==================== rect_blit
Figure 1. Routing congestion map (rect_blit).
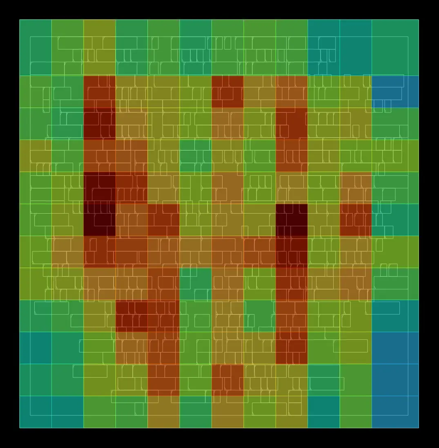

File: src/rtl/draw_pkg.sv
`default_nettype none
// ============================================================================
// Module   : draw_pkg
// Purpose  : Shared encodings and default geometry for the drawing pipeline.
// Revision : 1.0 - initial release
// ============================================================================
package draw_pkg;

    localparam int DEF_X_W      = 8;
    localparam int DEF_Y_W      = 7;
    localparam int DEF_SIZE_W   = 5;
    localparam int DEF_COLOR_W  = 3;
    localparam int DEF_SCREEN_W = 160;
    localparam int DEF_SCREEN_H = 120;

    localparam logic [1:0] FILL    = 2'b00;
    localparam logic [1:0] OUTLINE = 2'b01;
    localparam logic [1:0] ERASE   = 2'b10;

    typedef enum logic [1:0] {
        IDLE = 2'd0,
        RUN  = 2'd1,
        DONE = 2'd2
    } state_t;

    function automatic logic is_outline(input logic [1:0] m);
        return m == OUTLINE;
    endfunction

endpackage
`default_nettype wire

File: src/rtl/draw_scan_ctr.sv
`default_nettype none
// ============================================================================
// Module   : draw_scan_ctr
// Purpose  : Row-major cx/cy scan counter with look-ahead next position.
// Revision : 1.0 - initial release
// ============================================================================
module draw_scan_ctr #(
    parameter int SIZE_W = 5
) (
    input  logic              clk,
    input  logic              reset,
    input  logic              clear,
    input  logic              advance,
    input  logic [SIZE_W-1:0] w,
    input  logic [SIZE_W-1:0] h,
    output logic [SIZE_W-1:0] cx,
    output logic [SIZE_W-1:0] cy,
    output logic [SIZE_W-1:0] cx_nxt,
    output logic [SIZE_W-1:0] cy_nxt,
    output logic              first,
    output logic              last_col,
    output logic              last_row,
    output logic              last
);

    logic [SIZE_W-1:0] r_cx;
    logic [SIZE_W-1:0] r_cy;

    assign cx = r_cx;
    assign cy = r_cy;

    always_comb begin
        first    = (r_cx == '0) && (r_cy == '0);
        last_col = (r_cx == w - SIZE_W'(1));
        last_row = (r_cy == h - SIZE_W'(1));
        last     = last_col && last_row;
        cx_nxt   = last_col ? '0 : r_cx + SIZE_W'(1);
        cy_nxt   = r_cy;
        if (last_col) begin
            cy_nxt = last_row ? '0 : r_cy + SIZE_W'(1);
        end
    end

    always_ff @(posedge clk) begin
        if (!reset || clear) begin
            r_cx <= '0;
            r_cy <= '0;
        end else if (advance) begin
            r_cx <= cx_nxt;
            r_cy <= cy_nxt;
        end
    end

endmodule
`default_nettype wire

File: src/rtl/rect_blit.sv
`default_nettype none
// ============================================================================
// Module   : rect_blit
// Purpose  : Rectangle rasteriser (fill/outline/erase) with plot backpressure.
//            Define DRAW_CLIP_EN to suppress plots outside the visible screen.
// Revision : 1.0 - initial release
// ============================================================================
module rect_blit
    import draw_pkg::*;
#(
    parameter int                 X_W      = DEF_X_W,
    parameter int                 Y_W      = DEF_Y_W,
    parameter int                 SIZE_W   = DEF_SIZE_W,
    parameter int                 COLOR_W  = DEF_COLOR_W,
    parameter int                 SCREEN_W = DEF_SCREEN_W,
    parameter int                 SCREEN_H = DEF_SCREEN_H,
    parameter logic [COLOR_W-1:0] BG_COLOR = '0
) (
    input  logic               clk,
    input  logic               reset,
    input  logic               start,
    input  logic [X_W-1:0]     x_in,
    input  logic [Y_W-1:0]     y_in,
    input  logic [SIZE_W-1:0]  width,
    input  logic [SIZE_W-1:0]  height,
    input  logic [COLOR_W-1:0] c_in,
    input  logic [1:0]         mode,
    input  logic               plot_ready,
    output logic [X_W-1:0]     x_out,
    output logic [Y_W-1:0]     y_out,
    output logic [COLOR_W-1:0] c_out,
    output logic               plot,
    output logic               busy,
    output logic               done
);

    localparam logic [X_W:0] c_screen_w = (X_W+1)'(SCREEN_W);
    localparam logic [Y_W:0] c_screen_h = (Y_W+1)'(SCREEN_H);

    state_t             r_state;
    logic [X_W-1:0]     r_x0;
    logic [Y_W-1:0]     r_y0;
    logic [SIZE_W-1:0]  r_w;
    logic [SIZE_W-1:0]  r_h;
    logic [1:0]         r_mode;
    logic [X_W-1:0]     r_x_out;
    logic [Y_W-1:0]     r_y_out;
    logic [COLOR_W-1:0] r_c_out;
    logic               r_plot;
    logic               r_busy;
    logic               r_done;

    logic               w_clear;
    logic               w_advance;
    logic [SIZE_W-1:0]  w_cx;
    logic [SIZE_W-1:0]  w_cy;
    logic [SIZE_W-1:0]  w_cx_nxt;
    logic [SIZE_W-1:0]  w_cy_nxt;
    logic               w_first;
    logic               w_last_col;
    logic               w_last_row;
    logic               w_last;

    logic [X_W-1:0]     w_sel_x0;
    logic [Y_W-1:0]     w_sel_y0;
    logic [SIZE_W-1:0]  w_sel_w;
    logic [SIZE_W-1:0]  w_sel_h;
    logic [SIZE_W-1:0]  w_sel_cx;
    logic [SIZE_W-1:0]  w_sel_cy;
    logic [1:0]         w_sel_mode;
    logic [X_W:0]       w_ux;
    logic [Y_W:0]       w_uy;
    logic               w_edge;
    logic               w_in_screen;
    logic               w_pix_plot;
    logic [COLOR_W-1:0] w_color_in;

    assign w_clear   = (r_state == IDLE) && start;
    assign w_advance = (r_state == RUN) && plot_ready;

    draw_scan_ctr #(
        .SIZE_W (SIZE_W)
    ) u_scan (
        .clk      (clk),
        .reset    (reset),
        .clear    (w_clear),
        .advance  (w_advance),
        .w        (r_w),
        .h        (r_h),
        .cx       (w_cx),
        .cy       (w_cy),
        .cx_nxt   (w_cx_nxt),
        .cy_nxt   (w_cy_nxt),
        .first    (w_first),
        .last_col (w_last_col),
        .last_row (w_last_row),
        .last     (w_last)
    );

    // The output registers always load the pixel that will be shown after the
    // coming edge: the origin on start, otherwise the counter's next position.
    always_comb begin
        if (r_state == IDLE) begin
            w_sel_x0   = x_in;
            w_sel_y0   = y_in;
            w_sel_w    = width;
            w_sel_h    = height;
            w_sel_mode = mode;
            w_sel_cx   = '0;
            w_sel_cy   = '0;
        end else begin
            w_sel_x0   = r_x0;
            w_sel_y0   = r_y0;
            w_sel_w    = r_w;
            w_sel_h    = r_h;
            w_sel_mode = r_mode;
            w_sel_cx   = w_cx_nxt;
            w_sel_cy   = w_cy_nxt;
        end
    end

    assign w_ux   = {1'b0, w_sel_x0} + (X_W+1)'(w_sel_cx);
    assign w_uy   = {1'b0, w_sel_y0} + (Y_W+1)'(w_sel_cy);
    assign w_edge = (w_sel_cx == '0) || (w_sel_cx == w_sel_w - SIZE_W'(1)) ||
                    (w_sel_cy == '0) || (w_sel_cy == w_sel_h - SIZE_W'(1));

`ifdef DRAW_CLIP_EN
    assign w_in_screen = (w_ux < c_screen_w) && (w_uy < c_screen_h);
`else
    // Coordinates wrap, so the carry bits and screen bounds go unused here.
    assign w_in_screen = 1'b1;
    logic w_unused_clip;
    assign w_unused_clip = &{1'b0, w_ux[X_W], w_uy[Y_W], c_screen_w, c_screen_h};
`endif

    assign w_pix_plot = (is_outline(w_sel_mode) ? w_edge : 1'b1) && w_in_screen;
    assign w_color_in = (mode == ERASE) ? BG_COLOR : c_in;

    logic w_unused_ctr;
    assign w_unused_ctr = &{1'b0, w_cx, w_cy, w_first, w_last_col, w_last_row};

    always_ff @(posedge clk) begin
        if (!reset) begin
            r_state <= IDLE;
            r_x0    <= '0;
            r_y0    <= '0;
            r_w     <= '0;
            r_h     <= '0;
            r_mode  <= FILL;
            r_x_out <= '0;
            r_y_out <= '0;
            r_c_out <= '0;
            r_plot  <= 1'b0;
            r_busy  <= 1'b0;
            r_done  <= 1'b0;
        end else begin
            case (r_state)
                IDLE: begin
                    r_done <= 1'b0;
                    if (start) begin
                        r_x0   <= x_in;
                        r_y0   <= y_in;
                        r_w    <= width;
                        r_h    <= height;
                        r_mode <= mode;
                        if (width == '0 || height == '0) begin
                            r_state <= DONE;
                            r_done  <= 1'b1;
                        end else begin
                            r_state <= RUN;
                            r_busy  <= 1'b1;
                            r_x_out <= w_ux[X_W-1:0];
                            r_y_out <= w_uy[Y_W-1:0];
                            r_c_out <= w_color_in;
                            r_plot  <= w_pix_plot;
                        end
                    end
                end
                RUN: begin
                    if (plot_ready) begin
                        if (w_last) begin
                            r_state <= DONE;
                            r_plot  <= 1'b0;
                            r_busy  <= 1'b0;
                            r_done  <= 1'b1;
                        end else begin
                            r_x_out <= w_ux[X_W-1:0];
                            r_y_out <= w_uy[Y_W-1:0];
                            r_plot  <= w_pix_plot;
                        end
                    end
                end
                DONE: begin
                    r_done  <= 1'b0;
                    r_state <= IDLE;
                end
                default: r_state <= IDLE;
            endcase
        end
    end

    assign x_out = r_x_out;
    assign y_out = r_y_out;
    assign c_out = r_c_out;
    assign plot  = r_plot;
    assign busy  = r_busy;
    assign done  = r_done;

endmodule
`default_nettype wire

File: config.mk
export PLATFORM = sky130hd
export DESIGN_NAME = rect_blit
export DESIGN_NICKNAME = d
export VERILOG_FILES = /design/src/rtl/draw_pkg.sv /design/src/rtl/draw_scan_ctr.sv /design/src/rtl/rect_blit.sv
export SDC_FILE = /design/constraint.sdc
export NUM_CORES = 1
export LEC_CHECK = 0
export CAP_MARGIN = 10
export CORE_AREA = 2 2 84 86
export CTS_CLUSTER_SIZE = 30
export DETAILED_ROUTE_END_ITERATION = 8
export DIE_AREA = 0 0 86 88
export DONT_BUFFER_PORTS = 1
export GPL_TIMING_DRIVEN = 1
export PLACE_DENSITY = 0.73
export SLEW_MARGIN = 10
export SYNTH_ARGS = -nofsm -noshare
export SYNTH_HDL_FRONTEND = slang
export SYNTH_HIERARCHICAL = 1
export SYNTH_SLANG_ARGS = --single-unit
File: constraint.sdc
create_clock -name clk -period 4.12 [get_ports clk]
set_input_delay 0.824 -clock clk [delete_from_list [all_inputs] [get_ports clk]]
set_output_delay 0.824 -clock clk [all_outputs]
set_load 0.03 [all_outputs]
==================== x_dl_sampler
**src/rtl/x_dl_pkg.sv**
```systemverilog
// Shared types and constants for the delay-line sampler.
package x_dl_pkg;

  typedef enum logic [2:0] {
    IDLE,
    LAUNCH,
    WAIT,
    SAMPLE,
    ACC,
    DONE
  } state_t;

  localparam logic [1:0] SEL_SUM  = 2'd0;
  localparam logic [1:0] SEL_MIN  = 2'd1;
  localparam logic [1:0] SEL_MAX  = 2'd2;
  localparam logic [1:0] SEL_STAT = 2'd3;

  // Width needed to hold any code from 0 up to and including TAPS.
  function automatic int code_width(input int taps);
    return $clog2(taps + 1);
  endfunction

endpackage

```
**src/rtl/x_therm_enc.sv**
```systemverilog
// Combinational tap-snapshot encoder: leading run of taps matching the launch level,
// or popcount of matching taps when X_DL_BUBBLE_FILTER_EN is defined.
module x_therm_enc
  import x_dl_pkg::*;
#(
  parameter int TAPS = 64,
  parameter int CW   = code_width(TAPS)
) (
  input  logic [TAPS-1:0] snap,
  input  logic            level,
  output logic [CW-1:0]   code
);

`ifdef X_DL_BUBBLE_FILTER_EN
  always_comb begin
    code = '0;
    for (int i = 0; i < TAPS; i++) begin
      code = code + {{(CW-1){1'b0}}, snap[i] ~^ level};
    end
  end
`else
  logic run;

  // The run ends at the first tap that has not yet seen the new edge.
  always_comb begin
    code = '0;
    run  = 1'b1;
    for (int i = 0; i < TAPS; i++) begin
      if (run && (snap[i] == level)) begin
        code = CW'(i + 1);
      end else begin
        run = 1'b0;
      end
    end
  end
`endif

endmodule

```
**src/rtl/x_dl_sampler.sv**
```systemverilog
// Delay-line sampler: launches edges, snapshots taps after SETTLE cycles and accumulates
// sum/min/max of the encoded codes over 2^LOG_SAMPLES samples (encoder honours X_DL_BUBBLE_FILTER_EN).
module x_dl_sampler
  import x_dl_pkg::*;
#(
  parameter int TAPS        = 64,
  parameter int LOG_SAMPLES = 8,
  parameter int SETTLE      = 2
) (
  input  logic            i_clk,
  input  logic            i_rst,
  input  logic            i_start,
  input  logic [1:0]      i_sel,
  input  logic [TAPS-1:0] i_taps,
  output logic            o_launch,
  output logic            o_busy,
  output logic            o_done,
  output logic [31:0]     o_data
);

  localparam int CW = code_width(TAPS);
  localparam int SW = CW + LOG_SAMPLES;
  localparam int NW = (LOG_SAMPLES > 0) ? LOG_SAMPLES : 1;
  localparam int WW = $clog2(SETTLE + 1);
  localparam logic [NW-1:0] LAST_IDX = NW'((1 << LOG_SAMPLES) - 1);

  if (SW > 32) begin : g_sw_check
    $error("x_dl_sampler: sum width exceeds 32 bits");
  end

  state_t          state;
  logic [TAPS-1:0] snap;
  logic [NW-1:0]   cnt;
  logic [WW-1:0]   wcnt;
  logic [SW-1:0]   sum;
  logic [CW-1:0]   min_c;
  logic [CW-1:0]   max_c;
  logic [CW-1:0]   last;
  logic [CW-1:0]   code;

  x_therm_enc #(
    .TAPS (TAPS),
    .CW   (CW)
  ) u_enc (
    .snap  (snap),
    .level (o_launch),
    .code  (code)
  );

  always_ff @(posedge i_clk) begin
    if (i_rst) begin
      state    <= IDLE;
      o_launch <= 1'b0;
      o_busy   <= 1'b0;
      o_done   <= 1'b0;
      snap     <= '0;
      cnt      <= '0;
      wcnt     <= '0;
      sum      <= '0;
      min_c    <= '0;
      max_c    <= '0;
      last     <= '0;
    end else begin
      o_done <= 1'b0;
      case (state)
        IDLE: begin
          if (i_start) begin
            cnt    <= '0;
            sum    <= '0;
            min_c  <= '1;
            max_c  <= '0;
            o_busy <= 1'b1;
            state  <= LAUNCH;
          end
        end
        LAUNCH: begin
          o_launch <= ~o_launch;
          wcnt     <= '0;
          state    <= WAIT;
        end
        WAIT: begin
          if (wcnt == WW'(SETTLE - 1)) begin
            state <= SAMPLE;
          end else begin
            wcnt <= wcnt + WW'(1);
          end
        end
        SAMPLE: begin
          snap  <= i_taps;
          state <= ACC;
        end
        ACC: begin
          sum  <= sum + SW'(code);
          last <= code;
          if (code < min_c) min_c <= code;
          if (code > max_c) max_c <= code;
          if (cnt == LAST_IDX) begin
            o_done <= 1'b1;
            o_busy <= 1'b0;
            state  <= DONE;
          end else begin
            cnt   <= cnt + NW'(1);
            state <= LAUNCH;
          end
        end
        DONE:    state <= IDLE;
        default: state <= IDLE;
      endcase
    end
  end

  always_comb begin
    o_data = '0;
    case (i_sel)
      SEL_SUM: o_data = 32'(sum);
      SEL_MIN: o_data = 32'(min_c);
      SEL_MAX: o_data = 32'(max_c);
      default: o_data = {o_busy, {(31-CW){1'b0}}, last};
    endcase
  end

endmodule

```
**config.mk**
```make
export PLATFORM = sky130hd
export DESIGN_NAME = x_dl_sampler
export DESIGN_NICKNAME = d
export VERILOG_FILES = /design/src/rtl/x_dl_pkg.sv /design/src/rtl/x_therm_enc.sv /design/src/rtl/x_dl_sampler.sv
export SDC_FILE = /design/constraint.sdc
export NUM_CORES = 1
export LEC_CHECK = 0
export ABC_AREA = 1
export CORE_AREA = 4 4 138 140
export CTS_CLUSTER_SIZE = 8
export DETAILED_ROUTE_END_ITERATION = 8
export DIE_AREA = 0 0 142 144
export GPL_ROUTABILITY_DRIVEN = 0
export PLACE_DENSITY = 0.71
export SYNTH_ARGS = -nofsm -noshare
export SYNTH_HDL_FRONTEND = slang
export SYNTH_SLANG_ARGS = --single-unit
```
**constraint.sdc**
```tcl
create_clock -name i_clk -period 5.52 [get_ports i_clk]
set_clock_uncertainty 0.05 [all_clocks]
set_input_delay 1.104 -clock i_clk [delete_from_list [all_inputs] [get_ports i_clk]]
set_output_delay 1.104 -clock i_clk [all_outputs]
set_load 0.03 [all_outputs]
```
==================== mem_wb_stage
**config.mk**
```make
export PLATFORM = sky130hd
export DESIGN_NAME = mem_wb_stage
export DESIGN_NICKNAME = d
export VERILOG_FILES = /design/src/rtl/mem_wb_pkg.sv /design/src/rtl/mem_wb_stage_align.sv /design/src/rtl/mem_wb_stage.sv
export SDC_FILE = /design/constraint.sdc
export NUM_CORES = 1
export LEC_CHECK = 0
export CORE_AREA = 2 2 124 156
export DETAILED_ROUTE_END_ITERATION = 16
export DIE_AREA = 0 0 126 158
export PLACE_DENSITY = 0.57
export SETUP_SLACK_MARGIN = 0.2
export SLEW_MARGIN = 25
export SYNTH_ARGS = -nofsm -noshare
export SYNTH_HDL_FRONTEND = slang
export SYNTH_SLANG_ARGS = --single-unit
```
**constraint.sdc**
```tcl
create_clock -name i_clk -period 2 [get_ports i_clk]
set_input_delay 0.4 -clock i_clk [delete_from_list [all_inputs] [get_ports i_clk]]
set_output_delay 0.4 -clock i_clk [all_outputs]
set_load 0.02 [all_outputs]
```
**src/rtl/mem_wb_pkg.sv**
```systemverilog
`default_nettype none
// +-------------------------------------------------------------------+
// | Module   : mem_wb_pkg                                              |
// | Purpose  : Shared types and constants for the MEM/WB stage         |
// | Revision : 1.0                                                     |
// +-------------------------------------------------------------------+
package mem_wb_pkg;

  typedef enum logic [1:0] {
    WB_ALU  = 2'b00,
    WB_MEM  = 2'b01,
    WB_PC4  = 2'b10,
    WB_RSVD = 2'b11
  } wbsel_e;

  localparam logic [2:0] F3_LB  = 3'b000;
  localparam logic [2:0] F3_LH  = 3'b001;
  localparam logic [2:0] F3_LW  = 3'b010;
  localparam logic [2:0] F3_LBU = 3'b100;
  localparam logic [2:0] F3_LHU = 3'b101;

  localparam int CTRL_REGWRITE  = 0;
  localparam int CTRL_WBSEL_LSB = 1;
  localparam int CTRL_WBSEL_MSB = 2;

endpackage
`default_nettype wire

```
**src/rtl/mem_wb_stage_align.sv**
```systemverilog
`default_nettype none
// +-------------------------------------------------------------------+
// | Module   : wb_load_align                                           |
// | Purpose  : Byte/halfword lane select, extension, misalign check    |
// | Revision : 1.0                                                     |
// +-------------------------------------------------------------------+
module wb_load_align
  import mem_wb_pkg::*;
(
  input  logic [31:0] i_word,
  input  logic [1:0]  i_addr,
  input  logic [2:0]  i_funct3,
  output logic [31:0] o_data,
  output logic        o_misaligned
);

  logic [7:0]  w_byte;
  logic [15:0] w_half;

  always_comb begin
    w_byte = i_word[7:0];
    case (i_addr)
      2'd1:    w_byte = i_word[15:8];
      2'd2:    w_byte = i_word[23:16];
      2'd3:    w_byte = i_word[31:24];
      default: w_byte = i_word[7:0];
    endcase
    w_half = i_addr[1] ? i_word[31:16] : i_word[15:0];

    o_data = i_word;
    case (i_funct3)
      F3_LB:   o_data = {{24{w_byte[7]}}, w_byte};
      F3_LBU:  o_data = {24'd0, w_byte};
      F3_LH:   o_data = {{16{w_half[15]}}, w_half};
      F3_LHU:  o_data = {16'd0, w_half};
      default: o_data = i_word;
    endcase
  end

  // Unused funct3 codes are treated as full-word loads and never flag.
  assign o_misaligned = ((i_funct3 == F3_LH) || (i_funct3 == F3_LHU)) ? i_addr[0] :
                        (i_funct3 == F3_LW) ? (i_addr != 2'b00) : 1'b0;

endmodule
`default_nettype wire

```
**src/rtl/mem_wb_stage.sv**
```systemverilog
`default_nettype none
// +-------------------------------------------------------------------+
// | Module   : mem_wb_stage                                            |
// | Purpose  : MEM/WB pipeline register and writeback select.          |
// |            MEM_WB_INSTRET_EN adds a 64-bit retired counter.        |
// | Revision : 1.0                                                     |
// +-------------------------------------------------------------------+
module mem_wb_stage
  import mem_wb_pkg::*;
#(
  parameter int               XLEN      = 32,
  parameter logic [XLEN-1:0]  RESET_PC4 = 32'h0000_0004
) (
  input  logic            i_clk,
  input  logic            i_reset_n,
  input  logic            i_valid,
  input  logic [XLEN-1:0] i_readData,
  input  logic [XLEN-1:0] i_aluResult,
  input  logic [XLEN-1:0] i_pcPlus4,
  input  logic [4:0]      i_rd,
  input  logic [2:0]      i_funct3,
  input  logic [2:0]      i_ctrlWB,
  input  logic            i_stall,
  input  logic            i_flush,
  output logic            o_valid,
  output logic            o_regWrite,
  output logic [4:0]      o_rd,
  output logic [XLEN-1:0] o_wrData,
  output logic            o_misaligned
`ifdef MEM_WB_INSTRET_EN
  ,
  output logic [63:0]     o_instret
`endif
);

  logic            r_valid;
  logic [XLEN-1:0] r_read_data;
  logic [XLEN-1:0] r_alu_result;
  logic [XLEN-1:0] r_pc4;
  logic [4:0]      r_rd;
  logic [2:0]      r_funct3;
  logic [2:0]      r_ctrl;

  logic [XLEN-1:0] w_load_data;
  logic            w_align_mis;
  logic            w_load_mis;
  wbsel_e          w_wbsel;

  // Flush only needs to kill valid and the controls; data fields are left alone.
  always_ff @(posedge i_clk or negedge i_reset_n) begin
    if (!i_reset_n) begin
      r_valid      <= 1'b0;
      r_read_data  <= '0;
      r_alu_result <= '0;
      r_pc4        <= RESET_PC4;
      r_rd         <= '0;
      r_funct3     <= '0;
      r_ctrl       <= '0;
    end else if (i_flush) begin
      r_valid <= 1'b0;
      r_ctrl  <= '0;
    end else if (!i_stall) begin
      r_valid      <= i_valid;
      r_read_data  <= i_readData;
      r_alu_result <= i_aluResult;
      r_pc4        <= i_pcPlus4;
      r_rd         <= i_rd;
      r_funct3     <= i_funct3;
      r_ctrl       <= i_ctrlWB;
    end
  end

  wb_load_align u_align (
    .i_word       (r_read_data),
    .i_addr       (r_alu_result[1:0]),
    .i_funct3     (r_funct3),
    .o_data       (w_load_data),
    .o_misaligned (w_align_mis)
  );

  assign w_wbsel    = wbsel_e'(r_ctrl[CTRL_WBSEL_MSB:CTRL_WBSEL_LSB]);
  assign w_load_mis = (w_wbsel == WB_MEM) && w_align_mis;

  always_comb begin
    o_wrData = r_alu_result;
    case (w_wbsel)
      WB_MEM:  o_wrData = w_load_data;
      WB_PC4:  o_wrData = r_pc4;
      default: o_wrData = r_alu_result;
    endcase
  end

  assign o_valid      = r_valid;
  assign o_rd         = r_rd;
  assign o_misaligned = r_valid && w_load_mis;
  assign o_regWrite   = r_valid && r_ctrl[CTRL_REGWRITE] && (r_rd != 5'd0) && !w_load_mis;

`ifdef MEM_WB_INSTRET_EN
  logic [63:0] r_instret;

  // Counting only on non-stalled edges makes a held slot retire exactly once.
  always_ff @(posedge i_clk or negedge i_reset_n) begin
    if (!i_reset_n) begin
      r_instret <= '0;
    end else if (r_valid && !i_stall && !w_load_mis) begin
      r_instret <= r_instret + 64'd1;
    end
  end

  assign o_instret = r_instret;
`endif

endmodule
`default_nettype wire

```
Figure 2. Metal 3 (rect_blit).
Bar = 20 um.
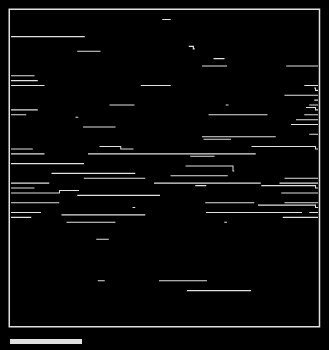
The longest straight run is 46.5 um. The layer holds 7.3% of the routed length. 52 nets have wire on it. The layer carries 688 um of wire. The wires run mostly horizontal.
wirelength, routed: 9370 um
GR Layer Usage met3: 5.66%
via count: 3318

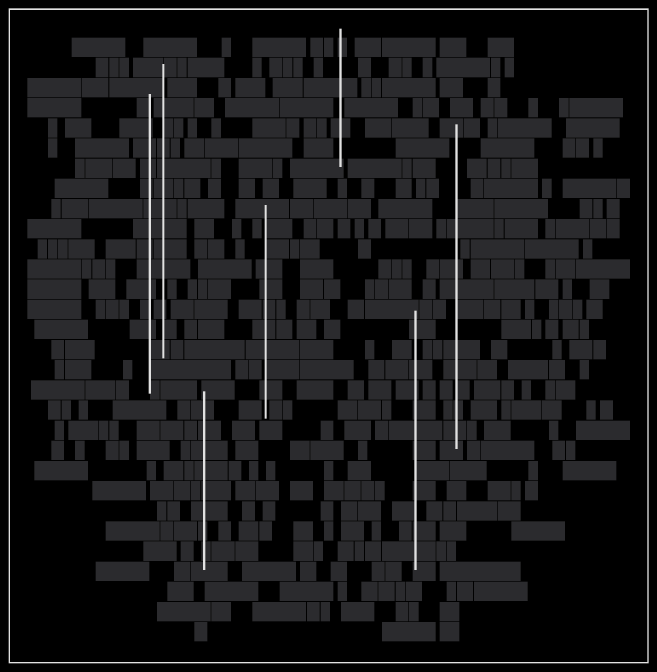
Figure 3: rect_blit, signal wires on met4.
The layer carries 229 um of wire. The longest straight run is 43.5 um.

## Picture notes: Figure 1
drt wl/cell: 16.8 um
core occupancy in the finished layout: 62.9%

==> out/summary.log, rect_blit <==
qor: outcome.status finished clean
qor: power.design_power_total 1840 uW
qor: floorplan.num_tap_cells 80
qor: layout.comb_area_share 59.6%
qor: global_routing.met2_usage 42.8%
qor: placed_design.place.gp.congestion 0.882
qor: floorplan.row_count 30
qor: yosys.syn-mean-instance-area 8.14 sq um
qor: floorplan.die_height 88 um
qor: min_path.min-delay-path-class reg2reg
qor: layout.layout.filler_cells 591
qor: layout.clock_cell_area_share 5.60%
qor: clock_network.cts.root.buffer_cell clkbuf_8
qor: timing.setup_skew 0.00548 ns
qor: layout.flow.area_growth_from_synthesis 6.61%
qor: detailed_routing.ant_nets 0
qor: timing.setup_ws 0.324 ns
qor: critical_path.worstPathArrival 4.07 ns
qor: layout.dominant-cell-class combinational gates
qor: critical_path.timing.reg2reg.worst_path_depth 16
qor: detailed_routing.detail_route.wirelength.met1 4000 um
qor: global_routing.global_route.usage.total 25.8%
qor: critical_path.timing.critical_path.cells inv_1 -> ha_1 -> xnor3_1 -> nand3_1 -> nor3_1 -> buf_4 -> nand2b_1 -> o221ai_1 -> nor2b_1 -> ha_1 -> a21o_1 -> a21oi_1 -> nand2b_1 -> a21oi_1 -> xor2_1 -> o22ai_1
qor: global_routing.grt_util_met1 31.8%
qor: power.ir_drop 320 uV
qor: layout.lay_top_cells nand2_1 (76), dfxtp_1 (60), a21oi_1 (46), inv_1 (26), xnor2_1 (26)
qor: job.warnings 32
qor: critical_path.cp_data_required_time 4.40 ns
qor: detailed_routing.drt_iter0_markers 184
qor: layout.layout.area.comb 0.00249 sq mm
-- rect_blit: where the power goes --
part | switching [uW] | internal [uW] | total (uW)
logic | 268 | 205 | 474
registers | 102 | 637 | 739
clock network | 235 | 388 | 623
total | 606 | 1230 | 1840
-- rect_blit: flip-flops by register name, summed over array words and instances, names as in the netlist --
signal     count
r_h            5
u_scan/cy      5
c_out          3
y_out          7
busy           1
r_x0           8
r_y0           7
r_mode         2
r_w            5
plot           1
done           1
r_state        2
u_scan/cx      5
x_out          8
-- rect_blit: repair_timing --
item / in CTS / in global routing
setup endpoints to repair: 0 / 2
resized: 0 / 1
buffers inserted: 0 / 0
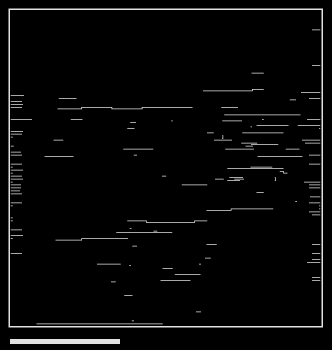
Figure 4: x_dl_sampler, metal 3.
Bar = 50 um.
The wires run mostly horizontal. The layer holds 4.6% of the routed length. The layer carries 858 um of wire. The longest straight run is 57.3 um.
GR Layer Usage met3: 4.33%
wirelength, routed: 18800 um

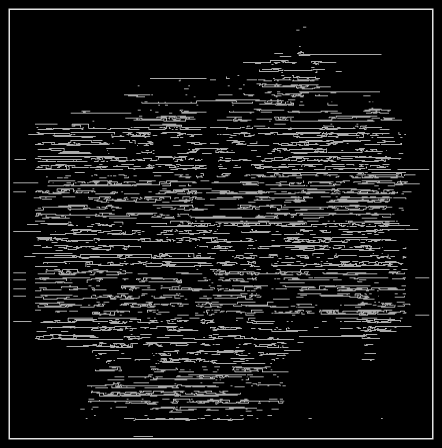
Figure 5: x_dl_sampler, met1 routing.
The layer holds 44% of the routed length. The layer carries 8270 um of wire.
via count: 7224
GR met1 Demand/Resource: 22.6%

==> out/summary.log, x_dl_sampler <==
qor: layout.seq_share 24.8%
qor: placed_design.portBuffers 87
qor: clock_network.cts_tree done
qor: clock_network.cts-hold-fix-buffers 0
qor: layout.design_area 0.00939 sq mm
qor: critical_path.rr_startpoint o_launch
qor: min_path.hold-path-cell-count 2
qor: detailed_routing.top_metal_used met4
qor: yosys.yosys.stat.seqShare 33.1%
qor: yosys.synth_async_sr_flop_share 0%
qor: floorplan.top_level_ports 104
qor: yosys.synth-adder-area-share 4.21%
qor: outcome.violations_in_the_final_reports setup timing
qor: layout.flow.area_growth_from_synthesis 33.7%
qor: power.design_power_total 3840 uW
qor: power.pg_clk 1200 uW
qor: placed_design.half_perimeter_wire_length_of_the_detailed_placement_result 13000 um
qor: clock_network.cts_buffers 17
qor: detailed_routing.ant_nets 0
qor: clock_network.numClockSinks 116
qor: critical_path.critPathMaxFanout 7
qor: power.power_switching_share 36.5%
qor: floorplan.dieWidth 142 um
qor: detailed_routing.dr_wl_met3 857 um
qor: critical_path.endpoint_kind flip-flop
qor: timing.layout_worst_path_cycle_share 106%
qor: layout.clock_cell_area_share 6.89%
qor: power.internal-power 2440 uW
qor: critical_path.timing.reg2reg.worst_path_depth 48
qor: global_routing.grt_first_pass_wirelength 31200 um
qor: timing.setup_tns -1.41 ns
qor: layout.ff_count 116
qor: power.top_power_group combinational logic
qor: global_routing.global_route.usage.total 18.5%
qor: timing.report.final.setup_viol 8
qor: outcome.status finished, violations left
qor: timing.setup_ws -0.354 ns
qor: min_path.timing.hold.worst.start last[4]
qor: yosys.compound_area_share 19.8%
qor: detailed_routing.route.met2.wl 9350 um
x_dl_sampler: layout by cell type, fill, tap and decap left out, types with 6 or more instances in the layout:
cell,netlist,layout
a211oi_1,7,6
a21oi_1,71,69
buf_4,16,76
clkbuf_16,0,17
clkdlybuf4s50_1,0,87
conb_1,1,16
dfxtp_1,116,115
ha_1,22,19
inv_1,117,110
inv_2,11,15
nand2_1,218,216
nand3_1,23,23
nand4_1,9,9
nor2_1,211,206
o211ai_1,8,8
o21ai_0,113,108
o21ai_1,7,9
o22ai_1,6,6
xor2_1,7,7
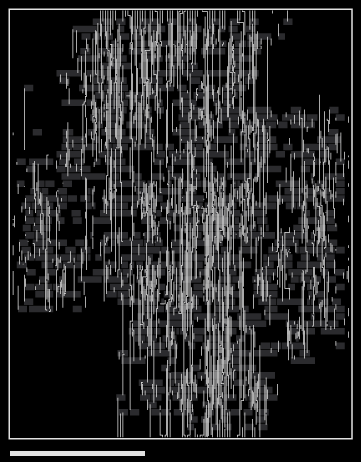
Figure 6: mem_wb_stage, the metal 2 layer.
Bar = 50 um.
The layer carries 9090 um of wire. 734 nets have wire on it. The longest straight run is 79.2 um.
via count: 4672
wirelength, routed: 17800 um
met2 track utilization from global routing: 30.0%

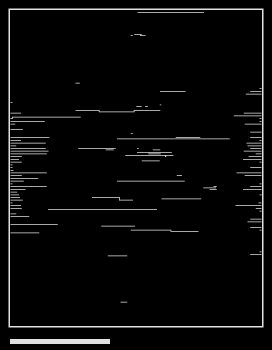
Figure 7: mem_wb_stage, metal 3.
Bar = 50 um.
The wires run mostly horizontal. 94 nets have wire on it. The layer holds 5.4% of the routed length. The layer carries 967 um of wire.
GR Layer Usage met3: 3.99%

==> out/summary.log, mem_wb_stage <==
qor: critical_path.critical_path.reg2reg.endpoint r_alu_result[0]
qor: global_routing.largest_net_degree_at_the_start_of_global_routing 61
qor: layout.final_layout_size_suffix_gt1_share 46.0%
qor: global_routing.grt_first_pass_wirelength 26500 um
qor: outcome.violations_in_the_final_reports setup timing
qor: outcome.status finished, violations left
qor: yosys.share_of_cell_area_taken_by_muxes_after_synthesis 21.1%
qor: timing.setup_ws -0.392 ns
qor: timing.max_slew.worst_pin.slew 0.401 ns
qor: critical_path.critPathMaxFanout 7
qor: layout.n_all_inverters 12
qor: yosys.compound_area_share 15.8%
qor: timing.report.final.setup_viol 34
qor: detailed_routing.drcViolationCount 0
qor: global_routing.initial_antenna_violation_count 0
qor: yosys.post_synth_main_area_contributors dfrtp_1 (49%), mux2_2 (20%), nand2_1 (3.8%)
qor: power.pg_clk 1850 uW
qor: yosys.ys_sh_xor 0%
qor: power.share_seq_of_total_power 38.5%
qor: critical_path.worst_setup_path_endpoint o_wrData[9]
qor: floorplan.top_level_ports 152
qor: yosys.synthCells 482
qor: power.power_switching_share 30.8%
[mem_wb_stage: registers in the layout, indices dropped and copies added, names as in the netlist]
name	cells
o_rd	5
o_valid	1
r_alu_result	32
r_ctrl	3
r_funct3	3
r_pc4	32
r_read_data	32
[mem_wb_stage: kinds of logic after synthesis]
| kind of cell | Yosys count |
|---|---|
| muxes | 102 |
| adders and majority gates | 2 |
| and+or+nand+nor | 101 |
| DFF | 108 |
| buffers and inverters | 53 |
| AOI/OAI and AO/OA | 116 |

==================== inside_match_stage
$ cat src/rtl/inside_match_pkg.sv
// Shared sizing and entry payload type for the inside-match stage.
package inside_match_pkg;

   localparam int unsigned WIDTH = 8;
   localparam int unsigned DEPTH = 8;
   localparam int unsigned CNT_W = 16;
   localparam int unsigned IDX_W = $clog2(DEPTH);

   typedef struct packed {
      logic             en;
      logic [WIDTH-1:0] val;
   } entry_t;

endpackage

$ cat src/rtl/prio_enc_lo.sv
// Lowest-index priority encoder: reports whether any bit is set and where the lowest one is.
module prio_enc_lo #(
   parameter  int unsigned N     = 8,
   localparam int unsigned IDX_W = $clog2(N)
) (
   input  logic [N-1:0]     vec,
   output logic             any_c,
   output logic [IDX_W-1:0] idx_c
);

   // Scan from the top down so the lowest set bit is the last one written.
   always_comb begin
      any_c = |vec;
      idx_c = '0;
      for (int i = int'(N) - 1; i >= 0; i--) begin
         if (vec[i]) idx_c = IDX_W'(i);
      end
   end

endmodule

$ cat src/rtl/inside_match_stage.sv
// Two-register pipelined set-membership check against a programmable value table,
// with a saturating count of delivered hits.
module inside_match_stage
   import inside_match_pkg::*;
#(
   parameter  int unsigned WIDTH = inside_match_pkg::WIDTH,
   parameter  int unsigned DEPTH = inside_match_pkg::DEPTH,
   parameter  int unsigned CNT_W = inside_match_pkg::CNT_W,
   localparam int unsigned IDX_W = $clog2(DEPTH)
) (
   input  logic             clk,
   input  logic             clr,
   input  logic             cfg_we,
   input  logic [IDX_W-1:0] cfg_addr,
   input  logic [WIDTH-1:0] cfg_data,
   input  logic             cfg_en,
   input  logic             cnt_clr,
   input  logic             in_valid,
   output logic             in_ready,
   input  logic [WIDTH-1:0] in_data,
   output logic             out_valid,
   input  logic             out_ready,
   output logic             out_hit,
   output logic [IDX_W-1:0] out_idx,
   output logic [CNT_W-1:0] hit_count
);

   logic [DEPTH-1:0] entry_en;
   logic [WIDTH-1:0] entry_val [DEPTH];

   logic             s1_valid;
   logic [WIDTH-1:0] s1_data;

   logic             stall_c;
   logic [DEPTH-1:0] hit_vec_c;
   logic             any_c;
   logic [IDX_W-1:0] idx_c;

   // Stall only on a held result; never looks at in_valid.
   assign stall_c  = out_valid & ~out_ready;
   assign in_ready = ~stall_c;

   // Table write port; disabled entries keep a defined value so compares never see X.
   always_ff @(posedge clk or posedge clr) begin
      if (clr) begin
         entry_en <= '0;
         for (int i = 0; i < int'(DEPTH); i++) entry_val[i] <= '0;
      end else if (cfg_we) begin
         entry_en[cfg_addr]  <= cfg_en;
         entry_val[cfg_addr] <= cfg_data;
      end
   end

   // Compare the S1 sample against every enabled entry using the current table.
   always_comb begin
      hit_vec_c = '0;
      for (int i = 0; i < int'(DEPTH); i++) begin
         hit_vec_c[i] = entry_en[i] & (entry_val[i] == s1_data);
      end
   end

   prio_enc_lo #(.N(DEPTH)) u_prio (
      .vec   (hit_vec_c),
      .any_c (any_c),
      .idx_c (idx_c)
   );

   // S1 capture; holds while the output is stalled.
   always_ff @(posedge clk or posedge clr) begin
      if (clr) begin
         s1_valid <= 1'b0;
         s1_data  <= '0;
      end else if (!stall_c) begin
         s1_valid <= in_valid;
         if (in_valid) s1_data <= in_data;
      end
   end

   // Output register; a stalled S1 sample keeps re-comparing until it moves here.
   always_ff @(posedge clk or posedge clr) begin
      if (clr) begin
         out_valid <= 1'b0;
         out_hit   <= 1'b0;
         out_idx   <= '0;
      end else if (!stall_c) begin
         out_valid <= s1_valid;
         if (s1_valid) begin
            out_hit <= any_c;
            out_idx <= idx_c;
         end
      end
   end

   // Saturating hit counter; a clear beats a coincident increment.
   always_ff @(posedge clk or posedge clr) begin
      if (clr) begin
         hit_count <= '0;
      end else if (cnt_clr) begin
         hit_count <= '0;
      end else if (out_valid && out_ready && out_hit && (hit_count != {CNT_W{1'b1}})) begin
         hit_count <= hit_count + CNT_W'(1);
      end
   end

endmodule

$ cat config.mk
export PLATFORM = sky130hd
export DESIGN_NAME = inside_match_stage
export DESIGN_NICKNAME = d
export VERILOG_FILES = /design/src/rtl/inside_match_pkg.sv /design/src/rtl/prio_enc_lo.sv /design/src/rtl/inside_match_stage.sv
export SDC_FILE = /design/constraint.sdc
export NUM_CORES = 1
export LEC_CHECK = 0
export CORE_MARGIN = 4
export CORE_UTILIZATION = 46
export DETAILED_ROUTE_END_ITERATION = 7
export PLACE_DENSITY = 0.8
export SLEW_MARGIN = 20
export SYNTH_ARGS = -nofsm -noshare
export SYNTH_HDL_FRONTEND = slang
export SYNTH_SLANG_ARGS = --single-unit
$ cat constraint.sdc
create_clock -name clk -period 3.15 [get_ports clk]
set_input_delay 0.315 -clock clk [delete_from_list [all_inputs] [get_ports clk]]
set_output_delay 0.315 -clock clk [all_outputs]
set_load 0.01 [all_outputs]
==================== aquila_clint
**config.mk**
```make
export PLATFORM = sky130hd
export DESIGN_NAME = aquila_clint
export DESIGN_NICKNAME = d
export VERILOG_FILES = /design/src/rtl/aquila_clint.sv
export SDC_FILE = /design/constraint.sdc
export NUM_CORES = 1
export LEC_CHECK = 0
export ABC_AREA = 1
export CAP_MARGIN = 10
export CORE_MARGIN = 5
export CORE_UTILIZATION = 53
export DETAILED_ROUTE_END_ITERATION = 8
export GPL_TIMING_DRIVEN = 0
export MAX_ROUTING_LAYER = met4
export PLACE_DENSITY = 0.78
export SYNTH_ARGS = -nofsm -noshare
export SYNTH_HDL_FRONTEND = slang
export SYNTH_SLANG_ARGS = --single-unit
```
**constraint.sdc**
```tcl
create_clock -name clk_i -period 2.35 [get_ports clk_i]
set_input_delay 0.47 -clock clk_i [delete_from_list [all_inputs] [get_ports clk_i]]
set_output_delay 0.47 -clock clk_i [all_outputs]
set_load 0.02 [all_outputs]
```
**src/rtl/aquila_clint.sv**
```systemverilog
// ---------------------------------------------------------------------------
// aquila_clint
//   Core-local interruptor: 64-bit mtime counter with prescaler, 64-bit
//   mtimecmp compare register and a machine software interrupt bit (msip),
//   all reachable through a simple request/ready data bus in a 64 KiB window.
//
// Ports
//   clk_i               clock
//   rst_ni              asynchronous active-low reset
//   data_req_i          access request, held high by the master until ready
//   data_addr_i         byte address (bits [1:0] ignored)
//   data_rw_i           0 = read, 1 = write
//   data_byte_enable_i  write byte lanes
//   data_i              write data
//   data_o              read data, zero whenever data_ready_o is low
//   data_ready_o        one-cycle completion pulse, one cycle after acceptance
//   tmr_irq_o           registered (mtime >= mtimecmp)
//   sft_irq_o           msip bit 0
//
// Handshake
//   A request is accepted on a rising clk_i edge where data_req_i is high and
//   no response is outstanding. data_ready_o is high for exactly the following
//   cycle; during that cycle nothing is accepted even if data_req_i is still
//   high, so a master that drops data_req_i after seeing data_ready_o gets a
//   single completion. With a fixed latency of one, data_ready_o itself is the
//   "response pending" flag.
// ---------------------------------------------------------------------------
module aquila_clint #(
    parameter int unsigned XLEN      = 32,
    parameter logic [31:0] BASE_ADDR = 32'h0200_0000,
    parameter int unsigned TICK_DIV  = 1
) (
    input  logic              clk_i,
    input  logic              rst_ni,
    input  logic              data_req_i,
    input  logic [XLEN-1:0]   data_addr_i,
    input  logic              data_rw_i,
    input  logic [XLEN/8-1:0] data_byte_enable_i,
    input  logic [XLEN-1:0]   data_i,
    output logic [XLEN-1:0]   data_o,
    output logic              data_ready_o,
    output logic              tmr_irq_o,
    output logic              sft_irq_o
);

    // Word indices (offset[15:2]) of the mapped registers
    localparam logic [13:0] IDX_MSIP   = 14'h0000;  // 0x0000
    localparam logic [13:0] IDX_CMP_LO = 14'h1000;  // 0x4000
    localparam logic [13:0] IDX_CMP_HI = 14'h1001;  // 0x4004
    localparam logic [13:0] IDX_MT_LO  = 14'h2FFE;  // 0xBFF8
    localparam logic [13:0] IDX_MT_HI  = 14'h2FFF;  // 0xBFFC

    localparam logic [32:0] WIN_LO     = {1'b0, BASE_ADDR};
    localparam logic [32:0] WIN_HI     = WIN_LO + 33'h0_FFFF;
    localparam logic [15:0] PRESC_MAX  = 16'(TICK_DIV - 1);

    logic [63:0]     mtime;
    logic [63:0]     mtimecmp;
    logic            msip;
    logic [15:0]     presc;
    logic            tick;

    logic            accept;
    logic            wr;
    logic            in_win;
    logic [XLEN-1:0] offset;
    logic [13:0]     idx;
    logic            sel_msip, sel_cmp_lo, sel_cmp_hi, sel_mt_lo, sel_mt_hi;
    logic [31:0]     rdata;
    logic            unused_offset_bits;

    function automatic logic [31:0] byte_merge(input logic [31:0] old_w,
                                               input logic [31:0] new_w,
                                               input logic [3:0]  be);
        logic [31:0] r;
        r = old_w;
        for (int i = 0; i < 4; i++) begin
            if (be[i]) r[8*i +: 8] = new_w[8*i +: 8];
        end
        return r;
    endfunction

    // ---------------- address decode ----------------
    assign accept = data_req_i && !data_ready_o;
    assign wr     = accept && data_rw_i;
    assign in_win = ({1'b0, data_addr_i} >= WIN_LO) && ({1'b0, data_addr_i} <= WIN_HI);
    assign offset = data_addr_i - BASE_ADDR;
    assign idx    = offset[15:2];
    assign unused_offset_bits = ^{offset[XLEN-1:16], offset[1:0]};

    assign sel_msip   = in_win && (idx == IDX_MSIP);
    assign sel_cmp_lo = in_win && (idx == IDX_CMP_LO);
    assign sel_cmp_hi = in_win && (idx == IDX_CMP_HI);
    assign sel_mt_lo  = in_win && (idx == IDX_MT_LO);
    assign sel_mt_hi  = in_win && (idx == IDX_MT_HI);

    // Read mux sees the pre-write register values of this cycle.
    always_comb begin
        rdata = '0;
        if (sel_msip)   rdata = {31'b0, msip};
        if (sel_cmp_lo) rdata = mtimecmp[31:0];
        if (sel_cmp_hi) rdata = mtimecmp[63:32];
        if (sel_mt_lo)  rdata = mtime[31:0];
        if (sel_mt_hi)  rdata = mtime[63:32];
    end

    // ---------------- prescaler ----------------
    assign tick = (presc == PRESC_MAX);

    always_ff @(posedge clk_i or negedge rst_ni) begin
        if (!rst_ni)   presc <= '0;
        else if (tick) presc <= '0;
        else           presc <= presc + 16'd1;
    end

    // ---------------- mtime ----------------
    // A bus write to either half wins over the tick: the written half takes
    // the merged bytes and the other half holds, so no carry crosses halves
    // in that cycle.
    always_ff @(posedge clk_i or negedge rst_ni) begin
        if (!rst_ni) begin
            mtime <= '0;
        end else if (wr && sel_mt_lo) begin
            mtime[31:0] <= byte_merge(mtime[31:0], data_i, data_byte_enable_i);
        end else if (wr && sel_mt_hi) begin
            mtime[63:32] <= byte_merge(mtime[63:32], data_i, data_byte_enable_i);
        end else if (tick) begin
            mtime <= mtime + 64'd1;
        end
    end

    // ---------------- mtimecmp / msip ----------------
    always_ff @(posedge clk_i or negedge rst_ni) begin
        if (!rst_ni) begin
            mtimecmp <= '1;
            msip     <= 1'b0;
        end else begin
            if (wr && sel_cmp_lo)
                mtimecmp[31:0] <= byte_merge(mtimecmp[31:0], data_i, data_byte_enable_i);
            if (wr && sel_cmp_hi)
                mtimecmp[63:32] <= byte_merge(mtimecmp[63:32], data_i, data_byte_enable_i);
            if (wr && sel_msip && data_byte_enable_i[0])
                msip <= data_i[0];
        end
    end

    // ---------------- interrupts ----------------
    always_ff @(posedge clk_i or negedge rst_ni) begin
        if (!rst_ni) tmr_irq_o <= 1'b0;
        else         tmr_irq_o <= (mtime >= mtimecmp);
    end

    assign sft_irq_o = msip;

    // ---------------- response ----------------
    always_ff @(posedge clk_i or negedge rst_ni) begin
        if (!rst_ni) begin
            data_ready_o <= 1'b0;
            data_o       <= '0;
        end else begin
            data_ready_o <= accept;
            data_o       <= (accept && !data_rw_i) ? rdata : '0;
        end
    end

endmodule

```
==================== poliriscv_loader
## src/rtl/poliriscv_loader.sv

```systemverilog
// Byte-stream program loader for the poliriscv_sc core.
// Fills instruction memory, checks an XOR checksum, then releases core reset.
module poliriscv_loader #(
  parameter int instructions = 256,
  parameter int ADDR_W       = 8
) (
  input  logic              clk,
  input  logic              rst,
  input  logic              rx_valid,
  input  logic [7:0]        rx_data,
  output logic              rx_ready,
  output logic              imem_we,
  output logic [ADDR_W-1:0] imem_addr,
  output logic [31:0]       imem_wdata,
  output logic              core_rst,
  output logic              done,
  output logic              error
);

  typedef enum logic [2:0] {
    HDR0, HDR1, DATA, CSUM, RUN, ERR
  } state_t;

  state_t      state, state_n;
  logic [7:0]  n_lo;
  logic [15:0] n_words;
  logic [15:0] widx;
  logic [1:0]  bcnt;
  logic [23:0] wbuf;
  logic [7:0]  csum;

  logic        acc;
  logic [15:0] n_full;
  logic        n_bad;
  logic        last_word;

  assign rx_ready  = (state == HDR0) || (state == HDR1) ||
                     (state == DATA) || (state == CSUM);
  assign acc       = rx_valid && rx_ready;
  assign n_full    = {rx_data, n_lo};
  assign n_bad     = (n_full == 16'd0) ||
                     ({1'b0, n_full} > 17'(instructions));
  assign last_word = (widx == n_words - 16'd1);

  assign core_rst  = (state != RUN);
  assign done      = (state == RUN);
  assign error     = (state == ERR);

  always_ff @(posedge clk or posedge rst) begin
    if (rst) state <= HDR0;
    else     state <= state_n;
  end

  always_comb begin
    state_n = state;
    if (acc) begin
      unique case (state)
        HDR0: state_n = HDR1;
        HDR1: state_n = n_bad ? ERR : DATA;
        DATA: begin
          if (bcnt == 2'd3 && last_word)
            state_n = CSUM;
        end
        CSUM: state_n = (rx_data == csum) ? RUN : ERR;
        default: state_n = state;
      endcase
    end
  end

  always_ff @(posedge clk or posedge rst) begin
    if (rst) begin
      n_lo       <= '0;
      n_words    <= '0;
      widx       <= '0;
      bcnt       <= '0;
      wbuf       <= '0;
      csum       <= '0;
      imem_we    <= 1'b0;
      imem_addr  <= '0;
      imem_wdata <= '0;
    end else begin
      imem_we <= 1'b0;
      if (acc) begin
        unique case (state)
          HDR0: n_lo <= rx_data;
          HDR1: begin
            n_words <= n_full;
            widx    <= '0;
            bcnt    <= '0;
          end
          DATA: begin
            csum <= csum ^ rx_data;
            bcnt <= bcnt + 2'd1;
            unique case (bcnt)
              2'd0: wbuf[7:0]   <= rx_data;
              2'd1: wbuf[15:8]  <= rx_data;
              2'd2: wbuf[23:16] <= rx_data;
              default: begin
                imem_we    <= 1'b1;
                imem_addr  <= widx[ADDR_W-1:0];
                imem_wdata <= {rx_data, wbuf};
                widx       <= widx + 16'd1;
              end
            endcase
          end
          default: ;
        endcase
      end
    end
  end

endmodule
```

## config.mk

```make
export PLATFORM = sky130hd
export DESIGN_NAME = poliriscv_loader
export DESIGN_NICKNAME = d
export VERILOG_FILES = /design/src/rtl/poliriscv_loader.sv
export SDC_FILE = /design/constraint.sdc
export NUM_CORES = 1
export LEC_CHECK = 0
export ABC_AREA = 1
export CAP_MARGIN = 0
export CORE_MARGIN = 1
export CORE_UTILIZATION = 57
export DETAILED_ROUTE_END_ITERATION = 7
export MAX_ROUTING_LAYER = met4
export PLACE_DENSITY = 0.88
export SLEW_MARGIN = 20
export SYNTH_ARGS = -nofsm -noshare
export SYNTH_HDL_FRONTEND = slang
export SYNTH_SLANG_ARGS = --single-unit
```

## constraint.sdc

```tcl
create_clock -name clk -period 4.6 [get_ports clk]
set_input_delay 0.92 -clock clk [delete_from_list [all_inputs] [get_ports clk]]
set_output_delay 0.92 -clock clk [all_outputs]
set_load 0.03 [all_outputs]
```

==================== skinny_sbox_seq_ctrl
===== config.mk =====
export PLATFORM = sky130hd
export DESIGN_NAME = skinny_sbox_seq_ctrl
export DESIGN_NICKNAME = d
export VERILOG_FILES = /design/src/rtl/skinny_sbox_pkg.sv /design/src/rtl/skinny_sbox_seq_ctrl_rnd_prio_arb.sv /design/src/rtl/skinny_sbox_seq_ctrl.sv
export SDC_FILE = /design/constraint.sdc
export NUM_CORES = 1
export LEC_CHECK = 0
export CORE_AREA = 2 2 39 41
export CTS_BUF_LIST = sky130_fd_sc_hd__clkbuf_8
export CTS_CLUSTER_SIZE = 25
export DETAILED_ROUTE_END_ITERATION = 12
export DIE_AREA = 0 0 41 43
export SLEW_MARGIN = 25
export SYNTH_ARGS = -nofsm -noshare
export SYNTH_HDL_FRONTEND = slang
export SYNTH_HIERARCHICAL = 1
export SYNTH_SLANG_ARGS = --single-unit

===== constraint.sdc =====
create_clock -name clk -period 4.9 [get_ports clk]
set_clock_uncertainty 0.15 [all_clocks]
set_input_delay 0.735 -clock clk [delete_from_list [all_inputs] [get_ports clk]]
set_output_delay 0.735 -clock clk [all_outputs]
set_load 0.03 [all_outputs]

===== src/rtl/skinny_sbox_pkg.sv =====
// Shared sizing and types for the masked SKINNY S-box pipeline sequencer.
package skinny_sbox_pkg;

  localparam int NSTAGE_DEF = 3;
  localparam logic [NSTAGE_DEF-1:0] RND_MASK_DEF = 3'b011;

  // Width needed to count 0..nstage tokens in flight.
  function automatic int occ_w(input int nstage);
    return $clog2(nstage + 1);
  endfunction

  typedef logic [NSTAGE_DEF-1:0] stage_vec_t;

endpackage


===== src/rtl/skinny_sbox_seq_ctrl_rnd_prio_arb.sv =====
// Fixed-priority one-hot arbiter; the highest index (oldest token) wins.
module rnd_prio_arb #(
  parameter int N = 3
) (
  input  logic [N-1:0] need,
  output logic [N-1:0] grant,
  output logic         any
);

  always_comb begin
    logic taken;
    // NOTE: every combinational output gets a default first so no latch is inferred.
    grant = '0;
    taken = 1'b0;
    for (int i = N - 1; i >= 0; i--) begin
      grant[i] = need[i] & ~taken;
      taken    = taken | need[i];
    end
  end

  assign any = |need;

endmodule


===== src/rtl/skinny_sbox_seq_ctrl.sv =====
// Valid-bit sequencer for the 3-share low-latency masked SKINNY S-box pipeline.
// Optional stage zeroization is built when SBOX_STAGE_CLR_EN is defined.
module skinny_sbox_seq_ctrl
  import skinny_sbox_pkg::*;
#(
  parameter int                NSTAGE   = NSTAGE_DEF,
  parameter logic [NSTAGE-1:0] RND_MASK = RND_MASK_DEF,
  parameter int                OCC_W    = occ_w(NSTAGE)
) (
  input  logic              clk,
  input  logic              rst,
  input  logic              in_valid,
  output logic              in_ready,
  output logic              out_valid,
  input  logic              out_ready,
  input  logic              rnd_valid,
  output logic              rnd_ready,
  output logic [NSTAGE-1:0] rnd_grant,
  output logic [NSTAGE-1:0] stage_en,
  output logic [NSTAGE-1:0] stage_clr,
  output logic [OCC_W-1:0]  occupancy,
  output logic              busy
);

  logic [NSTAGE-1:0] v;
  logic [NSTAGE-1:0] src;
  logic [NSTAGE-1:0] free;
  logic [NSTAGE-1:0] cand;
  logic [NSTAGE-1:0] need;
  logic [NSTAGE-1:0] move;
  logic [NSTAGE:0]   adv;
  logic [NSTAGE-1:0] arb_grant;
  logic              arb_any;
  logic [OCC_W-1:0]  occ;
  logic              in_acc;
  logic              out_acc;

  assign src = {v[NSTAGE-2:0], in_valid};

  // adv[i+1] says the token ahead of stage i leaves this cycle; adv[NSTAGE] is the sink.
  always_comb begin
    logic higher;
    free   = '0;
    cand   = '0;
    need   = '0;
    move   = '0;
    adv    = '0;
    higher = 1'b0;
    adv[NSTAGE] = out_ready;
    for (int i = NSTAGE - 1; i >= 0; i--) begin
      free[i] = ~v[i] | adv[i+1];
      cand[i] = src[i] & free[i];
      need[i] = cand[i] & RND_MASK[i];
      move[i] = cand[i] & (~RND_MASK[i] | (need[i] & ~higher & rnd_valid));
      higher  = higher | need[i];
      adv[i]  = move[i];
    end
  end

  rnd_prio_arb #(
    .N (NSTAGE)
  ) u_arb (
    .need  (need),
    .grant (arb_grant),
    .any   (arb_any)
  );

  assign in_acc  = move[0];
  assign out_acc = v[NSTAGE-1] & out_ready;

  assign in_ready  = ~rst & free[0] & (~RND_MASK[0] | (rnd_valid & ~|need[NSTAGE-1:1]));
  assign out_valid = ~rst & v[NSTAGE-1];
  assign rnd_ready = ~rst & arb_any;
  assign rnd_grant = rst ? '0 : arb_grant;
  assign stage_en  = rst ? '0 : move;
  assign occupancy = rst ? '0 : occ;
  assign busy      = ~rst & |v;

`ifdef SBOX_STAGE_CLR_EN
  // Zeroize a stage whose token moved on with nothing behind it, so stale shares never toggle.
  assign stage_clr = rst ? '1 : (v & adv[NSTAGE:1] & ~move);
`else
  assign stage_clr = '0;
`endif

  always_ff @(posedge clk) begin
    // NOTE: registered state uses non-blocking assignments so every flop samples pre-edge values.
    if (rst) begin
      v   <= '0;
      occ <= '0;
    end else begin
      v <= move | (v & ~adv[NSTAGE:1]);
      unique case ({in_acc, out_acc})
        2'b10: if (occ != OCC_W'(NSTAGE)) occ <= occ + OCC_W'(1);
        2'b01: if (occ != '0) occ <= occ - OCC_W'(1);
        default: occ <= occ;
      endcase
    end
  end

endmodule


==================== tagged_value_serializer_flat
File: src/rtl/tagged_value_serializer_if.sv
// Handshake bundle for the tagged value serializer: a wide value input port and a byte-wide stream output port.
interface tagged_value_serializer_if;
  logic        in_valid;
  logic        in_ready;
  logic [1:0]  in_tag;
  logic [63:0] in_data;
  logic        out_valid;
  logic        out_ready;
  logic [7:0]  out_data;
  logic        out_last;

  modport master (
    output in_valid, in_tag, in_data, out_ready,
    input  in_ready, out_valid, out_data, out_last
  );

  modport slave (
    input  in_valid, in_tag, in_data, out_ready,
    output in_ready, out_valid, out_data, out_last
  );
endinterface

File: src/rtl/tagged_value_serializer.sv
// Serializes one tagged integer (1/2/4/8 bytes) per transaction into a little-endian byte stream,
// optionally prefixed by a header byte carrying the tag, and counts completed frames.
module tagged_value_serializer #(
  parameter bit EMIT_HEADER = 1'b1,
  parameter int CNT_W       = 16
) (
  input  logic                      clk,
  input  logic                      rst_n,
  tagged_value_serializer_if.slave  bus,
  output logic [CNT_W-1:0]          frame_count
);

  typedef enum logic [1:0] {
    S_IDLE    = 2'd0,
    S_HEADER  = 2'd1,
    S_PAYLOAD = 2'd2
  } state_t;

  state_t            state_q, state_d;
  logic [1:0]        tag_q, tag_d;
  logic [63:0]       data_q, data_d;
  logic [2:0]        idx_q, idx_d;
  logic [CNT_W-1:0]  cnt_q, cnt_d;
  logic [2:0]        last_idx;

  // Index of the final payload byte: (1 << tag) - 1
  always_comb begin
    case (tag_q)
      2'd0:    last_idx = 3'd0;
      2'd1:    last_idx = 3'd1;
      2'd2:    last_idx = 3'd3;
      default: last_idx = 3'd7;
    endcase
  end

  always_ff @(posedge clk or negedge rst_n) begin
    if (!rst_n) begin
      state_q <= S_IDLE;
      tag_q   <= '0;
      data_q  <= '0;
      idx_q   <= '0;
      cnt_q   <= '0;
    end else begin
      state_q <= state_d;
      tag_q   <= tag_d;
      data_q  <= data_d;
      idx_q   <= idx_d;
      cnt_q   <= cnt_d;
    end
  end

  always_comb begin
    state_d = state_q;
    tag_d   = tag_q;
    data_d  = data_q;
    idx_d   = idx_q;
    cnt_d   = cnt_q;
    case (state_q)
      S_IDLE: begin
        if (bus.in_valid) begin
          tag_d   = bus.in_tag;
          data_d  = bus.in_data;
          idx_d   = 3'd0;
          state_d = EMIT_HEADER ? S_HEADER : S_PAYLOAD;
        end
      end
      S_HEADER: begin
        if (bus.out_ready) state_d = S_PAYLOAD;
      end
      S_PAYLOAD: begin
        if (bus.out_ready) begin
          if (idx_q == last_idx) begin
            cnt_d   = cnt_q + CNT_W'(1);
            state_d = S_IDLE;
          end else begin
            idx_d = idx_q + 3'd1;
          end
        end
      end
      default: state_d = S_IDLE;
    endcase
  end

  // Outputs are decoded purely from registered state, so they hold steady under backpressure
  always_comb begin
    bus.in_ready  = (state_q == S_IDLE);
    bus.out_valid = 1'b0;
    bus.out_data  = 8'h00;
    bus.out_last  = 1'b0;
    case (state_q)
      S_HEADER: begin
        bus.out_valid = 1'b1;
        bus.out_data  = {4'hA, 2'b00, tag_q};
      end
      S_PAYLOAD: begin
        bus.out_valid = 1'b1;
        bus.out_data  = data_q[{idx_q, 3'b000} +: 8];
        bus.out_last  = (idx_q == last_idx);
      end
      default: ;
    endcase
  end

  assign frame_count = cnt_q;

endmodule

File: src/flat_wrapper.sv
// flat-port wrapper written by rule: the top's interface ports become plain ports
module tagged_value_serializer_flat 
#(
  parameter bit EMIT_HEADER = 1'b1,
  parameter int CNT_W       = 16
)
  (clk, rst_n, frame_count, bus_in_valid, bus_in_tag, bus_in_data, bus_out_ready, bus_in_ready, bus_out_valid, bus_out_data, bus_out_last);
  tagged_value_serializer_if bus_i ();
  input  logic clk;
  input  logic rst_n;
  output logic [CNT_W-1:0] frame_count;
  input wire logic [$bits(bus_i.in_valid)-1:0] bus_in_valid;
  input wire logic [$bits(bus_i.in_tag)-1:0] bus_in_tag;
  input wire logic [$bits(bus_i.in_data)-1:0] bus_in_data;
  input wire logic [$bits(bus_i.out_ready)-1:0] bus_out_ready;
  output wire logic [$bits(bus_i.in_ready)-1:0] bus_in_ready;
  output wire logic [$bits(bus_i.out_valid)-1:0] bus_out_valid;
  output wire logic [$bits(bus_i.out_data)-1:0] bus_out_data;
  output wire logic [$bits(bus_i.out_last)-1:0] bus_out_last;
  assign bus_i.in_valid = bus_in_valid;
  assign bus_i.in_tag = bus_in_tag;
  assign bus_i.in_data = bus_in_data;
  assign bus_i.out_ready = bus_out_ready;
  assign bus_in_ready = bus_i.in_ready;
  assign bus_out_valid = bus_i.out_valid;
  assign bus_out_data = bus_i.out_data;
  assign bus_out_last = bus_i.out_last;
  tagged_value_serializer #(.EMIT_HEADER(EMIT_HEADER), .CNT_W(CNT_W)) u_core (.clk(clk), .rst_n(rst_n), .bus(bus_i), .frame_count(frame_count));
endmodule
File: config.mk
export PLATFORM = sky130hd
export DESIGN_NAME = tagged_value_serializer_flat
export DESIGN_NICKNAME = d
export VERILOG_FILES = /design/src/rtl/tagged_value_serializer_if.sv /design/src/rtl/tagged_value_serializer.sv /design/src/flat_wrapper.sv
export SDC_FILE = /design/constraint.sdc
export NUM_CORES = 1
export LEC_CHECK = 0
export CAP_MARGIN = 20
export CORE_ASPECT_RATIO = 1.5
export CORE_MARGIN = 4
export CORE_UTILIZATION = 55
export CTS_BUF_LIST = sky130_fd_sc_hd__clkbuf_4 sky130_fd_sc_hd__clkbuf_8
export DETAILED_ROUTE_END_ITERATION = 10
export DONT_BUFFER_PORTS = 1
export PLACE_DENSITY_LB_ADDON = 0.12
export SLEW_MARGIN = 20
export SYNTH_ARGS = -nofsm -noshare
export SYNTH_HDL_FRONTEND = slang
export SYNTH_SLANG_ARGS = --single-unit
File: constraint.sdc
create_clock -name clk -period 2.8 [get_ports clk]
set_input_delay 0.56 -clock clk [delete_from_list [all_inputs] [get_ports clk]]
set_output_delay 0.56 -clock clk [all_outputs]
set_load 0.005 [all_outputs]

==> notes/layouts.md <==
Pictures saved along the way, in no particular order.

The metal 2 layer.
shot_01.png
Bar = 50 um.
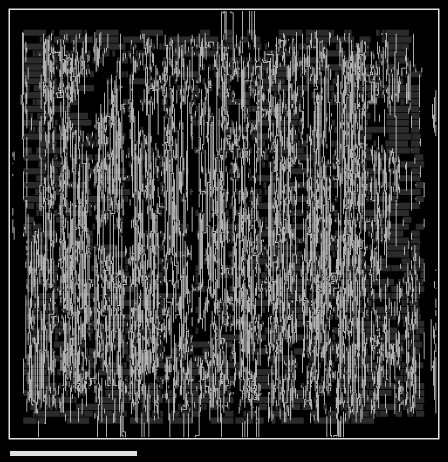
shot_02.png
Bar = 10 um.
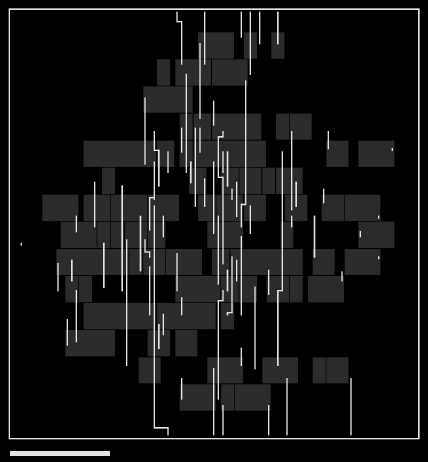
shot_03.png
Bar = 20 um.
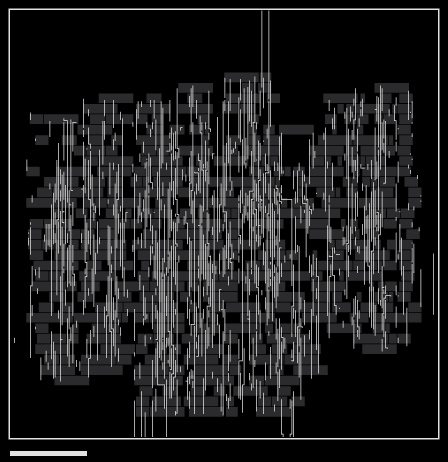
shot_04.png
Bar = 20 um.
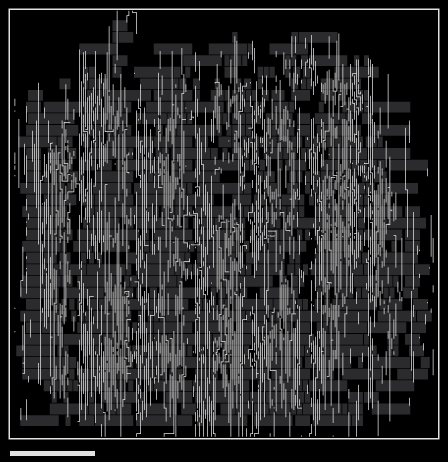
shot_05.png
Bar = 20 um.
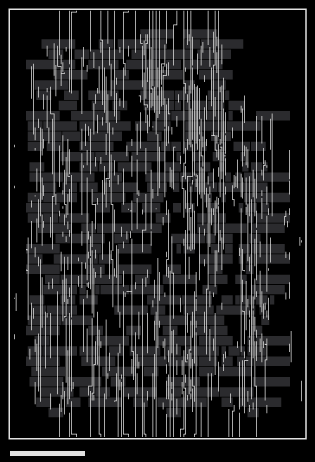
| from | picture |
|---|---|
| poliriscv_loader | shot_04.png |
| tagged_value_serializer_flat | shot_05.png |
| aquila_clint | shot_01.png |
| skinny_sbox_seq_ctrl | shot_02.png |
| inside_match_stage | shot_03.png |

Figure 8. Signal wires on met4 (aquila_clint).
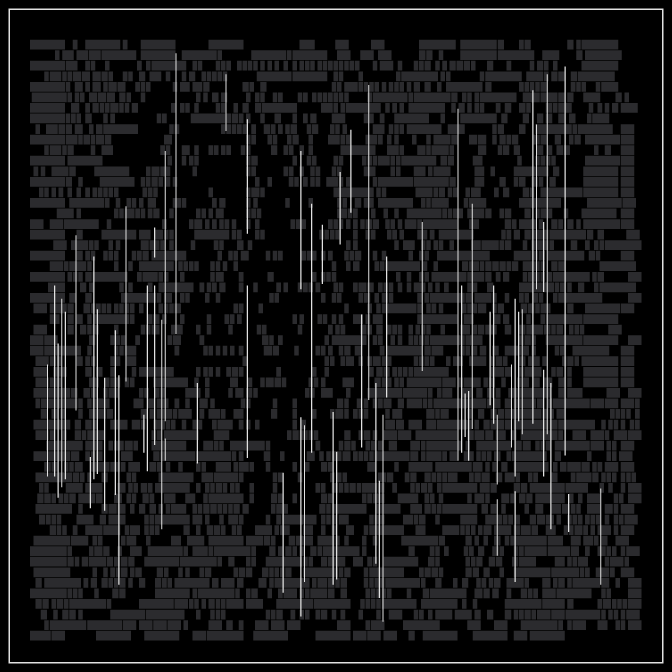
The longest straight run is 100 um. The wires run mostly vertical. The layer carries 2520 um of wire.
wirelength, routed: 48300 um
via count: 14211

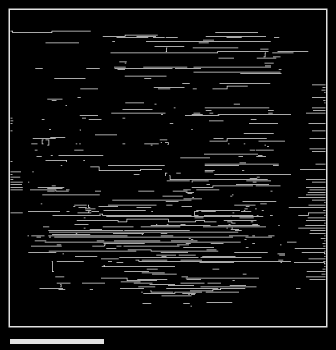
Figure 9: aquila_clint, metal 3.
Bar = 50 um.
The layer holds 9.3% of the routed length. 296 nets have wire on it. The longest straight run is 104 um.
GR Layer Usage met3: 6.21%

==> out/summary.log, aquila_clint <==
qor: global_routing.global_route.overflow_total 0
qor: layout.layout_top_registers mtime: 64 flops, mtimecmp: 64 flops, data_o: 32 flops
qor: layout.finalNetCount 2307
qor: global_routing.global_route.peak_usage_layer met2
qor: layout.flow.area_growth_from_synthesis 17.9%
qor: outcome.status finished clean
qor: power.design_power_total 6510 uW
qor: power.p_comb 345 uW
qor: global_routing.largest_net_degree_at_the_start_of_global_routing 124
qor: timing.hold_viol_final 0
qor: detailed_routing.route.met2.wl 21500 um
qor: critical_path.critPathMaxFanout 10
qor: yosys.synth.cell_area 0.0132 sq mm
qor: floorplan.num_tap_cells 324
qor: yosys.synth-seq-cells 179
qor: timing.slew-limit-headroom 43.7%
qor: timing.report.final.setup_viol 0
qor: power.static-leakage-power 0.00722 uW
qor: yosys.synth.lib_cells_used.distinct 39
qor: layout.lay_top_cells nand2_1 (708), nor2_1 (250), inv_1 (226), nand3_1 (159), dfrtp_1 (114)
qor: clock_network.numClockSinks 179
qor: critical_path.first_element_of_the_critical_path data_addr_i[9]
qor: detailed_routing.drt_iter0_markers 1652
qor: job.max-cap-violations 0
qor: placed_design.portBuffers 104
qor: layout.comb_cells 1551
==> aquila_clint: per-stage QoR <==
step	setup TNS, ns	setup slack, ns
floorplan	0	0.515
global route	-0.447	-0.0420
detailed placement	-75.45	-0.635
CTS	0	0.00452
finish	0	0.0597
global placement	-1059.93	-6.37
==> aquila_clint: worst max-delay path: stages <==
cell	delay, ns
clkdlybuf4s50_1	0.54
nand2_1	0.07
nor2_1	0.11
nand3b_1	0.12
nor2_2	0.24
clkbuf_1	0.56
o211ai_1	0.21
nand2_1	0.17
a21oi_1	0.09
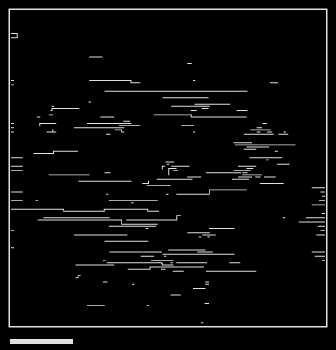
Figure 10: poliriscv_loader, metal 3.
Bar = 20 um.
The wires run mostly horizontal. The layer carries 898 um of wire. The longest straight run is 45.1 um.
via count: 4860
GR Layer Usage met3: 7.17%
wirelength, routed: 13800 um

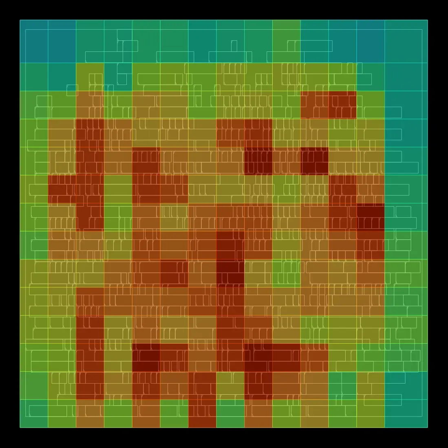
Figure 11: poliriscv_loader, routing congestion map.
highest-utilization routing layer at the global route stage: met2
total global routing track utilization: 30.9%
core occupancy in the finished layout: 72.3%

==> out/summary.log, poliriscv_loader <==
qor: yosys.share_of_cell_area_taken_by_muxes_after_synthesis 0%
qor: outcome.status finished clean
qor: layout.layout.nonclk_buf_share 8.42%
qor: placed_design.place.gp.congestion 0.963
qor: critical_path.worst_path_dominant_cell_family buffers and inverters
qor: placed_design.placed_cells 841
qor: clock_network.cts_buffers 17
qor: layout.comb_area_share 33.1%
qor: layout.stdcell_count 873
qor: yosys.topCombFamilyByArea simple AND/OR/NAND/NOR gates
qor: detailed_routing.first_pass_iters 6
qor: layout.flow.area_growth_from_synthesis 22.0%
qor: yosys.yosys.area.top_type_share 53.7%
qor: clock_network.clk-insertion-delay-late 0.53 ns
qor: critical_path.rr_startpoint state[2]
qor: layout.num-clock-buffers 17
==> poliriscv_loader: routing by layer <==
layer / global-route usage (%) / vias to the layer above / part of all wire [%]
li1: - / 2257 / -
met1: 38.1 / 2317 / 41
met2: 48.8 / 223 / 49
met3: 7.17 / 63 / 6.5
met4: 14.3 / 0 / 3.6
met5: - / - / 0
==> poliriscv_loader: power by group <==
group	leakage [uW]	switching, uW	total, uW	internal, uW
logic	0.00155	37.1	48.4	11.3
registers	0.00158	0	1040	1040
clock network	0.000260	536	1220	684
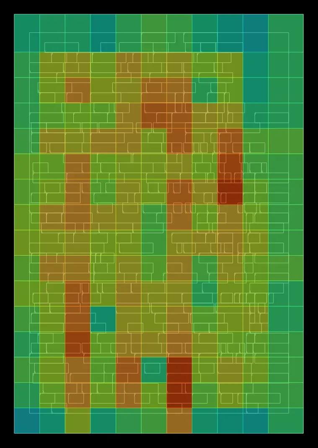
Figure 12: tagged_value_serializer_flat, routing congestion map.
core occupancy in the finished layout: 61.5%
drt wl/cell: 19.8 um
total global routing track utilization: 19.0%

==> out/summary.log, tagged_value_serializer_flat <==
qor: critical_path.cp_data_required_time 2.24 ns
qor: critical_path.critPathMaxFanout 8
qor: detailed_routing.dr_wl_met3 558 um
qor: yosys.synth_chip_area 0.00410 sq mm
qor: critical_path.critical_path.reg2reg.endpoint u_core.frame_count[15]
qor: outcome.status finished clean
qor: detailed_routing.top_metal_used met4
qor: power.pwr-share-clk 21.1%
qor: min_path.min-delay-path-class in2async
qor: detailed_routing.drcViolationCount 0
qor: yosys.post_synth_main_area_contributors dfrtp_1 (53%), mux2_2 (20%), mux4_2 (8.8%)
qor: clock_network.cts_tree done
qor: layout.dominant-cell-class registers
qor: clock_network.numClockSinks 87
qor: clock_network.cts_buffers 9
==> tagged_value_serializer_flat: power groups by stage <==
stage | Clock, uW | Combinational [uW] | Sequential, uW
6_report | 981 | 1570 | 2090
5_1_grt | 1060 | 1740 | 2160
4_1_cts | 1010 | 1610 | 2100
3_5_place_dp | 0 | 1570 | 2130
3_3_place_gp | 0 | 1530 | 2090
2_1_floorplan | 0 | 1340 | 1990
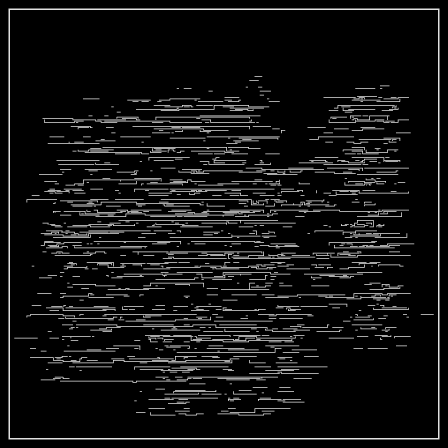
Figure 13: inside_match_stage, met1 routing.
The layer carries 4530 um of wire. 403 nets have wire on it.
wirelength, routed: 10200 um
via count: 3110

==> out/summary.log, inside_match_stage <==
qor: outcome.status finished clean
qor: critical_path.critical_path.reg2reg.endpoint out_idx[0]
qor: power.top_power_group registers
qor: yosys.post_synth_main_area_contributors dfrtp_1 (52%), mux2_2 (18%), xnor2_1 (8.2%)
qor: critical_path.setup.worst_path.start_class flip-flop
qor: layout.layout_top_registers entry_val: 64 flops, hit_count: 16 flops
qor: job.max-cap-violations 0
qor: critical_path.timing.critical_path.cells xnor2_1 -> nand4_1 -> or3_1 -> o21ai_1 -> a21oi_1 -> o31ai_1
qor: timing.timing.final.max_slew_violations 0
qor: layout.seq_share 44.8%
qor: floorplan.die_height 111 um
qor: layout.n_all_inverters 2
qor: critical_path.timing.reg2reg.worst_path_depth 6
qor: power.design_power_total 3320 uW
qor: power.power.share.combinational 21.3%
qor: layout.layout.filler_cells 889
qor: global_routing.global_route.overflow_total 0
qor: clock_network.cts_post_setup_buffers_inserted 0
inside_match_stage: logic make-up (layout without fill, tap and decap cells):
| kind of cell | after synthesis | in the layout | synth area share [%] |
|---|---|---|---|
| AND-OR/OR-AND | 15 | 15 | 2.44 |
| buffers and inverters | 19 | 69 | 2.29 |
| flip-flops | 102 | 102 | 51.9 |
| AND/OR/NAND/NOR | 96 | 96 | 10.7 |
| adder cells (fa/ha/maj) | 1 | 1 | 0.254 |
| multiplexers | 81 | 81 | 18.5 |
| XOR/XNOR | 78 | 78 | 13.9 |
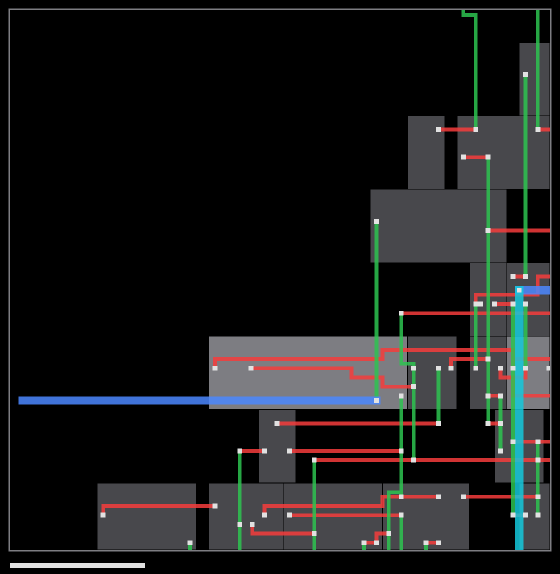
Figure 14: skinny_sbox_seq_ctrl, a small window of the routed layout.
Bar = 5 um. Window x 0 to 20, y 22 to 42 um. Cells in grey, sequential cells in the stronger grey; small squares are vias.
Key: metal 1 = red; metal 3 = blue; metal 2 = green; metal 4 = cyan
Sequential cells in the window: 1. 15 logic cells have their middle in the window. Most frequent: clkdlybuf4s50_1 (3), nand2_1 (2), nor3_1 (2). Netlist names of flops here include v (1).

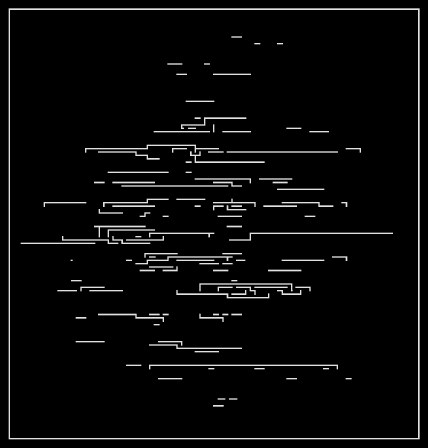
Figure 15: skinny_sbox_seq_ctrl, met1 routing.
The longest straight run is 18.9 um. The layer holds 47% of the routed length.
wirelength, routed: 789 um
via count: 368
GR met1 Demand/Resource: 15.8%

==> out/summary.log, skinny_sbox_seq_ctrl <==
qor: placed_design.place_ws 1.23 ns
qor: yosys.share_of_cell_area_taken_by_muxes_after_synthesis 2.57%
qor: floorplan.die_height 43 um
qor: timing.timing.final.max_slew_violations 0
qor: timing.hold_viol_final 0
qor: yosys.enable_flop_cells 0
qor: floorplan.dieArea 0.00176 sq mm
qor: global_routing.grt_first_pass_wirelength 1330 um
qor: timing.report.final.setup_viol 0
qor: global_routing.global_route.usage.total 11.5%
qor: critical_path.cp_data_required_time 4.01 ns
qor: clock_network.cts_buffers 3
qor: detailed_routing.route.met2.wl 344 um
qor: yosys.yosys.area.top_type dfxtp_1
qor: power.static-leakage-power 0.000254 uW
qor: detailed_routing.detail_route.wirelength.met1 368 um
qor: global_routing.met2_usage 13.8%
qor: placed_design.placed_cells 84
qor: yosys.synth-adder-area-share 0%
qor: yosys.yosys.stat.seqShare 25.7%
qor: critical_path.endpoint_kind output port
qor: detailed_routing.top_metal_used met4
qor: placed_design.half_perimeter_wire_length_of_the_detailed_placement_result 593 um
qor: layout.finalNetCount 78
qor: timing.max_slew.worst_pin.slew 0.574 ns
qor: power.top_power_group the clock network
qor: clock_network.max-clock-path-buffers 2
qor: timing.slew-limit-headroom 61.7%
qor: outcome.status finished clean
qor: yosys.topCombFamilyByArea simple AND/OR/NAND/NOR gates
qor: yosys.syn-mean-instance-area 7.48 sq um
qor: layout.layout.area.comb 269 sq um
-- skinny_sbox_seq_ctrl: state kept, by name (all words and copies together), names as in the netlist --
signal  flops
v           3
occ         2
-- skinny_sbox_seq_ctrl: path summary, 6_finish.rpt --
check	startpoint	to	slack, ns	depth (start not counted)
setup / recovery	out_ready	rnd_grant[0]	1.24	7
hold / removal	v[1]	v[1]	0.36	2
setup reg to reg	v[0]	occ[0]	3.65	3
hold reg to reg	v[1]	v[1]	0.36	2

==================== clip_controller_flat
--- src/rtl/clip_pkg.sv ---
// Shared types and command-bit positions for the clip record/playback controller.
package clip_pkg;

  typedef enum logic [1:0] {
    IDLE,
    REC,
    PLAY
  } state_t;

  localparam int CMD_SRST = 4;
  localparam int CMD_REC  = 3;
  localparam int CMD_PLAY = 2;
  localparam int CMD_WSEL = 1;
  localparam int CMD_RSEL = 0;

endpackage

--- src/rtl/clip_controller_if.sv ---
// Two-clip audio memory strobe/address bus.
interface clip_controller_if #(
  parameter int ADDR_W = 14
);

  logic [ADDR_W:0] mem_addr;
  logic            mem_we;
  logic            mem_re;

  modport master (
    output mem_addr,
    output mem_we,
    output mem_re
  );

  modport slave (
    input mem_addr,
    input mem_we,
    input mem_re
  );

endinterface

--- src/rtl/edge_detect.sv ---
// Rising-edge detector; history resets to all-ones so held inputs are not presses.
module edge_detect #(
  parameter int W = 5
) (
  input  logic         clock,
  input  logic         reset_n,
  input  logic [W-1:0] d,
  output logic [W-1:0] rise
);

  logic [W-1:0] d_q;

  always_ff @(posedge clock or negedge reset_n) begin
    if (!reset_n) d_q <= '1;
    else          d_q <= d;
  end

  assign rise = d & ~d_q;

endmodule

--- src/rtl/clip_controller.sv ---
// Record/playback FSM for a two-clip sample memory.
// Build option: define LOOP_PLAY_EN for looping playback.
module clip_controller
  import clip_pkg::*;
#(
  parameter int ADDR_W = 14
) (
  input  logic                clock,
  input  logic                reset_n,
  input  logic [4:0]          sync_cmd,
  input  logic                sample_tick,
  clip_controller_if.master   mem,
  output logic                recording,
  output logic                playing,
  output logic                done
);

  localparam logic [ADDR_W:0] ONE  = {{ADDR_W{1'b0}}, 1'b1};
  localparam logic [ADDR_W:0] FULL = {1'b1, {ADDR_W{1'b0}}};

  logic [4:0]        rise;
  state_t            state;
  logic              wsel;
  logic              rsel;
  logic [ADDR_W-1:0] idx;
  logic [ADDR_W:0]   len [2];
  logic [ADDR_W:0]   addr;
  logic              we;
  logic              re;
  logic [ADDR_W:0]   idx_ext;
  logic [ADDR_W:0]   last_rd;
  logic              has_clip;

  edge_detect #(.W(5)) u_edge (
    .clock   (clock),
    .reset_n (reset_n),
    .d       (sync_cmd),
    .rise    (rise)
  );

  assign idx_ext  = {1'b0, idx};
  assign last_rd  = len[rsel] - ONE;
  assign has_clip = |len[sync_cmd[CMD_RSEL]];

  always_ff @(posedge clock or negedge reset_n) begin
    if (!reset_n) begin
      state     <= IDLE;
      wsel      <= 1'b0;
      rsel      <= 1'b0;
      idx       <= '0;
      len[0]    <= '0;
      len[1]    <= '0;
      addr      <= '0;
      we        <= 1'b0;
      re        <= 1'b0;
      recording <= 1'b0;
      playing   <= 1'b0;
      done      <= 1'b0;
    end else begin
      we   <= 1'b0;
      re   <= 1'b0;
      done <= 1'b0;
      if (sync_cmd[CMD_SRST]) begin
        state     <= IDLE;
        recording <= 1'b0;
        playing   <= 1'b0;
      end else begin
        unique case (state)
          IDLE: begin
            if (rise[CMD_REC]) begin
              state     <= REC;
              wsel      <= sync_cmd[CMD_WSEL];
              idx       <= '0;
              recording <= 1'b1;
            end else if (rise[CMD_PLAY] && has_clip) begin
              state   <= PLAY;
              rsel    <= sync_cmd[CMD_RSEL];
              idx     <= '0;
              playing <= 1'b1;
            end
          end
          REC: begin
            if (rise[CMD_REC]) begin
              len[wsel] <= idx_ext;
              done      <= 1'b1;
              state     <= IDLE;
              recording <= 1'b0;
            end else if (sample_tick) begin
              we   <= 1'b1;
              addr <= {wsel, idx};
              idx  <= idx + 1'b1;
              // Last slot written: clip is full, stop on the wrap.
              if (&idx) begin
                len[wsel] <= FULL;
                done      <= 1'b1;
                state     <= IDLE;
                recording <= 1'b0;
              end
            end
          end
          PLAY: begin
            if (rise[CMD_PLAY]) begin
              done    <= 1'b1;
              state   <= IDLE;
              playing <= 1'b0;
            end else if (sample_tick) begin
              re   <= 1'b1;
              addr <= {rsel, idx};
              idx  <= idx + 1'b1;
              if (idx_ext == last_rd) begin
`ifdef LOOP_PLAY_EN
                idx <= '0;
`else
                done    <= 1'b1;
                state   <= IDLE;
                playing <= 1'b0;
`endif
              end
            end
          end
          default: state <= IDLE;
        endcase
      end
    end
  end

  assign mem.mem_addr = addr;
  assign mem.mem_we   = we;
  assign mem.mem_re   = re;

endmodule

--- src/flat_wrapper.sv ---
// flat-port wrapper written by rule: the top's interface ports become plain ports
module clip_controller_flat import clip_pkg::*;
#(
  parameter int ADDR_W = 14
)
  (clock, reset_n, sync_cmd, sample_tick, recording, playing, done, mem_mem_addr, mem_mem_we, mem_mem_re);
  clip_controller_if #(.ADDR_W(ADDR_W)) mem_i ();
  input  logic clock;
  input  logic reset_n;
  input  logic [4:0] sync_cmd;
  input  logic sample_tick;
  output logic recording;
  output logic playing;
  output logic done;
  output wire logic [$bits(mem_i.mem_addr)-1:0] mem_mem_addr;
  output wire logic [$bits(mem_i.mem_we)-1:0] mem_mem_we;
  output wire logic [$bits(mem_i.mem_re)-1:0] mem_mem_re;
  assign mem_mem_addr = mem_i.mem_addr;
  assign mem_mem_we = mem_i.mem_we;
  assign mem_mem_re = mem_i.mem_re;
  clip_controller #(.ADDR_W(ADDR_W)) u_core (.clock(clock), .reset_n(reset_n), .sync_cmd(sync_cmd), .sample_tick(sample_tick), .mem(mem_i), .recording(recording), .playing(playing), .done(done));
endmodule
--- config.mk ---
export PLATFORM = sky130hd
export DESIGN_NAME = clip_controller_flat
export DESIGN_NICKNAME = d
export VERILOG_FILES = /design/src/rtl/clip_pkg.sv /design/src/rtl/clip_controller_if.sv /design/src/rtl/edge_detect.sv /design/src/rtl/clip_controller.sv /design/src/flat_wrapper.sv
export SDC_FILE = /design/constraint.sdc
export NUM_CORES = 1
export LEC_CHECK = 0
export CAP_MARGIN = 20
export CORE_UTILIZATION = 59
export DETAILED_ROUTE_END_ITERATION = 10
export HOLD_SLACK_MARGIN = 0.03
export PLACE_DENSITY_LB_ADDON = 0.2
export SYNTH_ARGS = -nofsm -noshare
export SYNTH_HDL_FRONTEND = slang
export SYNTH_SLANG_ARGS = --single-unit
--- constraint.sdc ---
create_clock -name clock -period 3.4 [get_ports clock]
set_input_delay 0.68 -clock clock [delete_from_list [all_inputs] [get_ports clock]]
set_output_delay 0.68 -clock clock [all_outputs]
set_load 0.005 [all_outputs]
==================== hazard_unit_flat
`src/rtl/hazard_pkg.sv`:
```
// Purpose: shared types and helpers for the pipeline hazard controller.
// Latency: n/a (package); fwd_sel is purely combinational.
// Backpressure: n/a.
package hazard_pkg;

  // Operand select codes for the E-stage forwarding muxes.
  localparam logic [1:0] FWD_RF  = 2'b00;
  localparam logic [1:0] FWD_WB  = 2'b01;
  localparam logic [1:0] FWD_MEM = 2'b10;

  typedef enum logic {
    MD_IDLE = 1'b0,
    MD_BUSY = 1'b1
  } md_state_e;

  // E-stage forward select for one source register. The M-stage producer is
  // younger than the W-stage one, so it wins. Register 0 never matches.
  function automatic logic [1:0] fwd_sel(
    input logic [4:0] src,
    input logic       rw_m,
    input logic [4:0] wr_m,
    input logic       rw_w,
    input logic [4:0] wr_w
  );
    logic [1:0] sel;
    sel = FWD_RF;
    if (src != 5'd0 && rw_m && wr_m == src) begin
      sel = FWD_MEM;
    end else if (src != 5'd0 && rw_w && wr_w == src) begin
      sel = FWD_WB;
    end
    return sel;
  endfunction

endpackage

```
`src/rtl/hazard_unit_if.sv`:
```
// Purpose: bundles the pipeline-side signals seen by the hazard controller.
// Latency: n/a (wires only).
// Backpressure: stall_F/stall_D/flush_E are the pipeline's hold/clear controls.
// Ports: master = pipeline (drives register numbers and stage flags, receives
//        stall/forward controls); slave = hazard_unit.
interface hazard_unit_if;
  logic [4:0] rs_D, rt_D, rs_E, rt_E;
  logic [4:0] writereg_E, writereg_M, writereg_W;
  logic       regwrite_E, regwrite_M, regwrite_W;
  logic       memtoreg_E, memtoreg_M;
  logic       branch_D, md_D, md_start_E, md_op_E;
  logic       stall_F, stall_D, flush_E;
  logic       forwardA_D, forwardB_D;
  logic [1:0] forwardA_E, forwardB_E;
  logic       md_busy, md_done;

  modport master (
    output rs_D, rt_D, rs_E, rt_E, writereg_E, writereg_M, writereg_W,
           regwrite_E, regwrite_M, regwrite_W, memtoreg_E, memtoreg_M,
           branch_D, md_D, md_start_E, md_op_E,
    input  stall_F, stall_D, flush_E, forwardA_D, forwardB_D,
           forwardA_E, forwardB_E, md_busy, md_done
  );

  modport slave (
    input  rs_D, rt_D, rs_E, rt_E, writereg_E, writereg_M, writereg_W,
           regwrite_E, regwrite_M, regwrite_W, memtoreg_E, memtoreg_M,
           branch_D, md_D, md_start_E, md_op_E,
    output stall_F, stall_D, flush_E, forwardA_D, forwardB_D,
           forwardA_E, forwardB_E, md_busy, md_done
  );
endinterface

```
`src/rtl/md_tracker.sv`:
```
// Purpose: counts multiply/divide execution cycles so HI/LO consumers can wait.
// Latency: busy from the cycle after md_start is sampled, for MULT/DIV_CYCLES.
// Backpressure: none; md_start while busy is illegal and is ignored.
// Ports: clk, reset (async active-low), md_start/md_op in; md_busy/md_done out.
module md_tracker
  import hazard_pkg::*;
#(
  parameter int MULT_CYCLES = 4,
  parameter int DIV_CYCLES  = 32
) (
  input  logic clk,
  input  logic reset,
  input  logic md_start,
  input  logic md_op,
  output logic md_busy,
  output logic md_done
);

  localparam int MAX_CYCLES = (MULT_CYCLES > DIV_CYCLES) ? MULT_CYCLES : DIV_CYCLES;
  // A single-cycle unit would give a zero-width counter; keep at least one bit.
  localparam int CNT_W = (MAX_CYCLES > 1) ? $clog2(MAX_CYCLES) : 1;
  localparam logic [CNT_W-1:0] MULT_LOAD = CNT_W'(MULT_CYCLES - 1);
  localparam logic [CNT_W-1:0] DIV_LOAD  = CNT_W'(DIV_CYCLES - 1);

  md_state_e        state_q, state_d;
  logic [CNT_W-1:0] cnt_q, cnt_d;
  logic             done;

  always_ff @(posedge clk or negedge reset) begin
    if (!reset) begin
      state_q <= MD_IDLE;
      cnt_q   <= '0;
    end else begin
      state_q <= state_d;
      cnt_q   <= cnt_d;
    end
  end

  always_comb begin
    state_d = state_q;
    cnt_d   = cnt_q;
    done    = 1'b0;
    case (state_q)
      MD_IDLE: begin
        if (md_start) begin
          cnt_d   = md_op ? DIV_LOAD : MULT_LOAD;
          state_d = MD_BUSY;
        end
      end
      MD_BUSY: begin
        // A start here is a protocol violation: no reload, just keep counting.
        if (cnt_q == '0) begin
          done    = 1'b1;
          state_d = MD_IDLE;
        end else begin
          cnt_d = cnt_q - 1'b1;
        end
      end
      default: state_d = MD_IDLE;
    endcase
  end

  assign md_busy = (state_q == MD_BUSY);
  assign md_done = done;

  a_no_start_while_busy: assert property (
    @(posedge clk) disable iff (!reset) !(md_start && state_q == MD_BUSY)
  ) else $error("md_start asserted while multiply/divide unit busy");

endmodule

```
`src/rtl/hazard_unit.sv`:
```
// Purpose: stall, flush and forwarding control for the five-stage MIPS pipeline.
// Latency: all controls combinational (zero cycles) from inputs and tracker state.
// Backpressure: any hazard holds F and D and bubbles E via stall_F/stall_D/flush_E.
// Ports: clk, reset (async active-low), hif (slave: stage register numbers and
//        flags in; stalls, forward selects, md_busy/md_done out).
module hazard_unit
  import hazard_pkg::*;
#(
  parameter int MULT_CYCLES = 4,
  parameter int DIV_CYCLES  = 32
) (
  input  logic               clk,
  input  logic               reset,
  hazard_unit_if.slave       hif
);

  logic md_busy, md_done;
  logic lwstall, brstall, mdstall, stall;
  logic e_hits_d, m_hits_d;

  md_tracker #(
    .MULT_CYCLES (MULT_CYCLES),
    .DIV_CYCLES  (DIV_CYCLES)
  ) u_md_tracker (
    .clk      (clk),
    .reset    (reset),
    .md_start (hif.md_start_E),
    .md_op    (hif.md_op_E),
    .md_busy  (md_busy),
    .md_done  (md_done)
  );

  always_comb begin
    // Destination of E or M matches a nonzero D-stage source.
    e_hits_d = (hif.rs_D != 5'd0 && hif.writereg_E == hif.rs_D) ||
               (hif.rt_D != 5'd0 && hif.writereg_E == hif.rt_D);
    m_hits_d = (hif.rs_D != 5'd0 && hif.writereg_M == hif.rs_D) ||
               (hif.rt_D != 5'd0 && hif.writereg_M == hif.rt_D);

    lwstall = hif.memtoreg_E && hif.regwrite_E && e_hits_d;
    // Branches compare in D, so an ALU result still in E or a load in M
    // cannot be forwarded in time.
    brstall = hif.branch_D && ((hif.regwrite_E && e_hits_d) ||
                               (hif.memtoreg_M && m_hits_d));
    // md_start_E covers the cycle before the tracker has gone busy.
    mdstall = hif.md_D && (md_busy || hif.md_start_E);
    stall   = lwstall || brstall || mdstall;
  end

  assign hif.stall_F    = stall;
  assign hif.stall_D    = stall;
  assign hif.flush_E    = stall;
  assign hif.forwardA_D = hif.regwrite_M && hif.rs_D != 5'd0 && hif.writereg_M == hif.rs_D;
  assign hif.forwardB_D = hif.regwrite_M && hif.rt_D != 5'd0 && hif.writereg_M == hif.rt_D;
  assign hif.forwardA_E = fwd_sel(hif.rs_E, hif.regwrite_M, hif.writereg_M,
                                  hif.regwrite_W, hif.writereg_W);
  assign hif.forwardB_E = fwd_sel(hif.rt_E, hif.regwrite_M, hif.writereg_M,
                                  hif.regwrite_W, hif.writereg_W);
  assign hif.md_busy    = md_busy;
  assign hif.md_done    = md_done;

endmodule
```
`src/flat_wrapper.sv`:
```
// flat-port wrapper written by rule: the top's interface ports become plain ports
module hazard_unit_flat import hazard_pkg::*;
#(
  parameter int MULT_CYCLES = 4,
  parameter int DIV_CYCLES  = 32
)
  (clk, reset, hif_rs_D, hif_rt_D, hif_rs_E, hif_rt_E, hif_writereg_E, hif_writereg_M, hif_writereg_W, hif_regwrite_E, hif_regwrite_M, hif_regwrite_W, hif_memtoreg_E, hif_memtoreg_M, hif_branch_D, hif_md_D, hif_md_start_E, hif_md_op_E, hif_stall_F, hif_stall_D, hif_flush_E, hif_forwardA_D, hif_forwardB_D, hif_forwardA_E, hif_forwardB_E, hif_md_busy, hif_md_done);
  hazard_unit_if hif_i ();
  input  logic clk;
  input  logic reset;
  input wire logic [$bits(hif_i.rs_D)-1:0] hif_rs_D;
  input wire logic [$bits(hif_i.rt_D)-1:0] hif_rt_D;
  input wire logic [$bits(hif_i.rs_E)-1:0] hif_rs_E;
  input wire logic [$bits(hif_i.rt_E)-1:0] hif_rt_E;
  input wire logic [$bits(hif_i.writereg_E)-1:0] hif_writereg_E;
  input wire logic [$bits(hif_i.writereg_M)-1:0] hif_writereg_M;
  input wire logic [$bits(hif_i.writereg_W)-1:0] hif_writereg_W;
  input wire logic [$bits(hif_i.regwrite_E)-1:0] hif_regwrite_E;
  input wire logic [$bits(hif_i.regwrite_M)-1:0] hif_regwrite_M;
  input wire logic [$bits(hif_i.regwrite_W)-1:0] hif_regwrite_W;
  input wire logic [$bits(hif_i.memtoreg_E)-1:0] hif_memtoreg_E;
  input wire logic [$bits(hif_i.memtoreg_M)-1:0] hif_memtoreg_M;
  input wire logic [$bits(hif_i.branch_D)-1:0] hif_branch_D;
  input wire logic [$bits(hif_i.md_D)-1:0] hif_md_D;
  input wire logic [$bits(hif_i.md_start_E)-1:0] hif_md_start_E;
  input wire logic [$bits(hif_i.md_op_E)-1:0] hif_md_op_E;
  output wire logic [$bits(hif_i.stall_F)-1:0] hif_stall_F;
  output wire logic [$bits(hif_i.stall_D)-1:0] hif_stall_D;
  output wire logic [$bits(hif_i.flush_E)-1:0] hif_flush_E;
  output wire logic [$bits(hif_i.forwardA_D)-1:0] hif_forwardA_D;
  output wire logic [$bits(hif_i.forwardB_D)-1:0] hif_forwardB_D;
  output wire logic [$bits(hif_i.forwardA_E)-1:0] hif_forwardA_E;
  output wire logic [$bits(hif_i.forwardB_E)-1:0] hif_forwardB_E;
  output wire logic [$bits(hif_i.md_busy)-1:0] hif_md_busy;
  output wire logic [$bits(hif_i.md_done)-1:0] hif_md_done;
  assign hif_i.rs_D = hif_rs_D;
  assign hif_i.rt_D = hif_rt_D;
  assign hif_i.rs_E = hif_rs_E;
  assign hif_i.rt_E = hif_rt_E;
  assign hif_i.writereg_E = hif_writereg_E;
  assign hif_i.writereg_M = hif_writereg_M;
  assign hif_i.writereg_W = hif_writereg_W;
  assign hif_i.regwrite_E = hif_regwrite_E;
  assign hif_i.regwrite_M = hif_regwrite_M;
  assign hif_i.regwrite_W = hif_regwrite_W;
  assign hif_i.memtoreg_E = hif_memtoreg_E;
  assign hif_i.memtoreg_M = hif_memtoreg_M;
  assign hif_i.branch_D = hif_branch_D;
  assign hif_i.md_D = hif_md_D;
  assign hif_i.md_start_E = hif_md_start_E;
  assign hif_i.md_op_E = hif_md_op_E;
  assign hif_stall_F = hif_i.stall_F;
  assign hif_stall_D = hif_i.stall_D;
  assign hif_flush_E = hif_i.flush_E;
  assign hif_forwardA_D = hif_i.forwardA_D;
  assign hif_forwardB_D = hif_i.forwardB_D;
  assign hif_forwardA_E = hif_i.forwardA_E;
  assign hif_forwardB_E = hif_i.forwardB_E;
  assign hif_md_busy = hif_i.md_busy;
  assign hif_md_done = hif_i.md_done;
  hazard_unit #(.MULT_CYCLES(MULT_CYCLES), .DIV_CYCLES(DIV_CYCLES)) u_core (.clk(clk), .reset(reset), .hif(hif_i));
endmodule
```
`config.mk`:
```
export PLATFORM = sky130hd
export DESIGN_NAME = hazard_unit_flat
export DESIGN_NICKNAME = d
export VERILOG_FILES = /design/src/rtl/hazard_pkg.sv /design/src/rtl/hazard_unit_if.sv /design/src/rtl/md_tracker.sv /design/src/rtl/hazard_unit.sv /design/src/flat_wrapper.sv
export SDC_FILE = /design/constraint.sdc
export NUM_CORES = 1
export LEC_CHECK = 0
export CORE_UTILIZATION = 40
export CTS_BUF_LIST = sky130_fd_sc_hd__clkbuf_4 sky130_fd_sc_hd__clkbuf_8 sky130_fd_sc_hd__clkbuf_16
export DETAILED_ROUTE_END_ITERATION = 10
export PLACE_DENSITY_LB_ADDON = 0.08
export SYNTH_ARGS = -nofsm -noshare
export SYNTH_HDL_FRONTEND = slang
export SYNTH_SLANG_ARGS = --single-unit
```
`constraint.sdc`:
```
create_clock -name clk -period 2.95 [get_ports clk]
set_input_delay 0.295 -clock clk [delete_from_list [all_inputs] [get_ports clk]]
set_output_delay 0.295 -clock clk [all_outputs]
set_load 0.02 [all_outputs]
```
==================== ws2812b_frame_scheduler_flat
<file path="src/rtl/ws2812b_frame_scheduler_pkg.sv">
// Shared types and defaults for the WS2812B frame scheduler, the output module and top.
// Pixel words travel as packed GRB structs, G most significant so it leaves the wire first.
package ws2812b_frame_scheduler_pkg;

    localparam int unsigned GRB_W            = 24;
    localparam int unsigned LEDCOUNT_DEF     = 36;
    localparam int unsigned IDX_W_DEF        = 6;
    localparam int unsigned FRAME_CYCLES_DEF = 90000;

    typedef enum logic [2:0] {
        ST_IDLE,
        ST_FETCH,
        ST_WAIT_RD,
        ST_FILL,
        ST_DRAIN
    } state_e;

    typedef struct packed {
        logic [7:0] g;
        logic [7:0] r;
        logic [7:0] b;
    } grb_t;

endpackage

</file>
<file path="src/rtl/ws2812b_frame_scheduler_if.sv">
// Pixel RAM read port plus the bitstream handshake toward ws2812b_out_module.
// The master side is the scheduler; the slave side is the RAM and the output module.
interface ws2812b_frame_scheduler_if
    import ws2812b_frame_scheduler_pkg::*;
#(
    parameter int unsigned IDX_W = IDX_W_DEF
) ();

    logic             rd_en;
    logic [IDX_W:0]   rd_addr;
    grb_t             rd_data;
    logic             bitstream_available;
    grb_t             bitstream;
    logic             bitstream_read;

    modport master (
        output rd_en,
        output rd_addr,
        input  rd_data,
        output bitstream_available,
        output bitstream,
        input  bitstream_read
    );

    modport slave (
        input  rd_en,
        input  rd_addr,
        output rd_data,
        input  bitstream_available,
        input  bitstream,
        output bitstream_read
    );

endinterface

</file>
<file path="src/rtl/ws2812b_frame_scheduler_frame_tick_gen.sv">
// Free-running frame-rate down-counter; the tick is high while the count sits at zero.
// Counting restarts from zero on reset, so the first tick lands right after reset.
module ws2812b_frame_scheduler_frame_tick_gen
    import ws2812b_frame_scheduler_pkg::*;
#(
    parameter int unsigned FRAME_CYCLES = FRAME_CYCLES_DEF
) (
    input  logic clk,
    input  logic reset,
    output logic tick_c_o
);

    localparam int unsigned CNT_W = (FRAME_CYCLES > 1) ? $clog2(FRAME_CYCLES) : 1;
    localparam logic [CNT_W-1:0] RELOAD = CNT_W'(FRAME_CYCLES - 1);

    logic [CNT_W-1:0] cnt_q;

    always_ff @(posedge clk or posedge reset) begin
        if (reset) begin
            cnt_q <= '0;
        end else if (cnt_q == '0) begin
            cnt_q <= RELOAD;
        end else begin
            cnt_q <= cnt_q - CNT_W'(1);
        end
    end

    assign tick_c_o = (cnt_q == '0);

endmodule

</file>
<file path="src/rtl/ws2812b_frame_scheduler.sv">
// Per-frame sequencer: fetches LEDCOUNT GRB words from the displayed RAM bank and hands
// them to the output module through a one-word prefetch plus one output register.
module ws2812b_frame_scheduler
    import ws2812b_frame_scheduler_pkg::*;
#(
    parameter int unsigned LEDCOUNT     = LEDCOUNT_DEF,
    parameter int unsigned IDX_W        = IDX_W_DEF,
    parameter int unsigned FRAME_CYCLES = FRAME_CYCLES_DEF
) (
    input  logic clk,
    input  logic reset,
    input  logic enable,
    input  logic swap_req,
    output logic swap_ack,
    output logic display_bank,
    output logic busy,
    output logic frame_done,
    output logic overrun,
    input  logic clear_overrun,
    ws2812b_frame_scheduler_if.master px
);

    // idx counts up to LEDCOUNT itself, which may equal 2**IDX_W
    localparam int unsigned IDXC_W = IDX_W + 1;
    localparam logic [IDXC_W-1:0] LAST_IDX = IDXC_W'(LEDCOUNT);

    state_e              state_q;
    logic [IDXC_W-1:0]   idx_q;
    logic                bank_q;
    logic                swap_ack_q;
    logic                busy_q;
    logic                done_q;
    logic                overrun_q;
    logic                rd_en_q;
    logic [IDX_W:0]      rd_addr_q;
    grb_t                pf_q;
    logic                pf_valid_q;
    grb_t                out_q;
    logic                avail_q;

    logic tick_c;
    logic start_c;
    logic bank_next_c;
    logic consume_c;
    logic move_c;
    logic pf_after_c;

    ws2812b_frame_scheduler_frame_tick_gen #(
        .FRAME_CYCLES (FRAME_CYCLES)
    ) u_tick (
        .clk      (clk),
        .reset    (reset),
        .tick_c_o (tick_c)
    );

    assign start_c     = (state_q == ST_IDLE) && tick_c && enable;
    assign bank_next_c = bank_q ^ (start_c & swap_req);
    assign consume_c   = px.bitstream_read & avail_q;
    // Prefetch moves out whenever the output register is empty or being emptied this edge
    assign move_c      = pf_valid_q & (~avail_q | consume_c);
    assign pf_after_c  = pf_valid_q & ~move_c;

    always_ff @(posedge clk or posedge reset) begin
        if (reset) begin
            state_q    <= ST_IDLE;
            idx_q      <= '0;
            bank_q     <= 1'b0;
            swap_ack_q <= 1'b0;
            busy_q     <= 1'b0;
            done_q     <= 1'b0;
            overrun_q  <= 1'b0;
            rd_en_q    <= 1'b0;
            rd_addr_q  <= '0;
            pf_q       <= '0;
            pf_valid_q <= 1'b0;
            out_q      <= '0;
            avail_q    <= 1'b0;
        end else begin
            swap_ack_q <= 1'b0;
            done_q     <= 1'b0;
            rd_en_q    <= 1'b0;

            if (tick_c && busy_q) begin
                overrun_q <= 1'b1;
            end else if (clear_overrun) begin
                overrun_q <= 1'b0;
            end

            if (move_c) begin
                out_q      <= pf_q;
                avail_q    <= 1'b1;
                pf_valid_q <= 1'b0;
            end else if (consume_c) begin
                avail_q <= 1'b0;
            end

            case (state_q)
                ST_IDLE: begin
                    if (start_c) begin
                        bank_q     <= bank_next_c;
                        swap_ack_q <= swap_req;
                        idx_q      <= '0;
                        busy_q     <= 1'b1;
                        rd_en_q    <= 1'b1;
                        rd_addr_q  <= {bank_next_c, IDX_W'(0)};
                        state_q    <= ST_FETCH;
                    end
                end
                ST_FETCH: begin
                    state_q <= ST_WAIT_RD;
                end
                ST_WAIT_RD: begin
                    pf_q       <= px.rd_data;
                    pf_valid_q <= 1'b1;
                    idx_q      <= idx_q + IDXC_W'(1);
                    state_q    <= ST_FILL;
                end
                ST_FILL: begin
                    if (idx_q < LAST_IDX) begin
                        if (!pf_after_c) begin
                            rd_en_q   <= 1'b1;
                            rd_addr_q <= {bank_q, idx_q[IDX_W-1:0]};
                            state_q   <= ST_FETCH;
                        end
                    end else begin
                        state_q <= ST_DRAIN;
                    end
                end
                ST_DRAIN: begin
                    // Finish on the same edge that retires the last word
                    if (!pf_valid_q && (!avail_q || consume_c)) begin
                        done_q  <= 1'b1;
                        busy_q  <= 1'b0;
                        state_q <= ST_IDLE;
                    end
                end
                default: begin
                    state_q <= ST_IDLE;
                end
            endcase
        end
    end

    assign swap_ack               = swap_ack_q;
    assign display_bank           = bank_q;
    assign busy                   = busy_q;
    assign frame_done             = done_q;
    assign overrun                = overrun_q;
    assign px.rd_en               = rd_en_q;
    assign px.rd_addr             = rd_addr_q;
    assign px.bitstream_available = avail_q;
    assign px.bitstream           = out_q;

endmodule

</file>
<file path="src/flat_wrapper.sv">
// flat-port wrapper written by rule: the top's interface ports become plain ports
module ws2812b_frame_scheduler_flat import ws2812b_frame_scheduler_pkg::*;
#(
    parameter int unsigned LEDCOUNT     = LEDCOUNT_DEF,
    parameter int unsigned IDX_W        = IDX_W_DEF,
    parameter int unsigned FRAME_CYCLES = FRAME_CYCLES_DEF
)
  (clk, reset, enable, swap_req, swap_ack, display_bank, busy, frame_done, overrun, clear_overrun, px_rd_en, px_rd_addr, px_rd_data, px_bitstream_available, px_bitstream, px_bitstream_read);
  ws2812b_frame_scheduler_if #(.IDX_W(IDX_W)) px_i ();
  input  logic clk;
  input  logic reset;
  input  logic enable;
  input  logic swap_req;
  output logic swap_ack;
  output logic display_bank;
  output logic busy;
  output logic frame_done;
  output logic overrun;
  input  logic clear_overrun;
  output wire logic [$bits(px_i.rd_en)-1:0] px_rd_en;
  output wire logic [$bits(px_i.rd_addr)-1:0] px_rd_addr;
  input wire logic [$bits(px_i.rd_data)-1:0] px_rd_data;
  output wire logic [$bits(px_i.bitstream_available)-1:0] px_bitstream_available;
  output wire logic [$bits(px_i.bitstream)-1:0] px_bitstream;
  input wire logic [$bits(px_i.bitstream_read)-1:0] px_bitstream_read;
  assign px_rd_en = px_i.rd_en;
  assign px_rd_addr = px_i.rd_addr;
  assign px_i.rd_data = px_rd_data;
  assign px_bitstream_available = px_i.bitstream_available;
  assign px_bitstream = px_i.bitstream;
  assign px_i.bitstream_read = px_bitstream_read;
  ws2812b_frame_scheduler #(.LEDCOUNT(LEDCOUNT), .IDX_W(IDX_W), .FRAME_CYCLES(FRAME_CYCLES)) u_core (.clk(clk), .reset(reset), .enable(enable), .swap_req(swap_req), .swap_ack(swap_ack), .display_bank(display_bank), .busy(busy), .frame_done(frame_done), .overrun(overrun), .clear_overrun(clear_overrun), .px(px_i));
endmodule
</file>
<file path="config.mk">
export PLATFORM = sky130hd
export DESIGN_NAME = ws2812b_frame_scheduler_flat
export DESIGN_NICKNAME = d
export VERILOG_FILES = /design/src/rtl/ws2812b_frame_scheduler_pkg.sv /design/src/rtl/ws2812b_frame_scheduler_if.sv /design/src/rtl/ws2812b_frame_scheduler_frame_tick_gen.sv /design/src/rtl/ws2812b_frame_scheduler.sv /design/src/flat_wrapper.sv
export SDC_FILE = /design/constraint.sdc
export NUM_CORES = 1
export LEC_CHECK = 0
export CELL_PAD_IN_SITES_DETAIL_PLACEMENT = 1
export CELL_PAD_IN_SITES_GLOBAL_PLACEMENT = 1
export CORE_ASPECT_RATIO = 1.5
export CORE_UTILIZATION = 40
export CTS_CLUSTER_SIZE = 25
export DETAILED_ROUTE_END_ITERATION = 7
export GPL_ROUTABILITY_DRIVEN = 0
export PLACE_DENSITY = 0.88
export SETUP_SLACK_MARGIN = 0.1
export SLEW_MARGIN = 10
export SYNTH_ARGS = -nofsm -noshare
export SYNTH_HDL_FRONTEND = slang
export SYNTH_SLANG_ARGS = --single-unit
</file>
<file path="constraint.sdc">
create_clock -name clk -period 9.35 [get_ports clk]
set_input_delay 2.805 -clock clk [delete_from_list [all_inputs] [get_ports clk]]
set_output_delay 2.805 -clock clk [all_outputs]
set_load 0.01 [all_outputs]
</file>

==> notes/layouts.md <==
Pictures saved along the way, in no particular order.

Routing congestion map.
Plate I
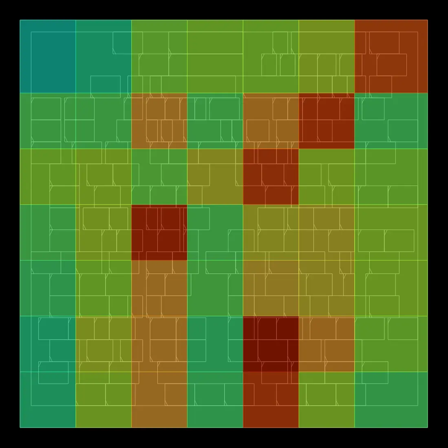
Plate II
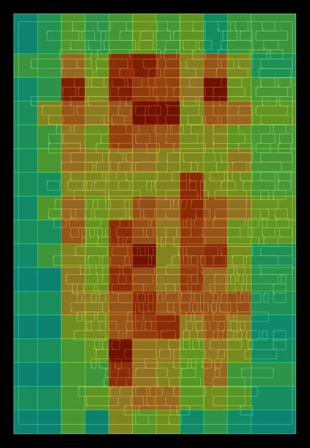
Plate III
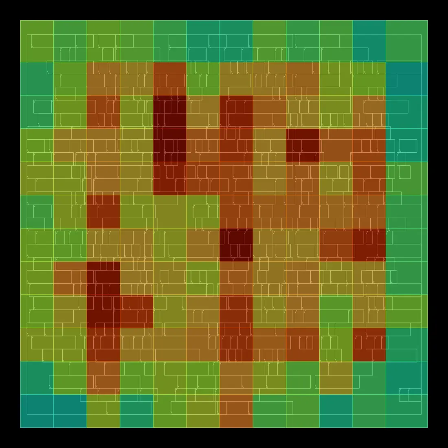
Plate III: clip_controller_flat
Plate I: hazard_unit_flat
Plate II: ws2812b_frame_scheduler_flat
- highest track usage: Plate III
- lowest utilization: Plate II

Figure 16. Metal 3 (hazard_unit_flat).
Bar = 20 um.
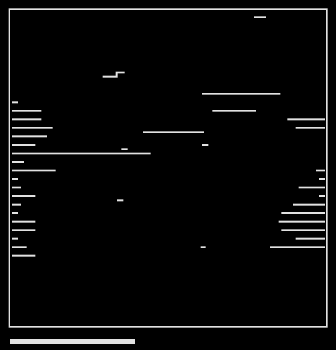
The wires run mostly horizontal. 36 nets have wire on it. The layer carries 166 um of wire. The longest straight run is 21.8 um. The layer holds 6.4% of the routed length.
via count: 1007
wirelength, routed: 2580 um
GR Layer Usage met3: 4.85%

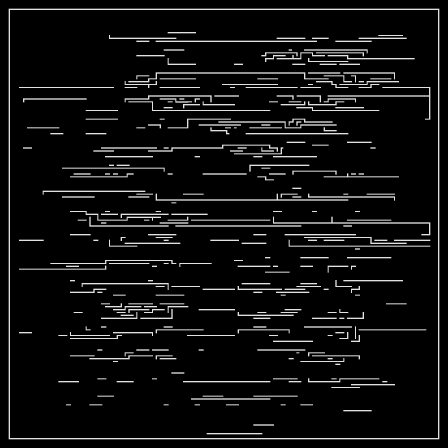
Figure 17: hazard_unit_flat, met1 routing.
The wires run mostly horizontal. The longest straight run is 22.5 um.
GR met1 Demand/Resource: 24.9%

==> out/summary.log, hazard_unit_flat <==
qor: power.share_seq_of_total_power 29.7%
qor: detailed_routing.drcViolationCount 0
qor: yosys.ys_sh_xor 37.3%
qor: power.internal-power 357 uW
qor: power.ir_drop 323 uV
qor: layout.nNonClkBuffers 57
qor: clock_network.cts_repair_resize_count 0
qor: yosys.synth.cell_area 938 sq um
qor: yosys.synthTopCellsByCount xnor2_1 (28), xor2_1 (12), a21oi_1 (8)
qor: detailed_routing.detail_route.wirelength.met1 1110 um
qor: placed_design.half_perimeter_wire_length_of_the_detailed_placement_result 2200 um
qor: yosys.yosysWarnings 0
qor: timing.layout_worst_path_cycle_share 92.1%
qor: yosys.yosys.area.top_type xnor2_1
qor: floorplan.dieArea 0.00254 sq mm
qor: yosys.yosys_cells 113
qor: yosys.synth_async_sr_flop_share 100%
qor: floorplan.die_height 50.4 um
qor: timing.slew-limit-headroom 73.8%
qor: power.design_power_total 594 uW
qor: yosys.ys.flop_type dfrtp_1
qor: layout.antennaDiodeCount 0
qor: clock_network.cts_tree done
qor: outcome.status finished clean
qor: yosys.synth_chip_area 938 sq um
qor: critical_path.worstPathBufferInverterCount 2
qor: layout.n_all_inverters 3
qor: clock_network.max-clock-path-buffers 2
qor: layout.finish.utilization 69.7%
qor: placed_design.place_ws 0.221 ns
qor: detailed_routing.top_metal_used met4
qor: power.pwr-share-clk 13.4%
qor: timing.max_slew.worst_pin.slew 0.390 ns
qor: clock_network.htree_levels 1
qor: clock_network.cts.clk_slew.worst_paths 0.05 ns
qor: critical_path.rr_startpoint u_core.u_md_tracker.cnt_q[0]
qor: critical_path.worst_path_dominant_cell_family buffers and inverters
-- hazard_unit_flat: power by group through the flow --
stage	combinational (uW)	sequential (uW)	clock, uW
after detailed placement	338	176	0
after CTS	341	174	80.3
after global routing	376	185	84.8
after floorplan	206	161	0
after global placement	331	174	0
final	338	176	79.6
-- hazard_unit_flat: state kept, by name, indices dropped and copies added (netlist names) --
signal and flops:
u_core.u_md_tracker.md_busy 1, u_core.u_md_tracker.cnt_q 5
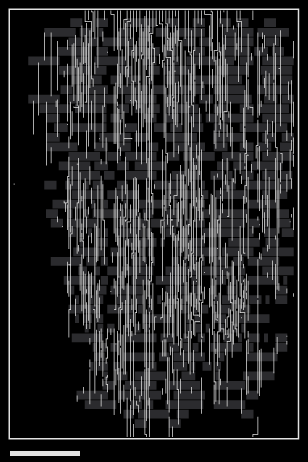
Figure 18: ws2812b_frame_scheduler_flat, the metal 2 layer.
Bar = 20 um.
The layer carries 5640 um of wire. The longest straight run is 57.1 um. The wires run mostly vertical. The layer holds 57% of the routed length. 383 nets have wire on it.
met2 track utilization from global routing: 37.6%
wirelength, routed: 9810 um

==> out/summary.log, ws2812b_frame_scheduler_flat <==
qor: layout.design_area 0.00494 sq mm
qor: power.areal_power_density_over_the_cells 161 mW/mm^2
qor: outcome.status finished clean
qor: layout.stdcell_count 492
qor: layout.finish.utilization 53.1%
qor: timing.setup_ws 4.79 ns
qor: global_routing.global_route.overflow_total 0
qor: yosys.yosys_cells 307
qor: layout.dominant-cell-class registers
qor: layout.seq_share 45.5%
qor: global_routing.grt_pass1_vias 2942
qor: detailed_routing.dr_wl_met3 310 um
qor: yosys.synthTopCellsByCount dfrtp_1 (90), mux2_2 (48), nand2_1 (29)
qor: yosys.syn-mean-instance-area 12.5 sq um
qor: layout.layout.filler_cells 962
qor: detailed_routing.drcViolationCount 0
qor: global_routing.global_route.usage.total 21.0%
qor: detailed_routing.vias 2633
qor: detailed_routing.vias_per_cell 5.35
qor: power.static-leakage-power 0.00233 uW
qor: layout.num-clock-buffers 11
qor: job.warnings 27
qor: floorplan.row_count 43
qor: yosys.enable_flop_cells 0
qor: yosys.synth.lib_cells_used.distinct 49
qor: placed_design.portBuffers 67
qor: power.design_power_total 794 uW
-- ws2812b_frame_scheduler_flat: power by group through the flow --
| stage | Combinational [uW] | Clock, uW | Sequential [uW] |
|---|---|---|---|
| floorplan | 6.72 | 0 | 397 |
| global placement | 21.7 | 0 | 397 |
| detailed placement | 22.0 | 0 | 397 |
| CTS | 22.3 | 389 | 389 |
| global route | 25.2 | 406 | 389 |
| finish | 23.0 | 382 | 389 |
-- ws2812b_frame_scheduler_flat: worst max-delay path, stage by stage --
cell and delay (ns):
clkdlybuf4s50_1 0.42, nor2b_1 0.19, nand2b_1 0.92, mux2_2 0.43
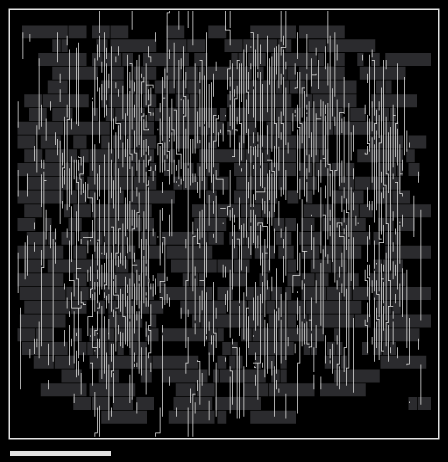
Figure 19: clip_controller_flat, the metal 2 layer.
Bar = 20 um.
The layer holds 49% of the routed length. The wires run mostly vertical.
wirelength, routed: 9450 um
met2 track utilization from global routing: 47.3%
via count: 3289

==> out/summary.log, clip_controller_flat <==
qor: outcome.status finished clean
qor: clock_network.htree_levels 3
qor: floorplan.row_count 29
qor: yosys.synthesis.nets 443
qor: min_path.timing.hold.worst.start u_core.mem.mem_addr[14]
qor: yosys.yosys.area.top_type dfrtp_1
qor: power.pwr-share-clk 31.6%
qor: layout.layout_top_cell_excl_fill_tap nand2_1
qor: critical_path.critPathMaxFanout 7
qor: yosys.ys.flop_type dfrtp_1
qor: timing.slew-limit-headroom 41.5%
qor: timing.clock.fmax 0.344 GHz
qor: placed_design.place.gp.congestion 0.879
qor: floorplan.num_tap_cells 77
qor: timing.timing.final.crit_period 2.91 ns
qor: global_routing.global_route.overflow_total 0
qor: floorplan.top_level_ports 28
qor: layout.max_flop_register u_core.len
qor: job.warnings 29
qor: layout.comb_area_share 46.4%
qor: layout.final_layout_size_suffix_gt1_share 11.5%
qor: global_routing.initial_antenna_violation_count 0
qor: detailed_routing.route.detailed.wl_per_inst 17.9 um
qor: critical_path.critical_path.reg2reg.endpoint u_core.state[0]
clip_controller_flat: worst min-delay path, delay by kind of cell (launching register included):
family / cells / cell delay, ns
DFF: 1 / 0.34
AOI/OAI and AO/OA: 1 / 0.07
and+or+nand+nor: 1 / 0.04
clip_controller_flat: stage by stage:
stage	worst slack (ns)	cell area, sq um	hold slack [ns]
after floorplan	0.632	4020	0.384
after global placement	0.421	4300	0.466
after detailed placement	0.304	4300	0.474
after CTS	0.518	4500	0.491
after global routing	0.255	4500	0.504
final	0.489	4500	0.485


==> notes/layouts.md <==
Pictures saved along the way, in no particular order.

A small window of the routed layout.
picture 1
Bar = 5 um. Window x 10 to 30, y 75 to 95 um. Cells in grey, sequential cells in the stronger grey; small squares are vias.
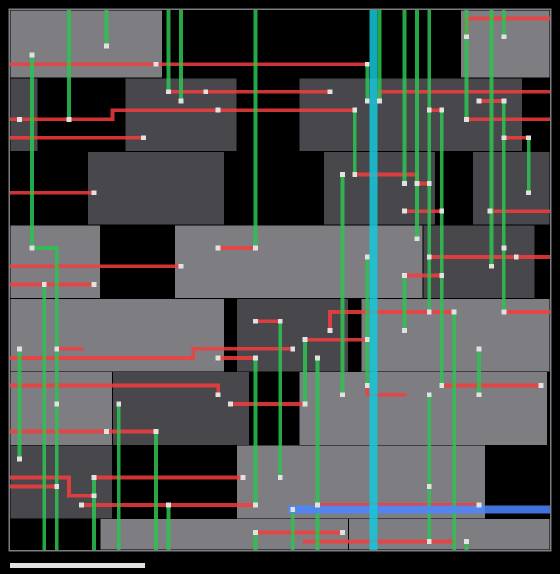
picture 2
Bar = 5 um. Window x 3 to 23, y 28 to 48 um. Cells in grey, sequential cells in the stronger grey; small squares are vias.
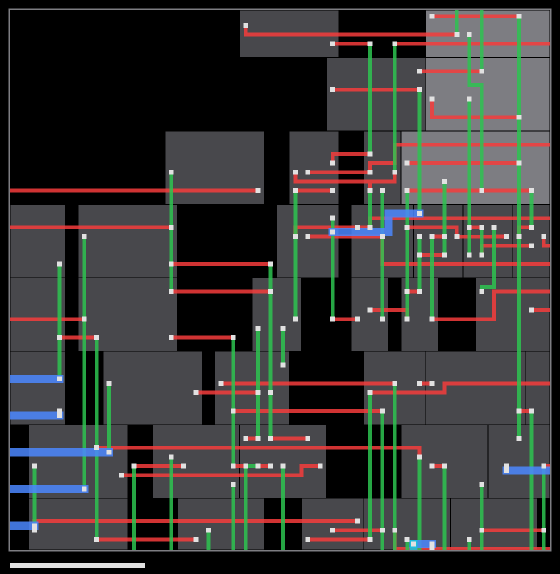
picture 3
Bar = 5 um. Window x 18 to 38, y 74 to 94 um. Cells in grey, sequential cells in the stronger grey; small squares are vias.
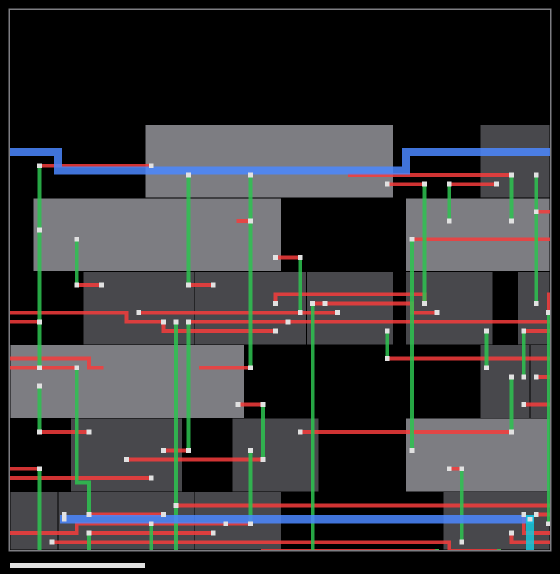
Of these, smallest die: picture 2
Of these, largest die: picture 3
hazard_unit_flat is picture 2.
tagged_value_serializer_flat is picture 1.
inside_match_stage is picture 3.

Key to picture 1:
Key: metal 4 = cyan; metal 2 = green; metal 1 = red; metal 3 = blue
Most frequent: mux2_2 (6), dfrtp_1 (6), clkbuf_8 (2). Netlist names of flops here include u_core.data_q (6). Sequential cells in the window: 6. 15 logic cells have their middle in the window.


==> screenshots <==
Metal 3.
panel A
Bar = 10 um.
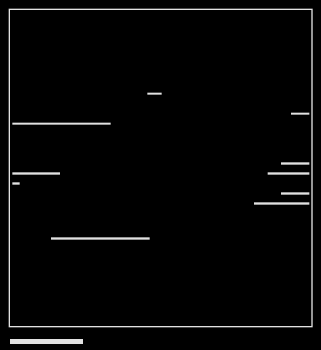
panel B
Bar = 20 um.
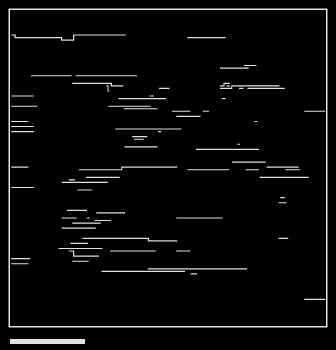
Panel A comes from skinny_sbox_seq_ctrl.
Panel B comes from clip_controller_flat.

Power is estimated from default activity; no workload was simulated.
